######## spi_reg_responder ########
--- src/rtl/spi_resp_pkg.sv ---
// Shared types and widths for the SPI register responder.
// Frame state encoding and command-byte field positions.
package spi_resp_pkg;

    typedef enum logic [2:0] {
        CMD,
        WDATA,
        RCOUNT,
        RDATA,
        DONE
    } spi_resp_state_t;

    localparam int SPI_WRITE_BIT = 7;
    localparam int SPI_ADDR_W    = 7;

endpackage

--- src/rtl/spi_edge_sync.sv ---
// 2-flop synchronizer with an edge register; rise/fall pulses valid 2 clk after the pad edge.
// No backpressure: one-cycle pulses, the consumer must take them when they occur.
module spi_edge_sync #(
    parameter int WIDTH = 1
) (
    input  logic             clk,
    input  logic             rst,
    input  logic [WIDTH-1:0] d_i,
    output logic [WIDTH-1:0] q_o,
    output logic [WIDTH-1:0] rise_o,
    output logic [WIDTH-1:0] fall_o
);

    logic [WIDTH-1:0] meta_q;
    logic [WIDTH-1:0] sync_q;
    logic [WIDTH-1:0] prev_q;

    always_ff @(posedge clk) begin
        if (rst) begin
            meta_q <= '0;
            sync_q <= '0;
            prev_q <= '0;
        end else begin
            meta_q <= d_i;
            sync_q <= meta_q;
            prev_q <= sync_q;
        end
    end

    assign q_o    = sync_q;
    assign rise_o = sync_q & ~prev_q;
    assign fall_o = ~sync_q & prev_q;

endmodule

--- src/rtl/spi_reg_responder.sv ---
// SPI write/burst-read responder serving an 8-bit register bank; actions land 3 clk after the pad sclk edge.
// No backpressure: the initiator owns timing, and a frame ends after TIMEOUT idle clk cycles.
module spi_reg_responder
    import spi_resp_pkg::*;
#(
    parameter int                    NUM_REGS    = 16,
    parameter logic [SPI_ADDR_W-1:0] INST_ADDR   = 7'h02,
    parameter logic [SPI_ADDR_W-1:0] STATUS_ADDR = 7'h03,
    parameter int                    TIMEOUT     = 64
) (
    input  logic                  clk,
    input  logic                  rst,
    input  logic                  sclk,
    input  logic                  pico,
    input  logic [7:0]            status_in,
    output logic                  poci,
    output logic [NUM_REGS*8-1:0] reg_q,
    output logic [7:0]            inst_pulse,
    output logic                  wr_strobe,
    output logic [SPI_ADDR_W-1:0] wr_addr,
    output logic                  frame_abort,
    output logic                  busy
);

    localparam int IDX_W = (NUM_REGS > 1) ? $clog2(NUM_REGS) : 1;
    localparam int TMO_W = $clog2(TIMEOUT + 1);

    logic sclk_lvl, sclk_rise, sclk_fall;
    logic pico_s, pico_rise, pico_fall;
    logic unused_sync;

    spi_edge_sync #(.WIDTH(1)) u_sclk_sync (
        .clk    (clk),
        .rst    (rst),
        .d_i    (sclk),
        .q_o    (sclk_lvl),
        .rise_o (sclk_rise),
        .fall_o (sclk_fall)
    );

    spi_edge_sync #(.WIDTH(1)) u_pico_sync (
        .clk    (clk),
        .rst    (rst),
        .d_i    (pico),
        .q_o    (pico_s),
        .rise_o (pico_rise),
        .fall_o (pico_fall)
    );

    assign unused_sync = ^{sclk_lvl, pico_rise, pico_fall};

    spi_resp_state_t       state_q, state_d;
    logic [2:0]            bit_cnt_q, bit_cnt_d;
    logic [6:0]            shift_in_q, shift_in_d;
    logic [SPI_ADDR_W-1:0] addr_q, addr_d;
    logic [7:0]            count_q, count_d;
    logic [7:0]            shift_out_q, shift_out_d;
    logic                  poci_q, poci_d;
    logic                  busy_q, busy_d;
    logic [TMO_W-1:0]      tmo_cnt_q, tmo_cnt_d;
    logic [7:0]            inst_q, inst_d;
    logic                  wr_strobe_q, wr_strobe_d;
    logic [SPI_ADDR_W-1:0] wr_addr_q, wr_addr_d;
    logic                  abort_q, abort_d;
    logic [7:0]            regs_q [NUM_REGS];

    logic [7:0]            byte_in;
    logic                  byte_done;
    logic                  sclk_edge;
    logic                  tmo_hit;
    logic                  addr_in_range;
    logic [IDX_W-1:0]      reg_idx;
    logic [7:0]            rd_byte;

    assign byte_in       = {shift_in_q, pico_s};
    assign byte_done     = sclk_rise && (bit_cnt_q == 3'd7) && (state_q != DONE);
    assign sclk_edge     = sclk_rise | sclk_fall;
    // A detected edge in the expiry cycle keeps the frame alive.
    assign tmo_hit       = busy_q && !sclk_edge && (tmo_cnt_q == TMO_W'(TIMEOUT - 1));
    assign addr_in_range = int'(addr_q) < NUM_REGS;
    assign reg_idx       = addr_q[IDX_W-1:0];

    always_comb begin
        rd_byte = '0;
        if (addr_q == STATUS_ADDR) begin
            rd_byte = status_in;
        end else if (addr_q != INST_ADDR && addr_in_range) begin
            rd_byte = regs_q[reg_idx];
        end
    end

    always_ff @(posedge clk) begin
        if (rst) begin
            state_q <= CMD;
        end else begin
            state_q <= state_d;
        end
    end

    always_comb begin
        state_d = state_q;
        if (tmo_hit) begin
            state_d = CMD;
        end else if (byte_done) begin
            case (state_q)
                CMD:     state_d = byte_in[SPI_WRITE_BIT] ? WDATA : RCOUNT;
                WDATA:   state_d = DONE;
                RCOUNT:  state_d = (byte_in == 8'd0) ? DONE : RDATA;
                RDATA:   state_d = (count_q == 8'd1) ? DONE : RDATA;
                default: state_d = state_q;
            endcase
        end
    end

    always_comb begin
        bit_cnt_d   = bit_cnt_q;
        shift_in_d  = shift_in_q;
        addr_d      = addr_q;
        count_d     = count_q;
        shift_out_d = shift_out_q;
        poci_d      = poci_q;
        busy_d      = busy_q;
        inst_d      = '0;
        wr_strobe_d = 1'b0;
        wr_addr_d   = wr_addr_q;
        abort_d     = 1'b0;
        tmo_cnt_d   = (!busy_q || sclk_edge || tmo_hit) ? '0 : tmo_cnt_q + TMO_W'(1);

        if (tmo_hit) begin
            bit_cnt_d = '0;
            busy_d    = 1'b0;
            poci_d    = 1'b0;
            abort_d   = !((state_q == DONE) || (state_q == CMD && bit_cnt_q == 3'd0));
        end else begin
            if (sclk_rise) begin
                busy_d = 1'b1;
            end
            if (sclk_rise && state_q != DONE) begin
                shift_in_d = byte_in[6:0];
                bit_cnt_d  = bit_cnt_q + 3'd1;
                if (bit_cnt_q == 3'd7) begin
                    case (state_q)
                        CMD:    addr_d = byte_in[SPI_ADDR_W-1:0];
                        WDATA: begin
                            if (addr_q == INST_ADDR) begin
                                inst_d = byte_in;
                            end else if (addr_q != STATUS_ADDR && addr_in_range) begin
                                wr_strobe_d = 1'b1;
                                wr_addr_d   = addr_q;
                            end
                        end
                        RCOUNT: count_d = byte_in;
                        RDATA:  count_d = count_q - 8'd1;
                        default: ;
                    endcase
                end
            end
            // Byte boundary fall loads the next read byte and drives its MSB straight away.
            if (sclk_fall && state_q == RDATA) begin
                if (bit_cnt_q == 3'd0) begin
                    poci_d      = rd_byte[7];
                    shift_out_d = {rd_byte[6:0], 1'b0};
                    addr_d      = addr_q + 7'd1;
                end else begin
                    poci_d      = shift_out_q[7];
                    shift_out_d = {shift_out_q[6:0], 1'b0};
                end
            end
            if (state_d != RDATA) begin
                poci_d = 1'b0;
            end
        end
    end

    always_ff @(posedge clk) begin
        if (rst) begin
            bit_cnt_q   <= '0;
            shift_in_q  <= '0;
            addr_q      <= '0;
            count_q     <= '0;
            shift_out_q <= '0;
            poci_q      <= 1'b0;
            busy_q      <= 1'b0;
            tmo_cnt_q   <= '0;
            inst_q      <= '0;
            wr_strobe_q <= 1'b0;
            wr_addr_q   <= '0;
            abort_q     <= 1'b0;
            for (int i = 0; i < NUM_REGS; i++) begin
                regs_q[i] <= '0;
            end
        end else begin
            bit_cnt_q   <= bit_cnt_d;
            shift_in_q  <= shift_in_d;
            addr_q      <= addr_d;
            count_q     <= count_d;
            shift_out_q <= shift_out_d;
            poci_q      <= poci_d;
            busy_q      <= busy_d;
            tmo_cnt_q   <= tmo_cnt_d;
            inst_q      <= inst_d;
            wr_strobe_q <= wr_strobe_d;
            wr_addr_q   <= wr_addr_d;
            abort_q     <= abort_d;
            if (wr_strobe_d) begin
                regs_q[reg_idx] <= byte_in;
            end
        end
    end

    for (genvar g = 0; g < NUM_REGS; g++) begin : g_flat
        assign reg_q[g*8 +: 8] = regs_q[g];
    end

    assign poci        = poci_q;
    assign inst_pulse  = inst_q;
    assign wr_strobe   = wr_strobe_q;
    assign wr_addr     = wr_addr_q;
    assign frame_abort = abort_q;
    assign busy        = busy_q;

endmodule

--- config.mk ---
export PLATFORM = sky130hd
export DESIGN_NAME = spi_reg_responder
export DESIGN_NICKNAME = d
export VERILOG_FILES = /design/src/rtl/spi_resp_pkg.sv /design/src/rtl/spi_edge_sync.sv /design/src/rtl/spi_reg_responder.sv
export SDC_FILE = /design/constraint.sdc
export NUM_CORES = 1
export LEC_CHECK = 0
export CORE_ASPECT_RATIO = 0.5
export CORE_UTILIZATION = 48
export DETAILED_ROUTE_END_ITERATION = 8
export GPL_ROUTABILITY_DRIVEN = 1
export PLACE_DENSITY = 0.73
export SLEW_MARGIN = 20
export SYNTH_ARGS = -nofsm -noshare
export SYNTH_HDL_FRONTEND = slang
export SYNTH_SLANG_ARGS = --single-unit
export TNS_END_PERCENT = 20
--- constraint.sdc ---
create_clock -name clk -period 2.2 [get_ports clk]
set_input_delay 0.22 -clock clk [delete_from_list [all_inputs] [get_ports clk]]
set_output_delay 0.22 -clock clk [all_outputs]
set_load 0.01 [all_outputs]
######## btn_pulse ########
[src/rtl/btn_pulse.sv]
// Multi-channel button conditioner: synchroniser, debounce filter and selectable
// edge detector per channel, with optional hold-to-repeat in rising-edge mode.
module btn_pulse #(
  parameter int CHANNELS        = 4,
  parameter int SYNC_STAGES     = 2,
  parameter int DEBOUNCE_CYCLES = 16,
  parameter int EDGE_MODE       = 0,
  parameter int REPEAT_DELAY    = 0,
  parameter int REPEAT_PERIOD   = 8
) (
  input  logic                clk_i,
  input  logic                rst_i,
  input  logic [CHANNELS-1:0] in_i,
  output logic [CHANNELS-1:0] level_o,
  output logic [CHANNELS-1:0] pulse_o,
  output logic                any_pulse_o
);

  localparam int DEB_W = $clog2(DEBOUNCE_CYCLES) + 1;
  localparam logic [DEB_W-1:0] DEB_LAST = DEB_W'(DEBOUNCE_CYCLES - 1);

  localparam int REP_MAX = (REPEAT_DELAY > REPEAT_PERIOD) ? REPEAT_DELAY : REPEAT_PERIOD;
  localparam int REP_W   = (REP_MAX < 2) ? 1 : $clog2(REP_MAX);
  localparam logic [REP_W-1:0] REP_DELAY_LAST  = REP_W'(REPEAT_DELAY - 1);
  localparam logic [REP_W-1:0] REP_PERIOD_LAST = REP_W'(REPEAT_PERIOD - 1);

  localparam bit REP_EN    = (REPEAT_DELAY > 0) && (EDGE_MODE == 0);
  localparam bit EDGE_RISE = (EDGE_MODE == 0) || (EDGE_MODE == 2);
  localparam bit EDGE_FALL = (EDGE_MODE == 1) || (EDGE_MODE == 2);

  typedef enum logic [1:0] {
    REP_IDLE,
    REP_WAIT_FIRST,
    REP_REPEATING
  } rep_state_e;

  genvar gi;
  generate
    for (gi = 0; gi < CHANNELS; gi++) begin : g_chan
      logic [SYNC_STAGES-1:0] sync_q;
      logic                   stable_q, stable_d;
      logic [DEB_W-1:0]       cnt_q, cnt_d;
      rep_state_e             rep_state_q, rep_state_d;
      logic [REP_W-1:0]       rep_cnt_q, rep_cnt_d;
      logic                   pulse_q, pulse_d;
      logic                   synced, rise, fall, rep_fire;

      assign synced = sync_q[SYNC_STAGES-1];

      // Accept a new level only after it has disagreed with stable for
      // DEBOUNCE_CYCLES consecutive edges; any agreement restarts the count.
      always_comb begin
        stable_d = stable_q;
        cnt_d    = '0;
        rise     = 1'b0;
        fall     = 1'b0;
        if (synced != stable_q) begin
          if (cnt_q == DEB_LAST) begin
            stable_d = synced;
            rise     = synced;
            fall     = ~synced;
          end else begin
            cnt_d = cnt_q + 1'b1;
          end
        end
      end

      always_comb begin
        rep_state_d = rep_state_q;
        rep_cnt_d   = rep_cnt_q;
        rep_fire    = 1'b0;
        if (!REP_EN) begin
          rep_state_d = REP_IDLE;
          rep_cnt_d   = '0;
        end else if (fall) begin
          // Release wins over a repeat that happens to be due this edge.
          rep_state_d = REP_IDLE;
          rep_cnt_d   = '0;
        end else begin
          case (rep_state_q)
            REP_IDLE: begin
              if (rise) begin
                rep_state_d = REP_WAIT_FIRST;
                rep_cnt_d   = '0;
              end
            end
            REP_WAIT_FIRST: begin
              if (rep_cnt_q == REP_DELAY_LAST) begin
                rep_fire    = 1'b1;
                rep_cnt_d   = '0;
                rep_state_d = REP_REPEATING;
              end else begin
                rep_cnt_d = rep_cnt_q + 1'b1;
              end
            end
            REP_REPEATING: begin
              if (rep_cnt_q == REP_PERIOD_LAST) begin
                rep_fire  = 1'b1;
                rep_cnt_d = '0;
              end else begin
                rep_cnt_d = rep_cnt_q + 1'b1;
              end
            end
            default: begin
              rep_state_d = REP_IDLE;
              rep_cnt_d   = '0;
            end
          endcase
        end
      end

      assign pulse_d = (EDGE_RISE & rise) | (EDGE_FALL & fall) | rep_fire;

      always_ff @(posedge clk_i or posedge rst_i) begin
        if (rst_i) begin
          sync_q      <= '0;
          stable_q    <= 1'b0;
          cnt_q       <= '0;
          rep_state_q <= REP_IDLE;
          rep_cnt_q   <= '0;
          pulse_q     <= 1'b0;
        end else begin
          sync_q      <= {sync_q[SYNC_STAGES-2:0], in_i[gi]};
          stable_q    <= stable_d;
          cnt_q       <= cnt_d;
          rep_state_q <= rep_state_d;
          rep_cnt_q   <= rep_cnt_d;
          pulse_q     <= pulse_d;
        end
      end

      assign level_o[gi] = stable_q;
      assign pulse_o[gi] = pulse_q;
    end
  endgenerate

  assign any_pulse_o = |pulse_o;

endmodule
[config.mk]
export PLATFORM = sky130hd
export DESIGN_NAME = btn_pulse
export DESIGN_NICKNAME = d
export VERILOG_FILES = /design/src/rtl/btn_pulse.sv
export SDC_FILE = /design/constraint.sdc
export NUM_CORES = 1
export LEC_CHECK = 0
export CELL_PAD_IN_SITES_DETAIL_PLACEMENT = 0
export CELL_PAD_IN_SITES_GLOBAL_PLACEMENT = 2
export CORE_UTILIZATION = 35
export DETAILED_ROUTE_END_ITERATION = 10
export GPL_TIMING_DRIVEN = 0
export PLACE_DENSITY = 0.78
export SYNTH_ARGS = -nofsm -noshare
export SYNTH_HDL_FRONTEND = slang
export SYNTH_SLANG_ARGS = --single-unit
[constraint.sdc]
create_clock -name clk_i -period 1.5 [get_ports clk_i]
set_input_delay 0.3 -clock clk_i [delete_from_list [all_inputs] [get_ports clk_i]]
set_output_delay 0.3 -clock clk_i [all_outputs]
set_load 0.005 [all_outputs]
**btn_pulse: metal 1**

Supply wires on this layer in gray.
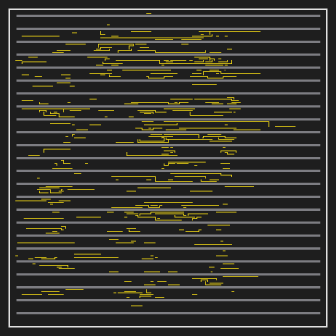
wire length on this layer: 965 um
main direction: horizontal

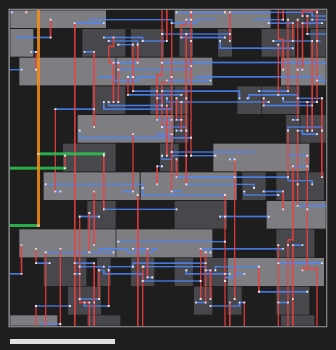
**Above:** btn_pulse (layout detail).
The bar under the picture is 10 um long. Window x 18 to 48, y 18 to 48 um. Cells in gray, sequential cells in the stronger gray; small squares are vias.
[red] M2
[green] M3
[blue] M1
[orange] M4
netlist names of flops here include: g_chan.cnt_q (7), g_chan.pulse_q (2), g_chan.stable_q (2)
sequential cells in the window: 12
cells with their middle in the window: 44
most frequent: dfrtp_1 (12), nor2_1 (4)

==> metrics.sh, btn_pulse <==
SYNTH_XOR_XNOR_AREA_SHARE=0.06009
AREA_SHARE_OF_FA_HA_MAJ_CELLS_AFTER_SYNTHESIS=0.03433
YOSYS_MOST_USED_DFF='sky130_fd_sc_hd__dfrtp_1'
ANT_NETS=0
FAILED_CHECKS='setup timing'
ROUTED_VIA_DENSITY=4.508
CHIPAREA_UM2=4427
FIN_HOLD_WS_PS=347.6
STATUS='complete, but fails checks'
WORSTSETUPPATHDEPTH=2
MOST_INSTANTIATED_LOGIC_CELLS_AFTER_ROUTING='sky130_fd_sc_hd__dfrtp_1 (36), sky130_fd_sc_hd__buf_4 (12), sky130_fd_sc_hd__nor2_1 (11), sky130_fd_sc_hd__dlygate4sd2_1 (8), sky130_fd_sc_hd__xor2_1 (6)'
WORST_CLOCK_SKEW_PS=5.191
REGTOREGSETUPSLACK_PS=170
FINAL_CRITICAL_PATH_SETUP_SLACK_PS=-86.61
SETUP_VIOLATIONS=1
SWSHARE=0.2211
CORE_UM2=4000
H-TREE-DEPTH=2
CP_DATA_ARRIVAL_TIME_PS=1290
## btn_pulse: area by class of cell
| type | instances | area [um^2] | share of cell area |
|---|---|---|---|
| Buffer | 8 | 60.06 | 0.03419 |
| Clock buffer | 6 | 72.57 | 0.04131 |
| Clock inverter | 1 | 5.005 | 0.002849 |
| Inverter | 3 | 15.01 | 0.008547 |
| Multi-Input combinational cell | 67 | 485.5 | 0.2764 |
| Sequential cell | 36 | 900.9 | 0.5128 |
| Tap cell | 50 | 62.56 | 0.03561 |
| Timing Repair Buffer | 18 | 155.1 | 0.08832 |
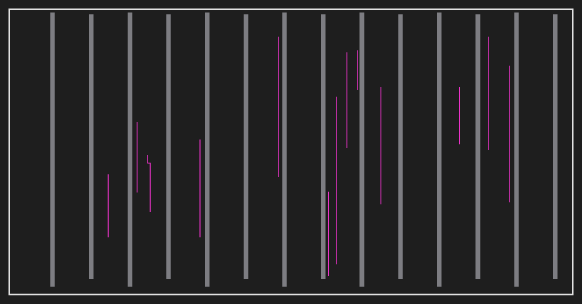
**Above:** spi_reg_responder (met4 routing).
Supply wires on this layer in gray.
share of all routed wire: 1.7%
main direction: vertical

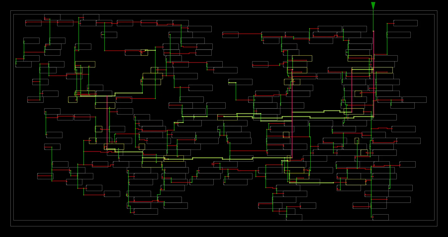
**Above:** spi_reg_responder (clock nets).
number of clock buffers in the layout: 17
total clock network power: 3.06 mW
clock sinks: 198
number of buffers created by CTS: 17

==> metrics.sh, spi_reg_responder <==
REMAINING_DRC_ERRORS=0
SETUP_VIOLATIONS=32
FINAL_CRITICAL_PATH_SETUP_SLACK_PS=-31.82
CLOCK_BUFFER_DEPTH=2
REGISTERS.TOP_BY_FF_COUNT='regs_q'
POWER.CLOCK.FRACTION=0.389
START_KIND='flop'
ANT_NETS=0
POST_SYNTH.CELL_AREA_AVG_UM2=12.50
PG_COMB_mW=0.629
ROUTED-VIA-COUNT=6724
STATUS='complete, but fails checks'
MOST_INSTANTIATED_LOGIC_CELLS_AFTER_ROUTING='sky130_fd_sc_hd__clkdlybuf4s50_1 (157), sky130_fd_sc_hd__edfxtp_1 (128), sky130_fd_sc_hd__and2_1 (126), sky130_fd_sc_hd__buf_4 (80), sky130_fd_sc_hd__dfxtp_1 (68)'
GLOBAL_ROUTE.OVERFLOW_TOTAL=0
SYNTH.AREA.TOP_CELLS='sky130_fd_sc_hd__edfxtp_1 (42%), sky130_fd_sc_hd__dfxtp_1 (15%), sky130_fd_sc_hd__and2_1 (8.6%), sky130_fd_sc_hd__mux4_2 (7.6%), sky130_fd_sc_hd__mux2i_1 (2.7%)'
PORT-BUFFER-COUNT=158
FRACTION_OF_LAYOUT_INSTANCES_USING_A_DRIVE_STRENGTH_ABOVE_1=0.2000
WORST_SLEW_PIN_SLEW_PS=738.8
POST_SYNTHESIS_ASYNC_SET_OR_RESET_FLOP_SHARE=0
FAILED_CHECKS='setup timing'
AREA.SHARE.COMBINATIONAL=0.3002
IO_PINS=159
FILLERINSTANCES=1381
CORE_UM2=18520
==> spi_reg_responder: layer usage <==
layer | track usage | share of wire | vias to the layer above
li1 | - | - | 3063
met1 | 0.3742 | 0.43 | 3327
met2 | 0.4244 | 0.47 | 305
met3 | 0.05426 | 0.080 | 29
met4 | 0.07931 | 0.017 | 0
met5 | 0 | 0 | -
==> spi_reg_responder: final timing paths <==
check             slack, ps  cells after the start              end
setup reg to reg        -30                     10     regs_q[7][6]
hold / removal          270                      4     tmo_cnt_q[2]
hold reg to reg         450                      1  u_pico_sync.q_o
setup / recovery        -30                     10     regs_q[7][6]

######## ram_arbiter ########
**ram_arbiter: clock nets**

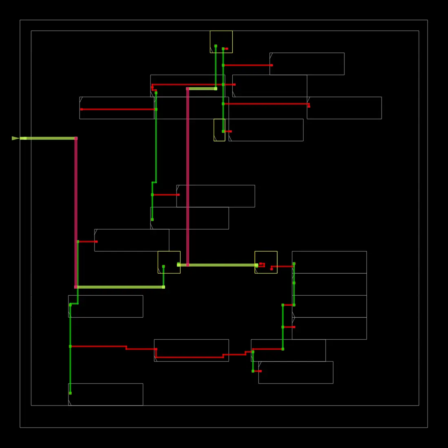

<file path="src/rtl/ram_arbiter.sv">
// ============================================================================
// Module   : ram_arbiter
// Purpose  : Two-port round-robin arbiter in front of a single-port RAM with a
//            registered read output. Optional power-up clear: INIT_CLEAR_EN.
// Revision : 1.0 - initial release
// ============================================================================
`default_nettype none

module ram_arbiter #(
    parameter int DATA_W = 4,
    parameter int ADDR_W = 4
) (
    input  logic              clock,
    input  logic              resetn,
    input  logic              req0,
    input  logic              req1,
    input  logic              we0,
    input  logic              we1,
    input  logic [ADDR_W-1:0] addr0,
    input  logic [ADDR_W-1:0] addr1,
    input  logic [DATA_W-1:0] wdata0,
    input  logic [DATA_W-1:0] wdata1,
    output logic              gnt0,
    output logic              gnt1,
    output logic              rvalid0,
    output logic              rvalid1,
    output logic [DATA_W-1:0] rdata,
    output logic [ADDR_W-1:0] ram_addr,
    output logic [DATA_W-1:0] ram_data,
    output logic              ram_we,
    input  logic [DATA_W-1:0] ram_q,
    output logic              busy
);

    typedef enum logic [0:0] {
        S_CLEAR = 1'b0,
        S_RUN   = 1'b1
    } state_t;

    localparam logic [ADDR_W-1:0] C_LAST_ADDR = '1;

`ifdef INIT_CLEAR_EN
    localparam state_t C_RESET_STATE = S_CLEAR;
`else
    localparam state_t C_RESET_STATE = S_RUN;
`endif

    state_t            r_state;
    state_t            w_state_nxt;
    logic [ADDR_W-1:0] r_clr_addr;
    logic [ADDR_W-1:0] w_clr_addr_nxt;
    logic              w_busy;
    logic              r_last1;     // 1 when port 1 won the most recent handshake
    logic              r_rd_pend0;
    logic              r_rd_pend1;

    always_ff @(posedge clock or negedge resetn) begin
        if (!resetn) begin
            r_state    <= C_RESET_STATE;
            r_clr_addr <= '0;
        end else begin
            r_state    <= w_state_nxt;
            r_clr_addr <= w_clr_addr_nxt;
        end
    end

    always_comb begin
        w_state_nxt    = r_state;
        w_clr_addr_nxt = r_clr_addr;
        w_busy         = 1'b0;
        if (r_state == S_CLEAR) begin
            w_busy         = 1'b1;
            w_clr_addr_nxt = r_clr_addr + 1'b1;
            if (r_clr_addr == C_LAST_ADDR) begin
                w_state_nxt = S_RUN;
            end
        end
    end

`ifdef INIT_CLEAR_EN
    assign busy = w_busy;
`else
    assign busy = 1'b0;
`endif

    // Ties go to the port that did not win last; busy blocks both grants.
    assign gnt0  = !w_busy && req0 && (!req1 || r_last1);
    assign gnt1  = !w_busy && req1 && (!req0 || !r_last1);
    assign rdata = ram_q;

    always_ff @(posedge clock or negedge resetn) begin
        if (!resetn) begin
            r_last1    <= 1'b1;
            ram_we     <= 1'b0;
            ram_addr   <= '0;
            ram_data   <= '0;
            r_rd_pend0 <= 1'b0;
            r_rd_pend1 <= 1'b0;
            rvalid0    <= 1'b0;
            rvalid1    <= 1'b0;
        end else begin
            // RAM q lands one cycle after the command, so rvalid trails by two.
            r_rd_pend0 <= gnt0 && !we0;
            r_rd_pend1 <= gnt1 && !we1;
            rvalid0    <= r_rd_pend0;
            rvalid1    <= r_rd_pend1;
            if (w_busy) begin
                ram_we   <= 1'b1;
                ram_addr <= r_clr_addr;
                ram_data <= '0;
            end else if (gnt0) begin
                ram_we   <= we0;
                ram_addr <= addr0;
                ram_data <= wdata0;
                r_last1  <= 1'b0;
            end else if (gnt1) begin
                ram_we   <= we1;
                ram_addr <= addr1;
                ram_data <= wdata1;
                r_last1  <= 1'b1;
            end else begin
                ram_we   <= 1'b0;
            end
        end
    end

endmodule

`default_nettype wire

</file>
<file path="config.mk">
export PLATFORM = sky130hd
export DESIGN_NAME = ram_arbiter
export DESIGN_NICKNAME = d
export VERILOG_FILES = /design/src/rtl/ram_arbiter.sv
export SDC_FILE = /design/constraint.sdc
export NUM_CORES = 1
export LEC_CHECK = 0
export CAP_MARGIN = 20
export CORE_UTILIZATION = 39
export DETAILED_ROUTE_END_ITERATION = 6
export GPL_ROUTABILITY_DRIVEN = 1
export GPL_TIMING_DRIVEN = 0
export PLACE_DENSITY = 0.81
export SYNTH_ARGS = -nofsm -noshare
export SYNTH_HDL_FRONTEND = slang
export SYNTH_SLANG_ARGS = --single-unit
</file>
<file path="constraint.sdc">
create_clock -name clock -period 1.6 [get_ports clock]
set_input_delay 0.24 -clock clock [delete_from_list [all_inputs] [get_ports clock]]
set_output_delay 0.24 -clock clock [all_outputs]
set_load 0.02 [all_outputs]
</file>
######## uart_rx_flat ########
**src/rtl/uart_pkg.sv**
```systemverilog
// Shared UART definitions, used by the receiver here and by a future transmitter.
//   DATA_BITS    : payload bits per frame (8N1 framing)
//   uart_state_e : frame sequencer states, IDLE -> START -> DATA -> STOP
package uart_pkg;

    localparam int DATA_BITS = 8;

    typedef enum logic [1:0] {
        IDLE  = 2'd0,
        START = 2'd1,
        DATA  = 2'd2,
        STOP  = 2'd3
    } uart_state_e;

endpackage

```
**src/rtl/uart_rx_if.sv**
```systemverilog
// Signal bundle between the UART receiver and its line / byte consumer.
//   rx        : serial line into the receiver (idle high)
//   ready     : consumer accepts data when valid && ready
//   data      : last received byte
//   valid     : data holds an unconsumed byte
//   frame_err : one-cycle pulse, stop bit sampled low
//   overrun   : one-cycle pulse, new byte landed while valid was still high
// modport master : line driver / consumer side
// modport slave  : receiver side
interface uart_rx_if;

    logic                           rx;
    logic                           ready;
    logic [uart_pkg::DATA_BITS-1:0] data;
    logic                           valid;
    logic                           frame_err;
    logic                           overrun;

    modport master (
        output rx,
        output ready,
        input  data,
        input  valid,
        input  frame_err,
        input  overrun
    );

    modport slave (
        input  rx,
        input  ready,
        output data,
        output valid,
        output frame_err,
        output overrun
    );

endinterface

```
**src/rtl/sync_2ff.sv**
```systemverilog
// Two-flop synchronizer for a single asynchronous bit.
//   clk, rst_n : clock and asynchronous active-low reset
//   d_i        : asynchronous input
//   q_o        : synchronized output (both flops reset to RESET_VAL)
module sync_2ff #(
    parameter logic RESET_VAL = 1'b1
) (
    input  logic clk,
    input  logic rst_n,
    input  logic d_i,
    output logic q_o
);

    logic meta_q;
    logic sync_q;

    always_ff @(posedge clk or negedge rst_n) begin
        if (!rst_n) begin
            meta_q <= RESET_VAL;
            sync_q <= RESET_VAL;
        end else begin
            meta_q <= d_i;
            sync_q <= meta_q;
        end
    end

    assign q_o = sync_q;

endmodule

```
**src/rtl/uart_rx.sv**
```systemverilog
// 8N1 UART receiver with a valid/ready byte output.
//   CLKS_PER_BIT : clock cycles per serial bit (4..4096)
//   clk, rst_n   : clock and asynchronous active-low reset
//   bus          : uart_rx_if.slave (rx, ready in; data, valid, frame_err, overrun out)
// Start bit is re-checked at its midpoint; data and stop bits are sampled one
// bit time apart from there, i.e. near the middle of each bit.
module uart_rx
    import uart_pkg::*;
#(
    parameter int CLKS_PER_BIT = 16
) (
    input  logic       clk,
    input  logic       rst_n,
    uart_rx_if.slave   bus
);

    localparam int                CNT_W    = $clog2(CLKS_PER_BIT);
    localparam logic [CNT_W-1:0]  CNT_LAST = CNT_W'(CLKS_PER_BIT - 1);
    localparam logic [CNT_W-1:0]  CNT_MID  = CNT_W'(CLKS_PER_BIT / 2 - 1);
    localparam logic [2:0]        BIT_LAST = 3'(DATA_BITS - 1);

    logic                 rx_s;

    uart_state_e          state_q,   state_d;
    logic [CNT_W-1:0]     cnt_q,     cnt_d;
    logic [2:0]           bit_idx_q, bit_idx_d;
    logic [DATA_BITS-1:0] shift_q,   shift_d;
    logic [DATA_BITS-1:0] data_q,    data_d;
    logic                 valid_q,   valid_d;
    logic                 fe_q,      fe_d;
    logic                 ov_q,      ov_d;

    logic                 cnt_last;
    logic                 cnt_mid;
    logic                 stop_done;

    sync_2ff #(.RESET_VAL(1'b1)) u_sync (
        .clk   (clk),
        .rst_n (rst_n),
        .d_i   (bus.rx),
        .q_o   (rx_s)
    );

    assign cnt_last  = (cnt_q == CNT_LAST);
    assign cnt_mid   = (cnt_q == CNT_MID);
    assign stop_done = (state_q == STOP) && cnt_last;

    always_ff @(posedge clk or negedge rst_n) begin
        if (!rst_n) begin
            state_q   <= IDLE;
            cnt_q     <= '0;
            bit_idx_q <= '0;
            shift_q   <= '0;
            data_q    <= '0;
            valid_q   <= 1'b0;
            fe_q      <= 1'b0;
            ov_q      <= 1'b0;
        end else begin
            state_q   <= state_d;
            cnt_q     <= cnt_d;
            bit_idx_q <= bit_idx_d;
            shift_q   <= shift_d;
            data_q    <= data_d;
            valid_q   <= valid_d;
            fe_q      <= fe_d;
            ov_q      <= ov_d;
        end
    end

    always_comb begin
        state_d = state_q;
        case (state_q)
            IDLE:  if (!rx_s) state_d = START;
            // A line that is high again at mid start bit was only a glitch.
            START: if (cnt_mid) state_d = rx_s ? IDLE : DATA;
            DATA:  if (cnt_last && (bit_idx_q == BIT_LAST)) state_d = STOP;
            STOP:  if (cnt_last) state_d = IDLE;
            default: state_d = IDLE;
        endcase
    end

    always_comb begin
        cnt_d     = cnt_q;
        bit_idx_d = bit_idx_q;
        shift_d   = shift_q;
        data_d    = data_q;
        valid_d   = valid_q;
        fe_d      = 1'b0;
        ov_d      = 1'b0;

        case (state_q)
            IDLE:  cnt_d = '0;
            START: cnt_d = cnt_mid ? '0 : cnt_q + 1'b1;
            DATA: begin
                if (cnt_last) begin
                    cnt_d     = '0;
                    // LSB arrives first, so shifting right leaves it in bit 0.
                    shift_d   = {rx_s, shift_q[DATA_BITS-1:1]};
                    // Wraps back to 0 after the last bit, ready for the next frame.
                    bit_idx_d = bit_idx_q + 1'b1;
                end else begin
                    cnt_d = cnt_q + 1'b1;
                end
            end
            STOP:  cnt_d = cnt_last ? '0 : cnt_q + 1'b1;
            default: cnt_d = '0;
        endcase

        if (valid_q && bus.ready) begin
            valid_d = 1'b0;
        end

        // A good stop bit wins over a same-cycle consume; it is only an
        // overrun when the previous byte was still unconsumed.
        if (stop_done) begin
            if (rx_s) begin
                data_d  = shift_q;
                valid_d = 1'b1;
                ov_d    = valid_q && !bus.ready;
            end else begin
                fe_d = 1'b1;
            end
        end
    end

    assign bus.data      = data_q;
    assign bus.valid     = valid_q;
    assign bus.frame_err = fe_q;
    assign bus.overrun   = ov_q;

endmodule

```
**src/flat_wrapper.sv**
```systemverilog
// flat-port wrapper written by rule: the top's interface ports become plain ports
module uart_rx_flat import uart_pkg::*;
#(
    parameter int CLKS_PER_BIT = 16
)
  (clk, rst_n, bus_rx, bus_ready, bus_data, bus_valid, bus_frame_err, bus_overrun);
  uart_rx_if bus_i ();
  input  logic clk;
  input  logic rst_n;
  input wire logic [$bits(bus_i.rx)-1:0] bus_rx;
  input wire logic [$bits(bus_i.ready)-1:0] bus_ready;
  output wire logic [$bits(bus_i.data)-1:0] bus_data;
  output wire logic [$bits(bus_i.valid)-1:0] bus_valid;
  output wire logic [$bits(bus_i.frame_err)-1:0] bus_frame_err;
  output wire logic [$bits(bus_i.overrun)-1:0] bus_overrun;
  assign bus_i.rx = bus_rx;
  assign bus_i.ready = bus_ready;
  assign bus_data = bus_i.data;
  assign bus_valid = bus_i.valid;
  assign bus_frame_err = bus_i.frame_err;
  assign bus_overrun = bus_i.overrun;
  uart_rx #(.CLKS_PER_BIT(CLKS_PER_BIT)) u_core (.clk(clk), .rst_n(rst_n), .bus(bus_i));
endmodule
```
**config.mk**
```make
export PLATFORM = sky130hd
export DESIGN_NAME = uart_rx_flat
export DESIGN_NICKNAME = d
export VERILOG_FILES = /design/src/rtl/uart_pkg.sv /design/src/rtl/uart_rx_if.sv /design/src/rtl/sync_2ff.sv /design/src/rtl/uart_rx.sv /design/src/flat_wrapper.sv
export SDC_FILE = /design/constraint.sdc
export NUM_CORES = 1
export LEC_CHECK = 0
export ABC_AREA = 1
export CAP_MARGIN = 20
export CELL_PAD_IN_SITES_DETAIL_PLACEMENT = 1
export CELL_PAD_IN_SITES_GLOBAL_PLACEMENT = 1
export CORE_MARGIN = 1.5
export CORE_UTILIZATION = 45
export DETAILED_ROUTE_END_ITERATION = 12
export PLACE_DENSITY_LB_ADDON = 0.1
export SKIP_CTS_REPAIR_TIMING = 1
export SYNTH_ARGS = -nofsm -noshare
export SYNTH_HDL_FRONTEND = slang
export SYNTH_HIERARCHICAL = 1
export SYNTH_SLANG_ARGS = --single-unit
```
**constraint.sdc**
```tcl
create_clock -name clk -period 2 [get_ports clk]
set_input_delay 0.3 -clock clk [delete_from_list [all_inputs] [get_ports clk]]
set_output_delay 0.3 -clock clk [all_outputs]
set_load 0.03 [all_outputs]
```
######## serial_frame_receiver ########
## src/rtl/serial_frame_pkg.sv

```systemverilog
// rtl/serial_frame_pkg.sv - shared state encoding and direction constants for the frame receiver
package serial_frame_pkg;

  typedef enum logic [1:0] {
    IDLE   = 2'd0,
    DATA   = 2'd1,
    PARITY = 2'd2,
    STOP   = 2'd3
  } rx_state_t;

  localparam string DIR_LEFT  = "LEFT";
  localparam string DIR_RIGHT = "RIGHT";

endpackage

```

## src/rtl/sipo_shift_reg.sv

```systemverilog
// rtl/sipo_shift_reg.sv - serial-in parallel-out data shift register
module sipo_shift_reg
  import serial_frame_pkg::*;
#(
  parameter int    SHIFT_WIDTH     = 8,
  parameter string SHIFT_DIRECTION = DIR_LEFT
) (
  input  logic                   clock,
  input  logic                   sclr,
  input  logic                   shift_en,
  input  logic                   shiftin,
  output logic [SHIFT_WIDTH-1:0] q
);

  always_ff @(posedge clock) begin
    if (sclr) begin
      q <= '0;
    end else if (shift_en) begin
      // LEFT is MSB first, so the newest bit lands at bit 0.
      if (SHIFT_DIRECTION == DIR_RIGHT) begin
        q <= {shiftin, q[SHIFT_WIDTH-1:1]};
      end else begin
        q <= {q[SHIFT_WIDTH-2:0], shiftin};
      end
    end
  end

endmodule

```

## src/rtl/serial_frame_receiver.sv

```systemverilog
// rtl/serial_frame_receiver.sv - framed serial receiver with parity, stop check and valid/ready output
module serial_frame_receiver
  import serial_frame_pkg::*;
#(
  parameter int    SHIFT_WIDTH     = 8,
  parameter string SHIFT_DIRECTION = DIR_LEFT,
  parameter int    PARITY_EN       = 1
) (
  input  logic                   clock,
  input  logic                   sclr,
  input  logic                   enable,
  input  logic                   serial_in,
  input  logic                   data_ready,
  output logic [SHIFT_WIDTH-1:0] data_out,
  output logic                   data_valid,
  output logic                   parity_err,
  output logic                   frame_err,
  output logic                   overflow
);

  localparam int              CW       = $clog2(SHIFT_WIDTH);
  localparam logic [CW-1:0]   LAST_BIT = CW'(SHIFT_WIDTH - 1);

  rx_state_t              state;
  logic [CW-1:0]          bit_cnt;
  logic                   acc;
  logic                   par_bad;
  logic [SHIFT_WIDTH-1:0] shift_q;

  sipo_shift_reg #(
    .SHIFT_WIDTH    (SHIFT_WIDTH),
    .SHIFT_DIRECTION(SHIFT_DIRECTION)
  ) u_shift (
    .clock   (clock),
    .sclr    (sclr),
    .shift_en(enable && (state == DATA)),
    .shiftin (serial_in),
    .q       (shift_q)
  );

  always_ff @(posedge clock) begin
    if (sclr) begin
      state      <= IDLE;
      bit_cnt    <= '0;
      acc        <= 1'b0;
      par_bad    <= 1'b0;
      data_out   <= '0;
      data_valid <= 1'b0;
      parity_err <= 1'b0;
      frame_err  <= 1'b0;
      overflow   <= 1'b0;
    end else begin
      parity_err <= 1'b0;
      frame_err  <= 1'b0;
      if (data_valid && data_ready) begin
        data_valid <= 1'b0;
      end
      if (enable) begin
        case (state)
          IDLE: begin
            if (serial_in) begin
              state   <= DATA;
              bit_cnt <= '0;
              acc     <= 1'b0;
              par_bad <= 1'b0;
            end
          end
          DATA: begin
            acc <= acc ^ serial_in;
            if (bit_cnt == LAST_BIT) begin
              bit_cnt <= '0;
              state   <= (PARITY_EN != 0) ? PARITY : STOP;
            end else begin
              bit_cnt <= bit_cnt + 1'b1;
            end
          end
          PARITY: begin
            par_bad <= acc ^ serial_in;
            state   <= STOP;
          end
          STOP: begin
            state <= IDLE;
            // A parity failure masks any stop-bit problem on the same frame.
            if (par_bad) begin
              parity_err <= 1'b1;
            end else if (serial_in) begin
              frame_err <= 1'b1;
            end else begin
              data_out   <= shift_q;
              data_valid <= 1'b1;
              if (data_valid && !data_ready) begin
                overflow <= 1'b1;
              end
            end
          end
          default: state <= IDLE;
        endcase
      end
    end
  end

endmodule

```

## config.mk

```make
export PLATFORM = sky130hd
export DESIGN_NAME = serial_frame_receiver
export DESIGN_NICKNAME = d
export VERILOG_FILES = /design/src/rtl/serial_frame_pkg.sv /design/src/rtl/sipo_shift_reg.sv /design/src/rtl/serial_frame_receiver.sv
export SDC_FILE = /design/constraint.sdc
export NUM_CORES = 1
export LEC_CHECK = 0
export ABC_CLOCK_PERIOD_IN_PS = 2800
export CAP_MARGIN = 20
export CORE_MARGIN = 5
export CORE_UTILIZATION = 55
export CTS_CLUSTER_DIAMETER = 40
export DETAILED_ROUTE_END_ITERATION = 10
export MAX_ROUTING_LAYER = met4
export PLACE_DENSITY = 0.79
export SYNTH_ARGS = -nofsm -noshare
export SYNTH_HDL_FRONTEND = slang
export SYNTH_HIERARCHICAL = 1
export SYNTH_SLANG_ARGS = --single-unit
```

## constraint.sdc

```tcl
create_clock -name clock -period 2.8 [get_ports clock]
set_input_delay 0.84 -clock clock [delete_from_list [all_inputs] [get_ports clock]]
set_output_delay 0.84 -clock clock [all_outputs]
set_load 0.01 [all_outputs]
```

######## mem_access_unit ########
$ cat src/rtl/mem_access_unit.sv
// Data-memory access controller: runs a req/ack bus cycle for loads/stores and stalls the datapath meanwhile.
// Optional feature: define MEM_TIMEOUT_EN to abort REQ after TIMEOUT_CYCLES cycles without ack.
module mem_access_unit #(
  parameter int TIMEOUT_CYCLES = 15
) (
  input  logic        clk,
  input  logic        rst,
  input  logic        MemRead,
  input  logic        MemWrite,
  input  logic [31:0] addr,
  input  logic [31:0] wdata,
  output logic [31:0] rdata,
  output logic        stall,
  output logic        misalign,
  output logic        bus_err,
  output logic        bus_req,
  output logic        bus_we,
  output logic [31:0] bus_addr,
  output logic [31:0] bus_wdata,
  input  logic        bus_ack,
  input  logic [31:0] bus_rdata
);
  typedef enum logic [1:0] {S_IDLE, S_REQ, S_DONE} state_e;

  state_e      state_q, state_d;
  logic        access, aligned, start, ack_hit, timeout;
  logic        bus_req_q, bus_we_q, misalign_q;
  logic [31:0] bus_addr_q, bus_wdata_q, rdata_q;

  assign access  = MemRead | MemWrite;
  assign aligned = (addr[1:0] == 2'b00);
  assign start   = (state_q == S_IDLE) && access && aligned;
  assign ack_hit = (state_q == S_REQ) && bus_ack;

`ifdef MEM_TIMEOUT_EN
  localparam int CW = (TIMEOUT_CYCLES > 1) ? $clog2(TIMEOUT_CYCLES + 1) : 1;
  logic [CW-1:0] cnt_q;
  logic          bus_err_q;

  // Counter idles at zero outside REQ, so every REQ entry starts fresh.
  assign timeout = (state_q == S_REQ) && !bus_ack && (cnt_q == CW'(TIMEOUT_CYCLES - 1));

  always_ff @(posedge clk or posedge rst) begin
    if (rst) begin
      cnt_q     <= '0;
      bus_err_q <= 1'b0;
    end else begin
      bus_err_q <= timeout;
      if (state_q != S_REQ) cnt_q <= '0;
      else if (!bus_ack)    cnt_q <= cnt_q + 1'b1;
    end
  end
  assign bus_err = bus_err_q;
`else
  logic unused_timeout;
  assign unused_timeout = ^TIMEOUT_CYCLES;
  assign timeout        = 1'b0;
  assign bus_err        = 1'b0;
`endif

  // State register
  always_ff @(posedge clk or posedge rst) begin
    if (rst) state_q <= S_IDLE;
    else     state_q <= state_d;
  end

  // Next-state logic; DONE never re-samples the still-held access
  always_comb begin
    state_d = state_q;
    case (state_q)
      S_IDLE:  if (start) state_d = S_REQ;
      S_REQ:   if (bus_ack || timeout) state_d = S_DONE;
      S_DONE:  state_d = S_IDLE;
      default: state_d = S_IDLE;
    endcase
  end

  // Output logic
  always_comb begin
    stall = start || (state_q == S_REQ);
  end

  always_ff @(posedge clk or posedge rst) begin
    if (rst) begin
      bus_req_q   <= 1'b0;
      bus_we_q    <= 1'b0;
      misalign_q  <= 1'b0;
      bus_addr_q  <= '0;
      bus_wdata_q <= '0;
      rdata_q     <= '0;
    end else begin
      bus_req_q  <= (state_d == S_REQ);
      misalign_q <= (state_q == S_IDLE) && access && !aligned;
      if (start) begin
        bus_addr_q <= {addr[31:2], 2'b00};
        bus_we_q   <= MemWrite;
        if (MemWrite) bus_wdata_q <= wdata;
      end
      if (ack_hit && !bus_we_q) rdata_q <= bus_rdata;
      else if (timeout)         rdata_q <= '0;
    end
  end

  assign bus_req   = bus_req_q;
  assign bus_we    = bus_we_q;
  assign bus_addr  = bus_addr_q;
  assign bus_wdata = bus_wdata_q;
  assign misalign  = misalign_q;
  assign rdata     = rdata_q;
endmodule

$ cat config.mk
export PLATFORM = sky130hd
export DESIGN_NAME = mem_access_unit
export DESIGN_NICKNAME = d
export VERILOG_FILES = /design/src/rtl/mem_access_unit.sv
export SDC_FILE = /design/constraint.sdc
export NUM_CORES = 1
export LEC_CHECK = 0
export CORE_UTILIZATION = 30
export DETAILED_ROUTE_END_ITERATION = 16
export GPL_TIMING_DRIVEN = 0
export PLACE_DENSITY = 0.67
export SYNTH_ARGS = -nofsm -noshare
export SYNTH_HDL_FRONTEND = slang
export SYNTH_SLANG_ARGS = --single-unit
$ cat constraint.sdc
create_clock -name clk -period 3.95 [get_ports clk]
set_input_delay 0.5925 -clock clk [delete_from_list [all_inputs] [get_ports clk]]
set_output_delay 0.5925 -clock clk [all_outputs]
set_load 0.05 [all_outputs]
######## lines_stats_tracker ########
--- config.mk ---
export PLATFORM = sky130hd
export DESIGN_NAME = lines_stats_tracker
export DESIGN_NICKNAME = d
export VERILOG_FILES = /design/src/rtl/lines_stats_tracker.sv
export SDC_FILE = /design/constraint.sdc
export NUM_CORES = 1
export LEC_CHECK = 0
export ABC_AREA = 1
export CAP_MARGIN = 10
export CORE_UTILIZATION = 48
export CTS_CLUSTER_SIZE = 8
export DETAILED_ROUTE_END_ITERATION = 8
export GPL_TIMING_DRIVEN = 0
export PLACE_DENSITY = 0.82
export SLEW_MARGIN = 30
export SYNTH_ARGS = -nofsm -noshare
export SYNTH_HDL_FRONTEND = slang
export SYNTH_SLANG_ARGS = --single-unit
--- constraint.sdc ---
create_clock -name clk -period 2.4 [get_ports clk]
set_input_delay 0.72 -clock clk [delete_from_list [all_inputs] [get_ports clk]]
set_output_delay 0.72 -clock clk [all_outputs]
set_load 0.02 [all_outputs]
--- src/rtl/lines_stats_tracker.sv ---
// Saturating "lines cleared"/"lines sent" counters with a shared sequential double-dabble
// BCD converter. The converter, FSM and dirty tracking exist only when LINES_STATS_BCD_EN is defined.
module lines_stats_tracker #(
    parameter int MAX_COUNT = 999,
    parameter int CNT_W     = 10
) (
    input  logic             clk,
    input  logic             rst_l,
    input  logic             game_start,
    input  logic             clear_valid,
    input  logic [2:0]       clear_count,
    input  logic             send_valid,
    input  logic [3:0]       send_count,
    output logic [CNT_W-1:0] lines_cleared,
    output logic [CNT_W-1:0] lines_sent,
    output logic [11:0]      lc_bcd,
    output logic [11:0]      ls_bcd,
    output logic             bcd_valid
);

    logic [1:0]            valid_vec;
    logic [1:0][CNT_W:0]   amt_vec;

    assign valid_vec  = {send_valid, clear_valid};
    assign amt_vec[0] = (CNT_W+1)'(clear_count);
    assign amt_vec[1] = (CNT_W+1)'(send_count);

    // Index 0 tracks lines cleared, index 1 tracks lines sent.
    for (genvar gi = 0; gi < 2; gi++) begin : g_cnt
        logic [CNT_W-1:0] cnt_q;
        logic [CNT_W-1:0] cnt_d;
        logic [CNT_W:0]   sum;

        always_comb begin
            sum   = {1'b0, cnt_q} + amt_vec[gi];
            cnt_d = cnt_q;
            if (game_start) begin
                cnt_d = '0;
            end else if (valid_vec[gi]) begin
                cnt_d = (sum > (CNT_W+1)'(MAX_COUNT)) ? CNT_W'(MAX_COUNT) : sum[CNT_W-1:0];
            end
        end

        always_ff @(posedge clk or negedge rst_l) begin
            if (!rst_l) begin
                cnt_q <= '0;
            end else begin
                cnt_q <= cnt_d;
            end
        end
    end

    assign lines_cleared = g_cnt[0].cnt_q;
    assign lines_sent    = g_cnt[1].cnt_q;

`ifdef LINES_STATS_BCD_EN

    typedef enum logic [1:0] {
        ST_IDLE,
        ST_CONV_LC,
        ST_CONV_LS
    } state_t;

    localparam int ITER_W = $clog2(CNT_W + 1);

    state_t             state_q, state_d;
    logic               dirty_q, dirty_d;
    logic [CNT_W-1:0]   snap_lc_q, snap_lc_d;
    logic [CNT_W-1:0]   snap_ls_q, snap_ls_d;
    logic [11:0]        work_q, work_d;
    logic [11:0]        lc_res_q, lc_res_d;
    logic [ITER_W-1:0]  iter_q, iter_d;
    logic [11:0]        lc_bcd_q, lc_bcd_d;
    logic [11:0]        ls_bcd_q, ls_bcd_d;
    logic               bcd_valid_q, bcd_valid_d;

    logic               event_any;
    logic [11:0]        work_adj;
    logic               shift_bit;
    logic [11:0]        work_step;
    logic               last_step;

    assign event_any = game_start | clear_valid | send_valid;

    for (genvar gi = 0; gi < 3; gi++) begin : g_nib
        assign work_adj[gi*4 +: 4] = (work_q[gi*4 +: 4] >= 4'd5) ? work_q[gi*4 +: 4] + 4'd3
                                                                   : work_q[gi*4 +: 4];
    end

    assign shift_bit = (state_q == ST_CONV_LC) ? snap_lc_q[CNT_W-1] : snap_ls_q[CNT_W-1];
    assign work_step = 12'({work_adj, shift_bit});
    assign last_step = (iter_q == ITER_W'(CNT_W - 1));

    always_comb begin
        state_d     = state_q;
        dirty_d     = dirty_q | event_any;
        snap_lc_d   = snap_lc_q;
        snap_ls_d   = snap_ls_q;
        work_d      = work_q;
        lc_res_d    = lc_res_q;
        iter_d      = iter_q;
        lc_bcd_d    = lc_bcd_q;
        ls_bcd_d    = ls_bcd_q;
        // Registered so it rises one cycle after returning to IDLE; any sampled event drops it at once.
        bcd_valid_d = (state_q == ST_IDLE) && !dirty_q && !event_any;

        case (state_q)
            ST_IDLE: begin
                if (dirty_q) begin
                    snap_lc_d = lines_cleared;
                    snap_ls_d = lines_sent;
                    work_d    = '0;
                    iter_d    = '0;
                    dirty_d   = event_any;
                    state_d   = ST_CONV_LC;
                end
            end
            ST_CONV_LC: begin
                work_d    = work_step;
                snap_lc_d = snap_lc_q << 1;
                iter_d    = iter_q + ITER_W'(1);
                if (last_step) begin
                    lc_res_d = work_step;
                    work_d   = '0;
                    iter_d   = '0;
                    state_d  = ST_CONV_LS;
                end
            end
            ST_CONV_LS: begin
                work_d    = work_step;
                snap_ls_d = snap_ls_q << 1;
                iter_d    = iter_q + ITER_W'(1);
                if (last_step) begin
                    // Both digits land together so the display never mixes old and new values.
                    lc_bcd_d = lc_res_q;
                    ls_bcd_d = work_step;
                    work_d   = '0;
                    iter_d   = '0;
                    state_d  = ST_IDLE;
                end
            end
            default: begin
                state_d = ST_IDLE;
            end
        endcase
    end

    always_ff @(posedge clk or negedge rst_l) begin
        if (!rst_l) begin
            state_q     <= ST_IDLE;
            dirty_q     <= 1'b0;
            snap_lc_q   <= '0;
            snap_ls_q   <= '0;
            work_q      <= '0;
            lc_res_q    <= '0;
            iter_q      <= '0;
            lc_bcd_q    <= '0;
            ls_bcd_q    <= '0;
            bcd_valid_q <= 1'b1;
        end else begin
            state_q     <= state_d;
            dirty_q     <= dirty_d;
            snap_lc_q   <= snap_lc_d;
            snap_ls_q   <= snap_ls_d;
            work_q      <= work_d;
            lc_res_q    <= lc_res_d;
            iter_q      <= iter_d;
            lc_bcd_q    <= lc_bcd_d;
            ls_bcd_q    <= ls_bcd_d;
            bcd_valid_q <= bcd_valid_d;
        end
    end

    assign lc_bcd    = lc_bcd_q;
    assign ls_bcd    = ls_bcd_q;
    assign bcd_valid = bcd_valid_q;

`else

    // Display derives decimal digits itself in this build.
    assign lc_bcd    = '0;
    assign ls_bcd    = '0;
    assign bcd_valid = 1'b0;

`endif

endmodule


==> screenshots <==
Clock nets.
image #1
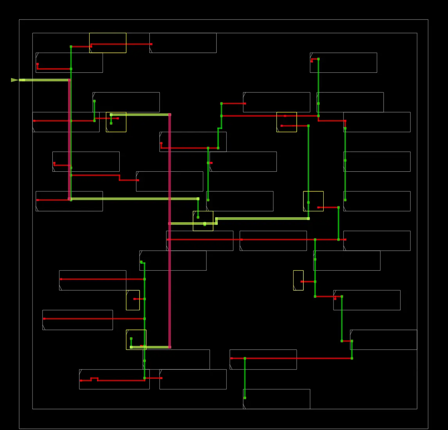
image #2
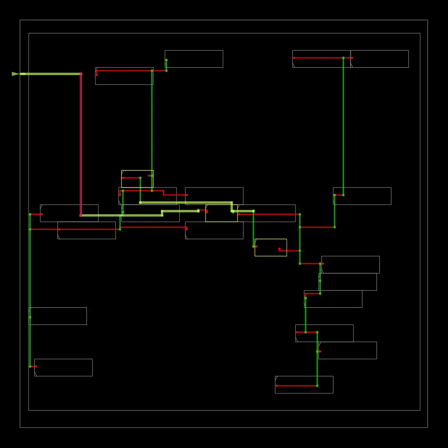
image #3
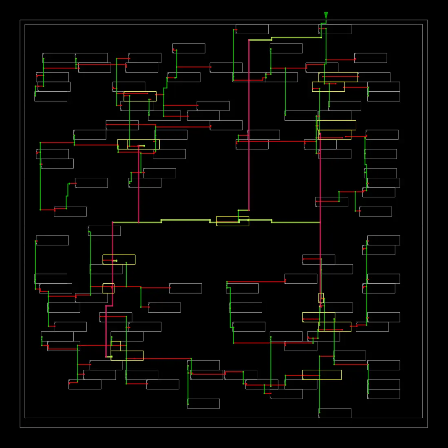
For mem_access_unit, see image #3.
For lines_stats_tracker, see image #2.
For uart_rx_flat, see image #1.
- most sequential cells: image #3
- fewest sequential cells: image #2

**mem_access_unit: nets reached from selected ports**

The bar under the picture is 20 um long.
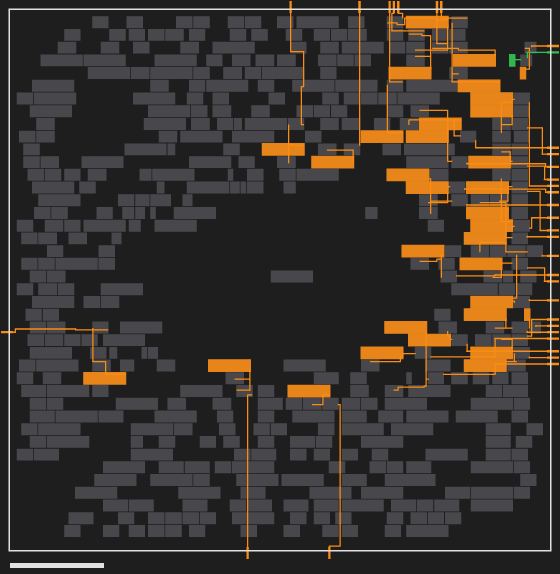
[green] bus_err | direction: output | edge: right | end cells: 1 | buffers: 1 | wire: 7.00 um
[orange] bus_addr | direction: output | edge: 22 right, 7 top, 2 bottom, 1 left | end cells: 32 | buffers: 32 | wire: 808 um
ports placed on the boundary: 202
number of I/O port buffers: 198

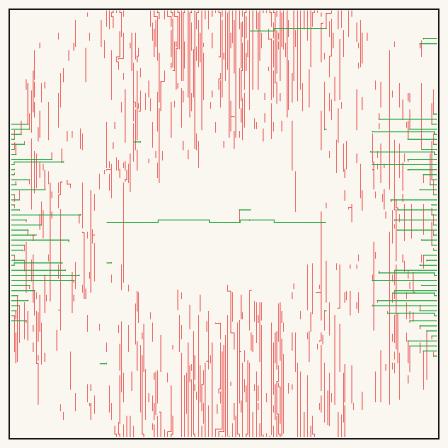
**Above:** mem_access_unit (routed metal, one color a layer).
Only two layers are drawn.
[red] M2 | wire length: 4640 um
[green] M3 | wire length: 662 um

==> metrics.sh, mem_access_unit <==
STATUS='finished clean'
CRIT_START='addr[1]'
CRIT_END='stall'
CRITICAL_PATH.MAX_STAGE_DELAY_PS=810
CHIPWIDTH_UM=115.5
POWER.SEQUENTIAL.TOTAL_mW=1.55
FMAX_MHz=288.8
CTS.CLK_SLEW.WORST_PATHS_PS=70
REMAINING_DRC_ERRORS=0
HOLDCRITSTARTPOINT='bus_addr[18]'
GR-USAGE-MET2=0.2359
WL_PER_CELL_UM=14.92
ROUTE.TOP_LAYER_USED='met4'
TRITONCTS='yes'
CRITICAL_PATH_PEAK_FANOUT=10
M1WIRELENGTH_UM=3668
SYNTH-COMPOUND-AREA-SHARE=0.005181
HOLD_BUFS_AT_CTS=0
POWER.CLOCK.FRACTION=0.193
START_KIND='input port'
DOMINANT_CELLS='registers'
-- mem_access_unit: per-stage QoR --
stage | setup WS, ps | power [mW] | hold slack (ps) | setup TNS [ps] | cells
after floorplan | 767.1 | 3.268 | 458.3 | 0 | 225
after global placement | -744.9 | 4.171 | 465.9 | -73210 | 595
after detailed placement | 441.8 | 4.215 | 474.1 | 0 | 596
after CTS | 430.6 | 5.239 | 488.7 | 0 | 612
after global routing | 334.3 | 5.393 | 496.2 | 0 | 612
final | 487.1 | 5.179 | 484.3 | 0 | 612
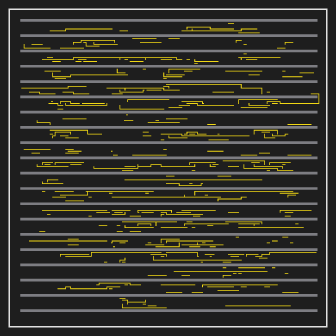
**Above:** uart_rx_flat (metal 1).
Supply wires on this layer in gray.
nets with wire on the layer: 134
share of all routed wire: 45%
wire length on this layer: 1030 um
longest straight run: 24.4 um
main direction: horizontal

==> metrics.sh, uart_rx_flat <==
STATUS='finished clean'
YOSYSCHIPAREA_UM2=1276
SWITCHINGPOWER_mW=0.3889
IO_PINS=15
DIEHEIGHT_UM=56.26
FINAL-SEQ-AREA_UM2=753.2
CRIT_START='u_core/bus.data[0]'
POST_SYNTH_INST_COUNT=125
SETUP_VIOLATIONS=0
FINAL_CRITICAL_PATH_SETUP_SLACK_PS=327.8
POST_SYNTH.CELL_AREA_AVG_UM2=10.21
WORST_SLEW_PIN_SLEW_PS=400.9
CELL_INTERNAL_PWR_mW=0.8956
SYNTH-SEQ-AREA-SHARE=0.5902
FINALINSTANCEAREA_UM2=1484
YOSYS_MOST_USED_DFF='sky130_fd_sc_hd__dfrtp_1'
SYNTH-COMPOUND-AREA-SHARE=0.09706
LAYOUT.CLOCK.CELL_AREA_SHARE=0.04047
FINISH.UTILIZATION=0.5428
NONCLOCKINVERTERCOUNT=16
AREA.SHARE.COMBINATIONAL=0.2858
TOP_AREA_CELL='sky130_fd_sc_hd__dfrtp_1'
CLOCK_SINK_COUNT=30
[uart_rx_flat: worst max path at each step]
| stage | depth (start not counted) | end | slack (ps) |
|---|---|---|---|
| floorplan | 7 | u_core/bus.data[0] | 750 |
| global placement | 5 | u_core/bit_idx_q[0] | 620 |
| detailed placement | 6 | u_core/shift_q[0] | 480 |
| CTS | 1 | bus_data[0] | 300 |
| global route | 1 | bus_data[0] | 260 |
| finish | 1 | bus_data[0] | 330 |
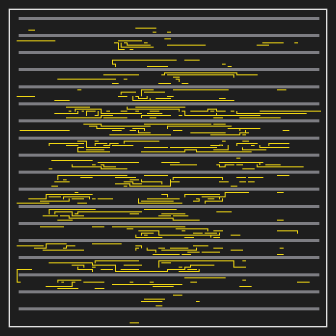
**Above:** ram_arbiter (metal 1).
Supply wires on this layer in gray.
share of all routed wire: 43%
wire length on this layer: 946 um
main direction: horizontal
Vias: 829
met1 track demand over resource in global routing: 0.2257
drt total wl: 2222 um

About 'clock nets' of ram_arbiter:
clock sinks: 19
Clock Skew: 1.612 ps
total clock network power: 0.240 mW
number of clock buffers in the layout: 4
number of sequential cells in the layout: 19

==> metrics.sh, ram_arbiter <==
PWR-SHARE-COMB=0.306
PLACED_CELLS_INCL_TAPS=151
FMAX_MHz=626.2
TOP_CELLS_BY_COUNT='sky130_fd_sc_hd__dfrtp_1 (17), sky130_fd_sc_hd__nor2_1 (12), sky130_fd_sc_hd__nand2_1 (7)'
GRT_PASS1_WL_UM=3422
ROUTE.MET2.WL_UM=1100
SYN2LAYOUT_AREA_GROWTH_PCT=56.53
STATUS='finished clean'
CRIT_BUF_INV=2
PLACE.DETAILED.HPWL_UM=1548
DETAILEDPLACE.WORSTSLACK_PS=-577.6
MOST_INSTANTIATED_LOGIC_CELLS_AFTER_ROUTING='sky130_fd_sc_hd__clkdlybuf4s50_1 (35), sky130_fd_sc_hd__dfrtp_1 (17), sky130_fd_sc_hd__buf_4 (15), sky130_fd_sc_hd__nor2_1 (11), sky130_fd_sc_hd__nand2_1 (7)'
TIMING.CRITICAL_PATH.SLOWEST_STAGE_CELL='sky130_fd_sc_hd__dfstp_2'
ROUTE.TOP_LAYER_USED='met4'
GRT_SETUP_UNREPAIRED='yes'
HOLD_BUFS_AT_CTS=0
REPORT.FINAL.HOLD_VIOL_COUNT=0
ANT_NETS=0
-- ram_arbiter: kinds of logic after synthesis --
kind of cell,Yosys count
fa+ha+maj,1
simple gates,32
compound gates,15
xor+xnor,3
buf+inv,10
flops,19
mux,4
other cells,1
-- ram_arbiter: cell type report --
| cell class | instances | share of cell area |
|---|---|---|
| Sequential cell | 19 | 0.3357 |
| Inverter | 1 | 0.005272 |
| Tap cell | 28 | 0.02460 |
| Clock buffer | 4 | 0.01845 |
| Multi-Input combinational cell | 56 | 0.2733 |
| Buffer | 8 | 0.04306 |
| Timing Repair Buffer | 45 | 0.2996 |
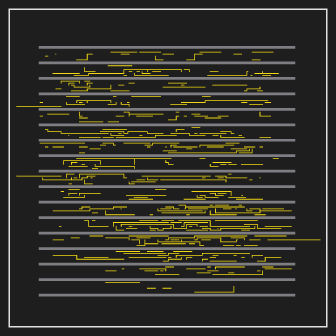
**Above:** serial_frame_receiver (metal 1).
Supply wires on this layer in gray.
nets with wire on the layer: 140
longest straight run: 16.6 um
main direction: horizontal
share of all routed wire: 47%
wire length on this layer: 989 um

==> metrics.sh, serial_frame_receiver <==
MAXSLEWHEADROOM=0.7080
MAXCAPVIOLATIONS=0
POSTSYNTHNETCOUNT=135
CTS.REPAIR_TIMING.SETUP_BUFFER_COUNT=0
GLOBAL_ROUTE.OVERFLOW_TOTAL=0
N_SEQUENTIAL_CELL=27
YS_SH_SIMPLE=0.2162
YOSYSUNIQUECELLTYPES=30
ROUTE.MET2.WL_UM=1028
GRT_ANTENNA_BEFORE_REPAIR=0
POWER.CLOCK.FRACTION=0.268
TIMING.HOLD.WORST_PATH_DEPTH=2
DRT_FIRST_PASS_ITERS=4
FINALINSTANCEAREA_UM2=1339
STATUS='finished clean'
TRITONCTS='yes'
P_LEAK_nW=0.4674
HOLD_PATH.CLASS='reg -> reg'
FP-UTILIZATION=0.5810
TOP_PWR_GRP='registers'
[serial_frame_receiver: state kept, by name, indices dropped and copies added (netlist names)]
signal and flops:
data_valid 1, state 2, frame_err 1, overflow 1, bit_cnt 3, par_bad 1
u_shift/q 8, data_out 8, acc 1, parity_err 1
[serial_frame_receiver: stage by stage]
step / setup WS, ps / instances / utilization
after floorplan: 1103 / 124 / -
after global placement: 489.1 / 162 / 0.6671
after detailed placement: 422.8 / 162 / 0.6671
after CTS: 702.2 / 166 / 0.6824
after global routing: 656.5 / 166 / 0.6824
final: 731.4 / 166 / 0.6824
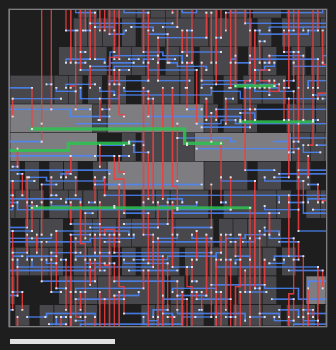
**Above:** lines_stats_tracker (layout detail).
The bar under the picture is 10 um long. Window x 17 to 47, y 17 to 47 um. Cells in gray, sequential cells in the stronger gray; small squares are vias.
[blue] M1
[red] M2
[green] M3
sequential cells in the window: 5
most frequent: nand2_1 (45), inv_1 (14), nand3_1 (10)
netlist names of flops here include: lines_cleared (3), lines_sent (2)
cells with their middle in the window: 111

==> metrics.sh, lines_stats_tracker <==
POWER.SEQUENTIAL.FRACTION=0.336
YOSYS_WARNINGS=0
GR-USAGE-MET3=0.04049
VIAS_IN_THE_FIRST_GLOBAL_ROUTE=1672
WORST_R2R_STARTPOINT='lines_sent[0]'
SYNTH.AREA.TOP_CELLS='sky130_fd_sc_hd__dfrtp_1 (27%), sky130_fd_sc_hd__nand2_1 (22%), sky130_fd_sc_hd__buf_4 (11%), sky130_fd_sc_hd__nand3_1 (9.3%), sky130_fd_sc_hd__inv_1 (7.6%)'
ANT_NETS=0
SYN2LAYOUT_AREA_GROWTH_PCT=38.18
CHIPAREA_UM2=4180
MAXCAPVIOLATIONS=0
TRITONCTS.NUM_BUFFERS=3
FINAL_CRITICAL_PATH_SETUP_SLACK_PS=123.2
WORSTSETUPPATHDEPTH=16
CTS.ROOT.BUFFER_CELL='sky130_fd_sc_hd__clkbuf_8'
STATUS='finished clean'
DIEHEIGHT_UM=64.66
TIMING.CRITICAL_PATH.MAX_DELAY_FAMILY='simple AND/OR/NAND/NOR gates'
YOSYSUNIQUECELLTYPES=20
## lines_stats_tracker: logic make-up (layout without fill, tap and decap cells)
logic type	Yosys count	count (layout)	synth area share
AND/OR/NAND/NOR	185	185	0.4482
buffers and inverters	65	111	0.1833
flip-flops	20	20	0.2656
adder cells (fa/ha/maj)	9	9	0.06773
AND-OR/OR-AND	9	9	0.02390
XOR/XNOR	2	2	0.009298
other	1	25	0.001990

######## tile_map_arbiter ########
**tile_map_arbiter: routed metal, one color a layer**

Only two layers are drawn.
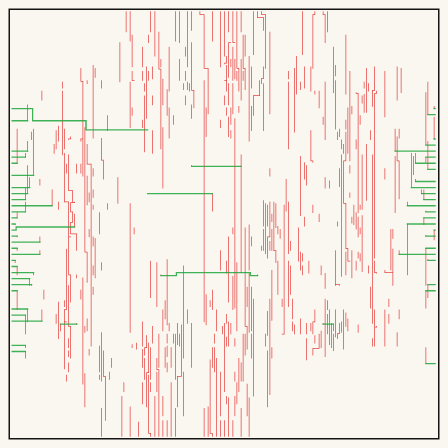

### config.mk
export PLATFORM = sky130hd
export DESIGN_NAME = tile_map_arbiter
export DESIGN_NICKNAME = d
export VERILOG_FILES = /design/src/rtl/tile_map_arbiter.sv
export SDC_FILE = /design/constraint.sdc
export NUM_CORES = 1
export LEC_CHECK = 0
export ABC_AREA = 1
export CAP_MARGIN = 20
export CELL_PAD_IN_SITES_DETAIL_PLACEMENT = 0
export CELL_PAD_IN_SITES_GLOBAL_PLACEMENT = 1
export CORE_UTILIZATION = 26
export CTS_BUF_LIST = sky130_fd_sc_hd__clkbuf_16
export DETAILED_ROUTE_END_ITERATION = 12
export PLACE_DENSITY = 0.82
export SETUP_SLACK_MARGIN = 0.5
export SYNTH_ARGS = -nofsm -noshare
export SYNTH_HDL_FRONTEND = slang
export SYNTH_SLANG_ARGS = --single-unit
### constraint.sdc
create_clock -name clk -period 1.5 [get_ports clk]
set_clock_uncertainty 0.2 [all_clocks]
set_input_delay 0.45 -clock clk [delete_from_list [all_inputs] [get_ports clk]]
set_output_delay 0.45 -clock clk [all_outputs]
set_load 0.05 [all_outputs]
### src/rtl/tile_map_arbiter.sv
// Two-port req/ack arbiter in front of the video tile-map memory port.
// Define FPGA_ROBOTS_TMARB_RR_EN for round-robin arbitration; default is fixed priority (A over B).
module tile_map_arbiter #(
  parameter int ADR_W  = 13,
  parameter int DAT_W  = 8,
  parameter int RD_LAT = 1
) (
  input  logic             clk,
  input  logic             rst_n,
  input  logic             a_req,
  input  logic             a_we,
  input  logic [ADR_W-1:0] a_adr,
  input  logic [DAT_W-1:0] a_wdat,
  output logic             a_ack,
  output logic [DAT_W-1:0] a_rdat,
  input  logic             b_req,
  input  logic             b_we,
  input  logic [ADR_W-1:0] b_adr,
  input  logic [DAT_W-1:0] b_wdat,
  output logic             b_ack,
  output logic [DAT_W-1:0] b_rdat,
  output logic [ADR_W-1:0] tm_adr,
  output logic [DAT_W-1:0] tm_wrt,
  output logic             tm_wen,
  input  logic [DAT_W-1:0] tm_red,
  output logic             busy
);

  typedef enum logic [1:0] {IDLE, ISSUE, WAIT, ACK} state_t;

  localparam logic [1:0] LAT_LOAD = 2'(RD_LAT);

  state_t             state_q, state_d;
  logic               win_q, win_d;  // 0 = port A, 1 = port B
  logic               we_q, we_d;
  logic [1:0]         cnt_q, cnt_d;
  logic [ADR_W-1:0]   tm_adr_q, tm_adr_d;
  logic [DAT_W-1:0]   tm_wrt_q, tm_wrt_d;
  logic               tm_wen_q, tm_wen_d;
  logic [DAT_W-1:0]   a_rdat_q, a_rdat_d;
  logic [DAT_W-1:0]   b_rdat_q, b_rdat_d;
  logic               gnt_b;

`ifdef FPGA_ROBOTS_TMARB_RR_EN
  logic last_q, last_d;  // last granted port; resets to B so A wins the first tie

  always_comb begin
    gnt_b = b_req & (~a_req | ~last_q);
  end
`else
  always_comb begin
    gnt_b = b_req & ~a_req;
  end
`endif

  always_comb begin
    state_d  = state_q;
    win_d    = win_q;
    we_d     = we_q;
    cnt_d    = cnt_q;
    tm_adr_d = tm_adr_q;
    tm_wrt_d = tm_wrt_q;
    tm_wen_d = 1'b0;
    a_rdat_d = a_rdat_q;
    b_rdat_d = b_rdat_q;
`ifdef FPGA_ROBOTS_TMARB_RR_EN
    last_d   = last_q;
`endif
    unique case (state_q)
      IDLE: begin
        if (a_req || b_req) begin
          win_d    = gnt_b;
          we_d     = gnt_b ? b_we : a_we;
          tm_adr_d = gnt_b ? b_adr : a_adr;
          tm_wrt_d = gnt_b ? b_wdat : a_wdat;
          tm_wen_d = gnt_b ? b_we : a_we;
`ifdef FPGA_ROBOTS_TMARB_RR_EN
          last_d   = gnt_b;
`endif
          state_d  = ISSUE;
        end
      end
      ISSUE: begin
        if (we_q) begin
          state_d = ACK;
        end else begin
          cnt_d   = LAT_LOAD;
          state_d = WAIT;
        end
      end
      WAIT: begin
        // Memory data is stable by the last counted cycle; capture it then.
        if (cnt_q <= 2'd1) begin
          if (win_q) b_rdat_d = tm_red;
          else       a_rdat_d = tm_red;
          state_d = ACK;
        end else begin
          cnt_d = cnt_q - 2'd1;
        end
      end
      ACK: begin
        state_d = IDLE;
      end
      default: begin
        state_d = IDLE;
      end
    endcase
  end

  always_ff @(posedge clk or negedge rst_n) begin
    if (!rst_n) begin
      state_q  <= IDLE;
      win_q    <= 1'b0;
      we_q     <= 1'b0;
      cnt_q    <= 2'd0;
      tm_adr_q <= '0;
      tm_wrt_q <= '0;
      tm_wen_q <= 1'b0;
      a_rdat_q <= '0;
      b_rdat_q <= '0;
`ifdef FPGA_ROBOTS_TMARB_RR_EN
      last_q   <= 1'b1;
`endif
    end else begin
      state_q  <= state_d;
      win_q    <= win_d;
      we_q     <= we_d;
      cnt_q    <= cnt_d;
      tm_adr_q <= tm_adr_d;
      tm_wrt_q <= tm_wrt_d;
      tm_wen_q <= tm_wen_d;
      a_rdat_q <= a_rdat_d;
      b_rdat_q <= b_rdat_d;
`ifdef FPGA_ROBOTS_TMARB_RR_EN
      last_q   <= last_d;
`endif
    end
  end

  assign a_ack  = (state_q == ACK) && !win_q;
  assign b_ack  = (state_q == ACK) &&  win_q;
  assign a_rdat = a_rdat_q;
  assign b_rdat = b_rdat_q;
  assign tm_adr = tm_adr_q;
  assign tm_wrt = tm_wrt_q;
  assign tm_wen = tm_wen_q;
  assign busy   = (state_q != IDLE);

endmodule

######## uart_rx ########
[config.mk]
export PLATFORM = sky130hd
export DESIGN_NAME = uart_rx
export DESIGN_NICKNAME = d
export VERILOG_FILES = /design/src/rtl/uart_rx.sv
export SDC_FILE = /design/constraint.sdc
export NUM_CORES = 1
export LEC_CHECK = 0
export ABC_AREA = 1
export CAP_MARGIN = 20
export CORE_UTILIZATION = 45
export DETAILED_ROUTE_END_ITERATION = 8
export GPL_TIMING_DRIVEN = 0
export HOLD_SLACK_MARGIN = 0.1
export PLACE_DENSITY = 0.75
export SETUP_SLACK_MARGIN = 0.1
export SLEW_MARGIN = 20
export SYNTH_ARGS = -nofsm -noshare
export SYNTH_HDL_FRONTEND = slang
export SYNTH_SLANG_ARGS = --single-unit
[constraint.sdc]
create_clock -name clk -period 1.6 [get_ports clk]
set_clock_uncertainty 0.05 [all_clocks]
set_input_delay 0.32 -clock clk [delete_from_list [all_inputs] [get_ports clk]]
set_output_delay 0.32 -clock clk [all_outputs]
set_load 0.02 [all_outputs]
[src/rtl/uart_rx.sv]
// uart_rx: 8N1 UART receiver with a per-bit oversampling counter.
// Recovers each byte LSB first, flags framing errors and overruns, and
// presents received bytes on a level valid / ack handshake.
//
// Handshake: valid rises the cycle after a good stop bit is sampled and
// stays high until the cycle after ack is seen high while valid is high.
// ack while valid is low has no effect. If a frame completes while valid
// is already high, data is overwritten and overrun is set. The one exception
// is when ack arrives in that same cycle: the old byte counts as consumed,
// so valid stays high with the new byte and no overrun is raised.
// overrun is sticky until reset.
module uart_rx #(
  parameter int CLKS_PER_BIT = 16,
  parameter int SYNC_STAGES  = 2
) (
  input  logic       clk,
  input  logic       rst,
  input  logic       rxd,
  input  logic       ack,
  output logic [7:0] data,
  output logic       valid,
  output logic       overrun,
  output logic       frame_err,
  output logic       busy,
  output logic [2:0] state_dbg
);

  localparam int CW = $clog2(CLKS_PER_BIT) + 1;
  localparam logic [CW-1:0] HALF = CW'(CLKS_PER_BIT / 2);
  localparam logic [CW-1:0] LAST = CW'(CLKS_PER_BIT - 1);
  localparam logic [CW-1:0] ONE  = CW'(1);

  typedef enum logic [2:0] {
    S_IDLE  = 3'd0,
    S_START = 3'd1,
    S_DATA  = 3'd2,
    S_STOP  = 3'd3,
    S_BRK   = 3'd4
  } state_t;

  state_t                 state, state_nxt;
  logic [CW-1:0]          cnt, cnt_nxt;
  logic [2:0]             bit_idx, bit_idx_nxt;
  logic [7:0]             shift, shift_nxt;
  logic [7:0]             data_nxt;
  logic                   valid_nxt;
  logic                   overrun_nxt;
  logic                   frame_err_nxt;
  logic [SYNC_STAGES-1:0] sync_q;
  logic                   rx_s;
  logic                   rx_prev;

  assign rx_s      = sync_q[SYNC_STAGES-1];
  assign busy      = (state != S_IDLE);
  assign state_dbg = state;

  // Synchroniser chain plus one delayed copy for falling-edge detection;
  // both reset to the idle-high line level.
  always_ff @(posedge clk or negedge rst) begin
    if (!rst) begin
      sync_q  <= '1;
      rx_prev <= 1'b1;
    end else begin
      sync_q[0] <= rxd;
      for (int i = 1; i < SYNC_STAGES; i++) begin
        sync_q[i] <= sync_q[i-1];
      end
      rx_prev <= rx_s;
    end
  end

  // State and datapath registers.
  always_ff @(posedge clk or negedge rst) begin
    if (!rst) begin
      state     <= S_IDLE;
      cnt       <= '0;
      bit_idx   <= '0;
      shift     <= '0;
      data      <= '0;
      valid     <= 1'b0;
      overrun   <= 1'b0;
      frame_err <= 1'b0;
    end else begin
      state     <= state_nxt;
      cnt       <= cnt_nxt;
      bit_idx   <= bit_idx_nxt;
      shift     <= shift_nxt;
      data      <= data_nxt;
      valid     <= valid_nxt;
      overrun   <= overrun_nxt;
      frame_err <= frame_err_nxt;
    end
  end

  // Next-state, bit sampling and handshake logic.
  // The start-bit sample lands HALF cycles after the edge-detect cycle, so
  // START is entered with cnt already at 1. With HALF == 0 the detect cycle
  // itself is the start sample, and rx_s is known low there.
  always_comb begin
    state_nxt     = state;
    cnt_nxt       = cnt;
    bit_idx_nxt   = bit_idx;
    shift_nxt     = shift;
    data_nxt      = data;
    valid_nxt     = valid;
    overrun_nxt   = overrun;
    frame_err_nxt = 1'b0;

    if (ack && valid) begin
      valid_nxt = 1'b0;
    end

    case (state)
      S_IDLE: begin
        if (rx_prev && !rx_s) begin
          bit_idx_nxt = '0;
          if (HALF == '0) begin
            state_nxt = S_DATA;
            cnt_nxt   = '0;
          end else begin
            state_nxt = S_START;
            cnt_nxt   = ONE;
          end
        end
      end

      S_START: begin
        if (cnt == HALF) begin
          if (!rx_s) begin
            state_nxt   = S_DATA;
            cnt_nxt     = '0;
            bit_idx_nxt = '0;
          end else begin
            // Line went back high before mid-bit: treat as a glitch.
            state_nxt = S_IDLE;
          end
        end else begin
          cnt_nxt = cnt + ONE;
        end
      end

      S_DATA: begin
        if (cnt == LAST) begin
          shift_nxt[bit_idx] = rx_s;
          cnt_nxt            = '0;
          if (bit_idx == 3'd7) begin
            state_nxt = S_STOP;
          end else begin
            bit_idx_nxt = bit_idx + 3'd1;
          end
        end else begin
          cnt_nxt = cnt + ONE;
        end
      end

      S_STOP: begin
        if (cnt == LAST) begin
          if (rx_s) begin
            data_nxt  = shift;
            valid_nxt = 1'b1;
            if (valid && !ack) begin
              overrun_nxt = 1'b1;
            end
            state_nxt = S_IDLE;
          end else begin
            frame_err_nxt = 1'b1;
            state_nxt     = S_BRK;
          end
        end else begin
          cnt_nxt = cnt + ONE;
        end
      end

      S_BRK: begin
        // Hold here until the line is released, so a stuck-low line
        // cannot be mistaken for a new start bit.
        if (rx_s) begin
          state_nxt = S_IDLE;
        end
      end

      default: begin
        state_nxt = S_IDLE;
      end
    endcase
  end

endmodule

######## inv_shift_rows_stream ########
==> src/rtl/aes_pkg.sv <==
// Shared AES datapath types and the ShiftRows byte-index helper.
// Byte k of a state sits at row k%4, column k/4.
package aes_pkg;

  typedef logic [7:0] byte_t;

  localparam int NB          = 4;
  localparam int BLOCK_BYTES = 16;

  // Source byte index feeding output index k. Inverse rotates each row right
  // by its row number, forward rotates it left; 2-bit column math wraps mod 4.
  function automatic logic [3:0] srow_idx(input logic [3:0] k, input logic inverse);
    logic [1:0] r;
    logic [1:0] c;
    logic [1:0] src_c;
    r     = k[1:0];
    c     = k[3:2];
    src_c = inverse ? (c - r) : (c + r);
    return {src_c, r};
  endfunction

endpackage

==> src/rtl/inv_shift_rows_stream.sv <==
// Byte-serial (Inv)ShiftRows with two 16-byte ping-pong banks: one bank fills
// in arrival order while the other drains through the row-rotation index.
module inv_shift_rows_stream
  import aes_pkg::*;
#(
  parameter int BYTE_W  = 8,
  parameter bit INVERSE = 1'b1
) (
  input  logic              clk,
  input  logic              rst_n,
  input  logic              flush,
  input  logic              in_valid,
  output logic              in_ready,
  input  logic [BYTE_W-1:0] in_data,
  input  logic              in_last,
  output logic              out_valid,
  input  logic              out_ready,
  output logic [BYTE_W-1:0] out_data,
  output logic              out_last,
  output logic              frame_err
);

  logic [BYTE_W-1:0] bank_mem [2*BLOCK_BYTES];

  logic [1:0] bank_full_q, bank_full_d;
  logic       wr_bank_q, wr_bank_d;
  logic       rd_bank_q, rd_bank_d;
  logic [3:0] wr_cnt_q, wr_cnt_d;
  logic [3:0] rd_cnt_q, rd_cnt_d;
  logic       frame_err_q, frame_err_d;

  logic       in_fire;
  logic       out_fire;
  logic [4:0] wr_addr;
  logic [4:0] rd_addr;

  assign in_ready  = !bank_full_q[wr_bank_q];
  assign out_valid = bank_full_q[rd_bank_q];
  assign in_fire   = in_valid && in_ready;
  assign out_fire  = out_valid && out_ready;

  assign wr_addr = {wr_bank_q, wr_cnt_q};
  assign rd_addr = {rd_bank_q, srow_idx(rd_cnt_q, INVERSE)};

  // Read is combinational so the byte is presented in the same cycle the
  // bank becomes full, and holds naturally while rd_cnt is stalled.
  assign out_data  = out_valid ? bank_mem[rd_addr] : '0;
  assign out_last  = out_valid && (rd_cnt_q == 4'hF);
  assign frame_err = frame_err_q;

  // Storage has no reset; bank_full gates every read of stale content.
  always_ff @(posedge clk) begin
    if (in_fire && !flush) begin
      bank_mem[wr_addr] <= in_data;
    end
  end

  always_comb begin
    bank_full_d = bank_full_q;
    wr_bank_d   = wr_bank_q;
    rd_bank_d   = rd_bank_q;
    wr_cnt_d    = wr_cnt_q;
    rd_cnt_d    = rd_cnt_q;
    frame_err_d = 1'b0;

    if (flush) begin
      bank_full_d = 2'b00;
      wr_bank_d   = 1'b0;
      rd_bank_d   = 1'b0;
      wr_cnt_d    = 4'd0;
      rd_cnt_d    = 4'd0;
    end else begin
      // Fill and drain always address different banks, so both may update.
      if (in_fire) begin
        wr_cnt_d    = wr_cnt_q + 4'd1;
        frame_err_d = (in_last != (wr_cnt_q == 4'hF));
        if (wr_cnt_q == 4'hF) begin
          bank_full_d[wr_bank_q] = 1'b1;
          wr_bank_d              = !wr_bank_q;
        end
      end
      if (out_fire) begin
        rd_cnt_d = rd_cnt_q + 4'd1;
        if (rd_cnt_q == 4'hF) begin
          bank_full_d[rd_bank_q] = 1'b0;
          rd_bank_d              = !rd_bank_q;
        end
      end
    end
  end

  always_ff @(posedge clk or negedge rst_n) begin
    if (!rst_n) begin
      bank_full_q <= 2'b00;
      wr_bank_q   <= 1'b0;
      rd_bank_q   <= 1'b0;
      wr_cnt_q    <= 4'd0;
      rd_cnt_q    <= 4'd0;
      frame_err_q <= 1'b0;
    end else begin
      bank_full_q <= bank_full_d;
      wr_bank_q   <= wr_bank_d;
      rd_bank_q   <= rd_bank_d;
      wr_cnt_q    <= wr_cnt_d;
      rd_cnt_q    <= rd_cnt_d;
      frame_err_q <= frame_err_d;
    end
  end

endmodule

==> config.mk <==
export PLATFORM = sky130hd
export DESIGN_NAME = inv_shift_rows_stream
export DESIGN_NICKNAME = d
export VERILOG_FILES = /design/src/rtl/aes_pkg.sv /design/src/rtl/inv_shift_rows_stream.sv
export SDC_FILE = /design/constraint.sdc
export NUM_CORES = 1
export LEC_CHECK = 0
export CAP_MARGIN = 20
export CORE_AREA = 2 2 170 172
export CTS_CLUSTER_SIZE = 25
export DETAILED_ROUTE_END_ITERATION = 12
export DIE_AREA = 0 0 172 174
export HOLD_SLACK_MARGIN = 0.02
export PLACE_DENSITY = 0.62
export SKIP_LAST_GASP = 1
export SLEW_MARGIN = 0
export SYNTH_ARGS = -nofsm -noshare
export SYNTH_HDL_FRONTEND = slang
export SYNTH_SLANG_ARGS = --single-unit
==> constraint.sdc <==
create_clock -name clk -period 3.35 [get_ports clk]
set_input_delay 0.67 -clock clk [delete_from_list [all_inputs] [get_ports clk]]
set_output_delay 0.67 -clock clk [all_outputs]
set_load 0.05 [all_outputs]
**tile_map_arbiter: layout detail**

The bar under the picture is 10 um long. Window x 33 to 63, y 33 to 63 um. Cells in gray, sequential cells in the stronger gray; small squares are vias.
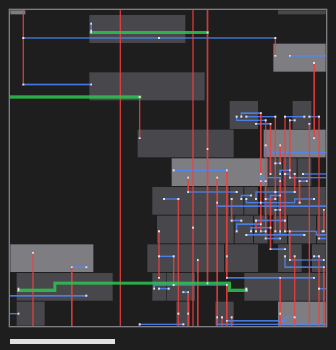
[red] M2
[blue] M1
[green] M3
sequential cells in the window: 4
most frequent: nand2_1 (8), clkbuf_16 (4), buf_12 (3)
cells with their middle in the window: 33
netlist names of flops here include: cnt_q (2)

About 'routed metal, one color a layer' of tile_map_arbiter:
[green] M3 | wire length: 267 um
[red] M2 | wire length: 2870 um

==> metrics.sh, tile_map_arbiter <==
IO_PINS=97
FIN_HOLD_WS_PS=-69.49
REPORT.FINAL.HOLD_VIOL_COUNT=44
FINALMAXSLEWVIOLATIONS=0
YOSYS-MUX-AREA-FRACTION=0
SYNTHTOPLOGICFAMILY='simple AND/OR/NAND/NOR gates'
GRT_SETUP_UNREPAIRED='yes'
FILLERINSTANCES=772
DRT_FIRST_PASS_ITERS=4
ANT_NETS=0
FIN_TOTAL_PWR_mW=10.09
POSTSYNTHNETCOUNT=374
SYNTH-SEQ-AREA-SHARE=0.4806
SETUP_VIOLATIONS=82
YOSYSCHIPAREA_UM2=2291
CRITICAL_PATH_PEAK_FANOUT=3
STATUS='complete, but fails checks'
FAILED_CHECKS='hold timing, setup timing'
FINAL_CRITICAL_PATH_SETUP_SLACK_PS=-351.3
DIEHEIGHT_UM=95.87
TRITONCTS='yes'
PLACE.DETAILED.HPWL_UM=4425
tile_map_arbiter: timing repair:
item,CTS,global route
pin swaps,0,1
buffers inserted,1,2
endpoints found under the hold margin,44,44
setup endpoints to repair,85,85
resized,4,0
tile_map_arbiter: worst max-delay path: cells and delay by family (launching register included):
kind                     cells  cell delay (ps)
flip-flops                   1              410
buffers and inverters        2              240
adder cells (fa/ha/maj)      1              200
AND/OR/NAND/NOR              1               70
tile_map_arbiter: flip-flops by register name, indices dropped and copies added (netlist names):
register	flops
state_q	2
cnt_q	2
we_q	1
tm_adr	13
tm_wrt	8
b_rdat	8
win_q	1
a_rdat	8
tm_wen	1
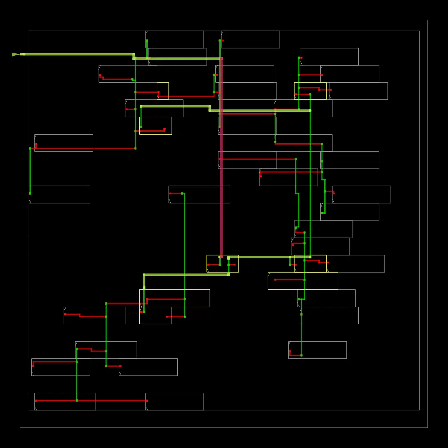
**Above:** uart_rx (clock nets).
number of clock buffers in the layout: 5
number of buffers created by CTS: 5
clock insertion delay at the later pin of the skew report: 290 ps
total clock network power: 0.941 mW

==> metrics.sh, uart_rx <==
STATUS='complete, but fails checks'
GLOBAL_ROUTE.OVERFLOW_TOTAL=0
FAILED_CHECKS='setup timing'
CORE_UM2=3689
AREA_SHARE_OF_FA_HA_MAJ_CELLS_AFTER_SYNTHESIS=0.05022
YOSYS.AREA.TOP_TYPE_SHARE=0.4304
START_KIND='flop'
FINALINSTANCEAREA_UM2=2441
ANTENNA_CELLS=0
SIGNAL_BUFFERS=40
FIN_HOLD_WS_PS=310.1
SETUP_VIOLATIONS=18
MIN_PERIOD_PS=1685
FILLERINSTANCES=298
CLOCK_BUFFER_DEPTH=2
AREA.SHARE.SEQUENTIAL=0.3409
MAXCAPVIOLATIONS=0
SIGNAL_BUFFER_AREA_FRACTION=0.1481
YS_SH_SIMPLE=0.3379
FINAL_CRITICAL_PATH_SETUP_SLACK_PS=-84.66
[uart_rx: routing by layer]
metal | vias up | wire (um)
li1 | 800 | -
met1 | 731 | 1746
met2 | 47 | 1911
met3 | 4 | 214
met4 | 0 | 55
met5 | - | 0
[uart_rx: state kept, by name, summed over array words and instances (netlist names)]
name	cells
data	8
shift	8
cnt	5
bit_idx	3
state_dbg	3
sync_q	2
frame_err	1
overrun	1
rx_prev	1
valid	1
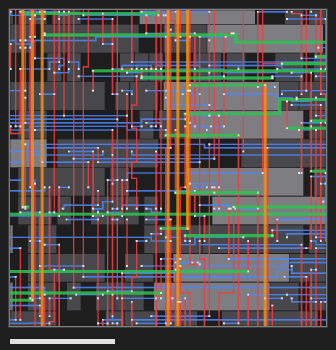
**Above:** inv_shift_rows_stream (layout detail).
The bar under the picture is 10 um long. Window x 71 to 101, y 72 to 102 um. Cells in gray, sequential cells in the stronger gray; small squares are vias.
[orange] M4
[red] M2
[blue] M1
[green] M3
most frequent: buf_4 (12), nor2_1 (9), edfxtp_1 (7)
cells with their middle in the window: 53
sequential cells in the window: 7
netlist names of flops here include: bank_mem (7)

==> metrics.sh, inv_shift_rows_stream <==
SYNTH.AREA.TOP_CELLS='sky130_fd_sc_hd__edfxtp_1 (70%), sky130_fd_sc_hd__mux4_2 (4.9%), sky130_fd_sc_hd__mux2i_1 (3.9%), sky130_fd_sc_hd__dfrtp_1 (2.9%), sky130_fd_sc_hd__nor2_1 (2.2%)'
STATUS='complete, but fails checks'
CTS_REPAIR_RESIZE_COUNT=59
FAILED_CHECKS='setup timing'
CRIT_START='rd_cnt_q[0]'
CTS.REPAIR_TIMING.SETUP_BUFFER_COUNT=13
SWITCHINGPOWER_mW=1.305
MIN_PERIOD_PS=3478
ANTENNA_CELLS=0
TIMING.CRITICAL_PATH.MAX_DELAY_FAMILY='AND-OR/OR-AND gates'
TOP_PWR_GRP='registers'
N_SEQUENTIAL_CELL=269
COUNT_OF_LIBRARY_FLOPS_WITH_AN_ENABLE_PIN=256
CRITICAL_PATH_PEAK_FANOUT=7
POST_SYNTH_INST_COUNT=667
GRT_ANTENNA_BEFORE_REPAIR=0
SETUP_VIOLATIONS=8
PWR.GROUP.CLOCK_mW=2.88
WORSTPATHCELLLIST='ha_4 -> buf_12 -> buf_12 -> mux2i_1 -> a21o_1 -> o22ai_1 -> a221oi_2 -> a211oi_2 -> buf_12'
H-TREE-DEPTH=1
TOP_AREA_CELL='sky130_fd_sc_hd__edfxtp_1'
CLOCK_BUFFER_DEPTH=3
OPENROAD.WARNINGS=31
PLACE.DETAILED.HPWL_UM=16980
CELLPOWERDENSITY_nW_PER_UM2=490.3
YOSYS.AREA.TOP_TYPE_SHARE=0.6965
FINAL_MIN_PERIOD_OVER_CLOCK_PERIOD=1.038
FINAL_CRITICAL_PATH_SETUP_SLACK_PS=-127.6
FINALNONFILLERCELLS=1183
CLOCK_BUFFER_COUNT=40
inv_shift_rows_stream: logic make-up (layout without fill, tap and decap cells):
kind of cell,after synthesis,in the layout,share of synthesized area
multiplexers,78,78,0.09920
AND-OR/OR-AND,117,117,0.07516
buffers and inverters,50,182,0.02562
AND/OR/NAND/NOR,135,135,0.05702
XOR/XNOR,12,12,0.01020
flip-flops,269,269,0.7260
adder cells (fa/ha/maj),6,6,0.006802
inv_shift_rows_stream: sequential cells by signal (all words and copies together), names as in the netlist:
register	cells
bank_full_q	2
bank_mem	256
frame_err	1
rd_bank_q	1
rd_cnt_q	4
wr_bank_q	1
wr_cnt_q	4

## Gallery

Metal 1.
Supply wires on this layer in gray.
shot_01.png
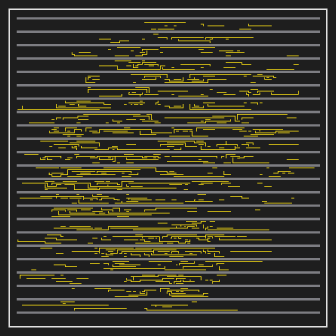
shot_02.png
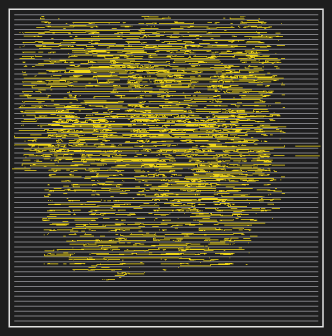
shot_03.png
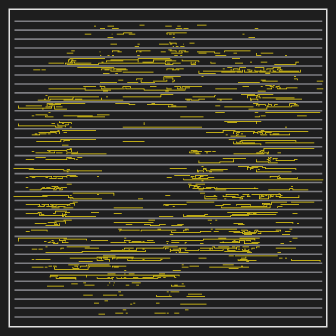
shot_03.png comes from tile_map_arbiter.
shot_01.png comes from uart_rx.
shot_02.png comes from inv_shift_rows_stream.



==> layout pictures side by side <==
Clock nets.
picture 1
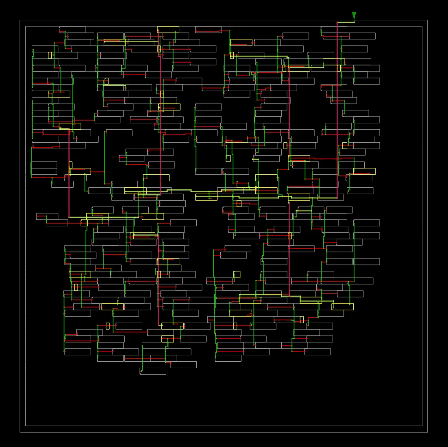
picture 2
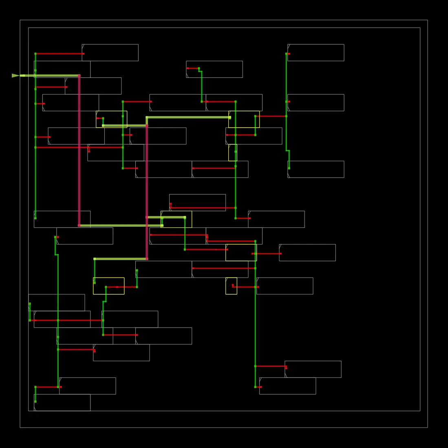
picture 3
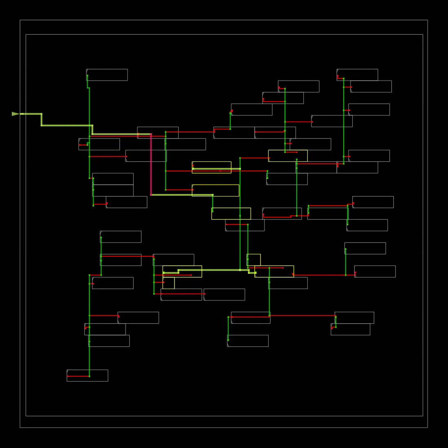
Picture 3 is tile_map_arbiter.
Picture 2 is btn_pulse.
Picture 1 is inv_shift_rows_stream.
Of these, most clock buffers: picture 1
Of these, fewest sequential cells: picture 2


==> notes/layouts.md <==
Pictures saved along the way, in no particular order.

Metal 1.
Supply wires on this layer in gray.
Plate I
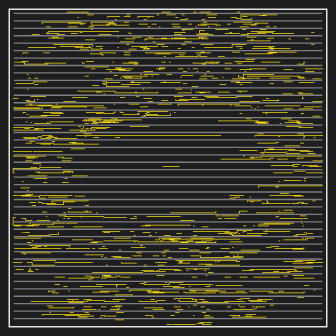
Plate II
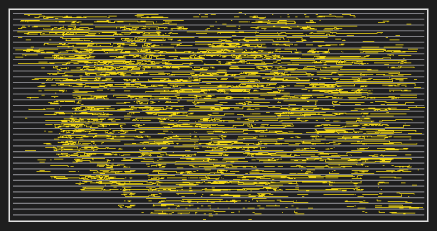
Plate III
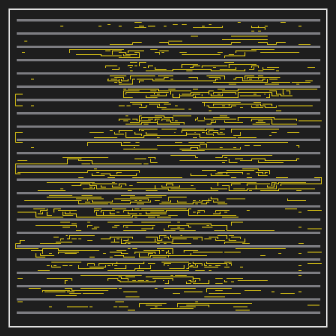
| picture | from |
|---|---|
| Plate III | lines_stats_tracker |
| Plate II | spi_reg_responder |
| Plate I | mem_access_unit |

Key to Plate III:
main direction: horizontal
nets with wire on the layer: 326
wire length on this layer: 2020 um
share of all routed wire: 46%

Power and IR drop assume default switching activity.
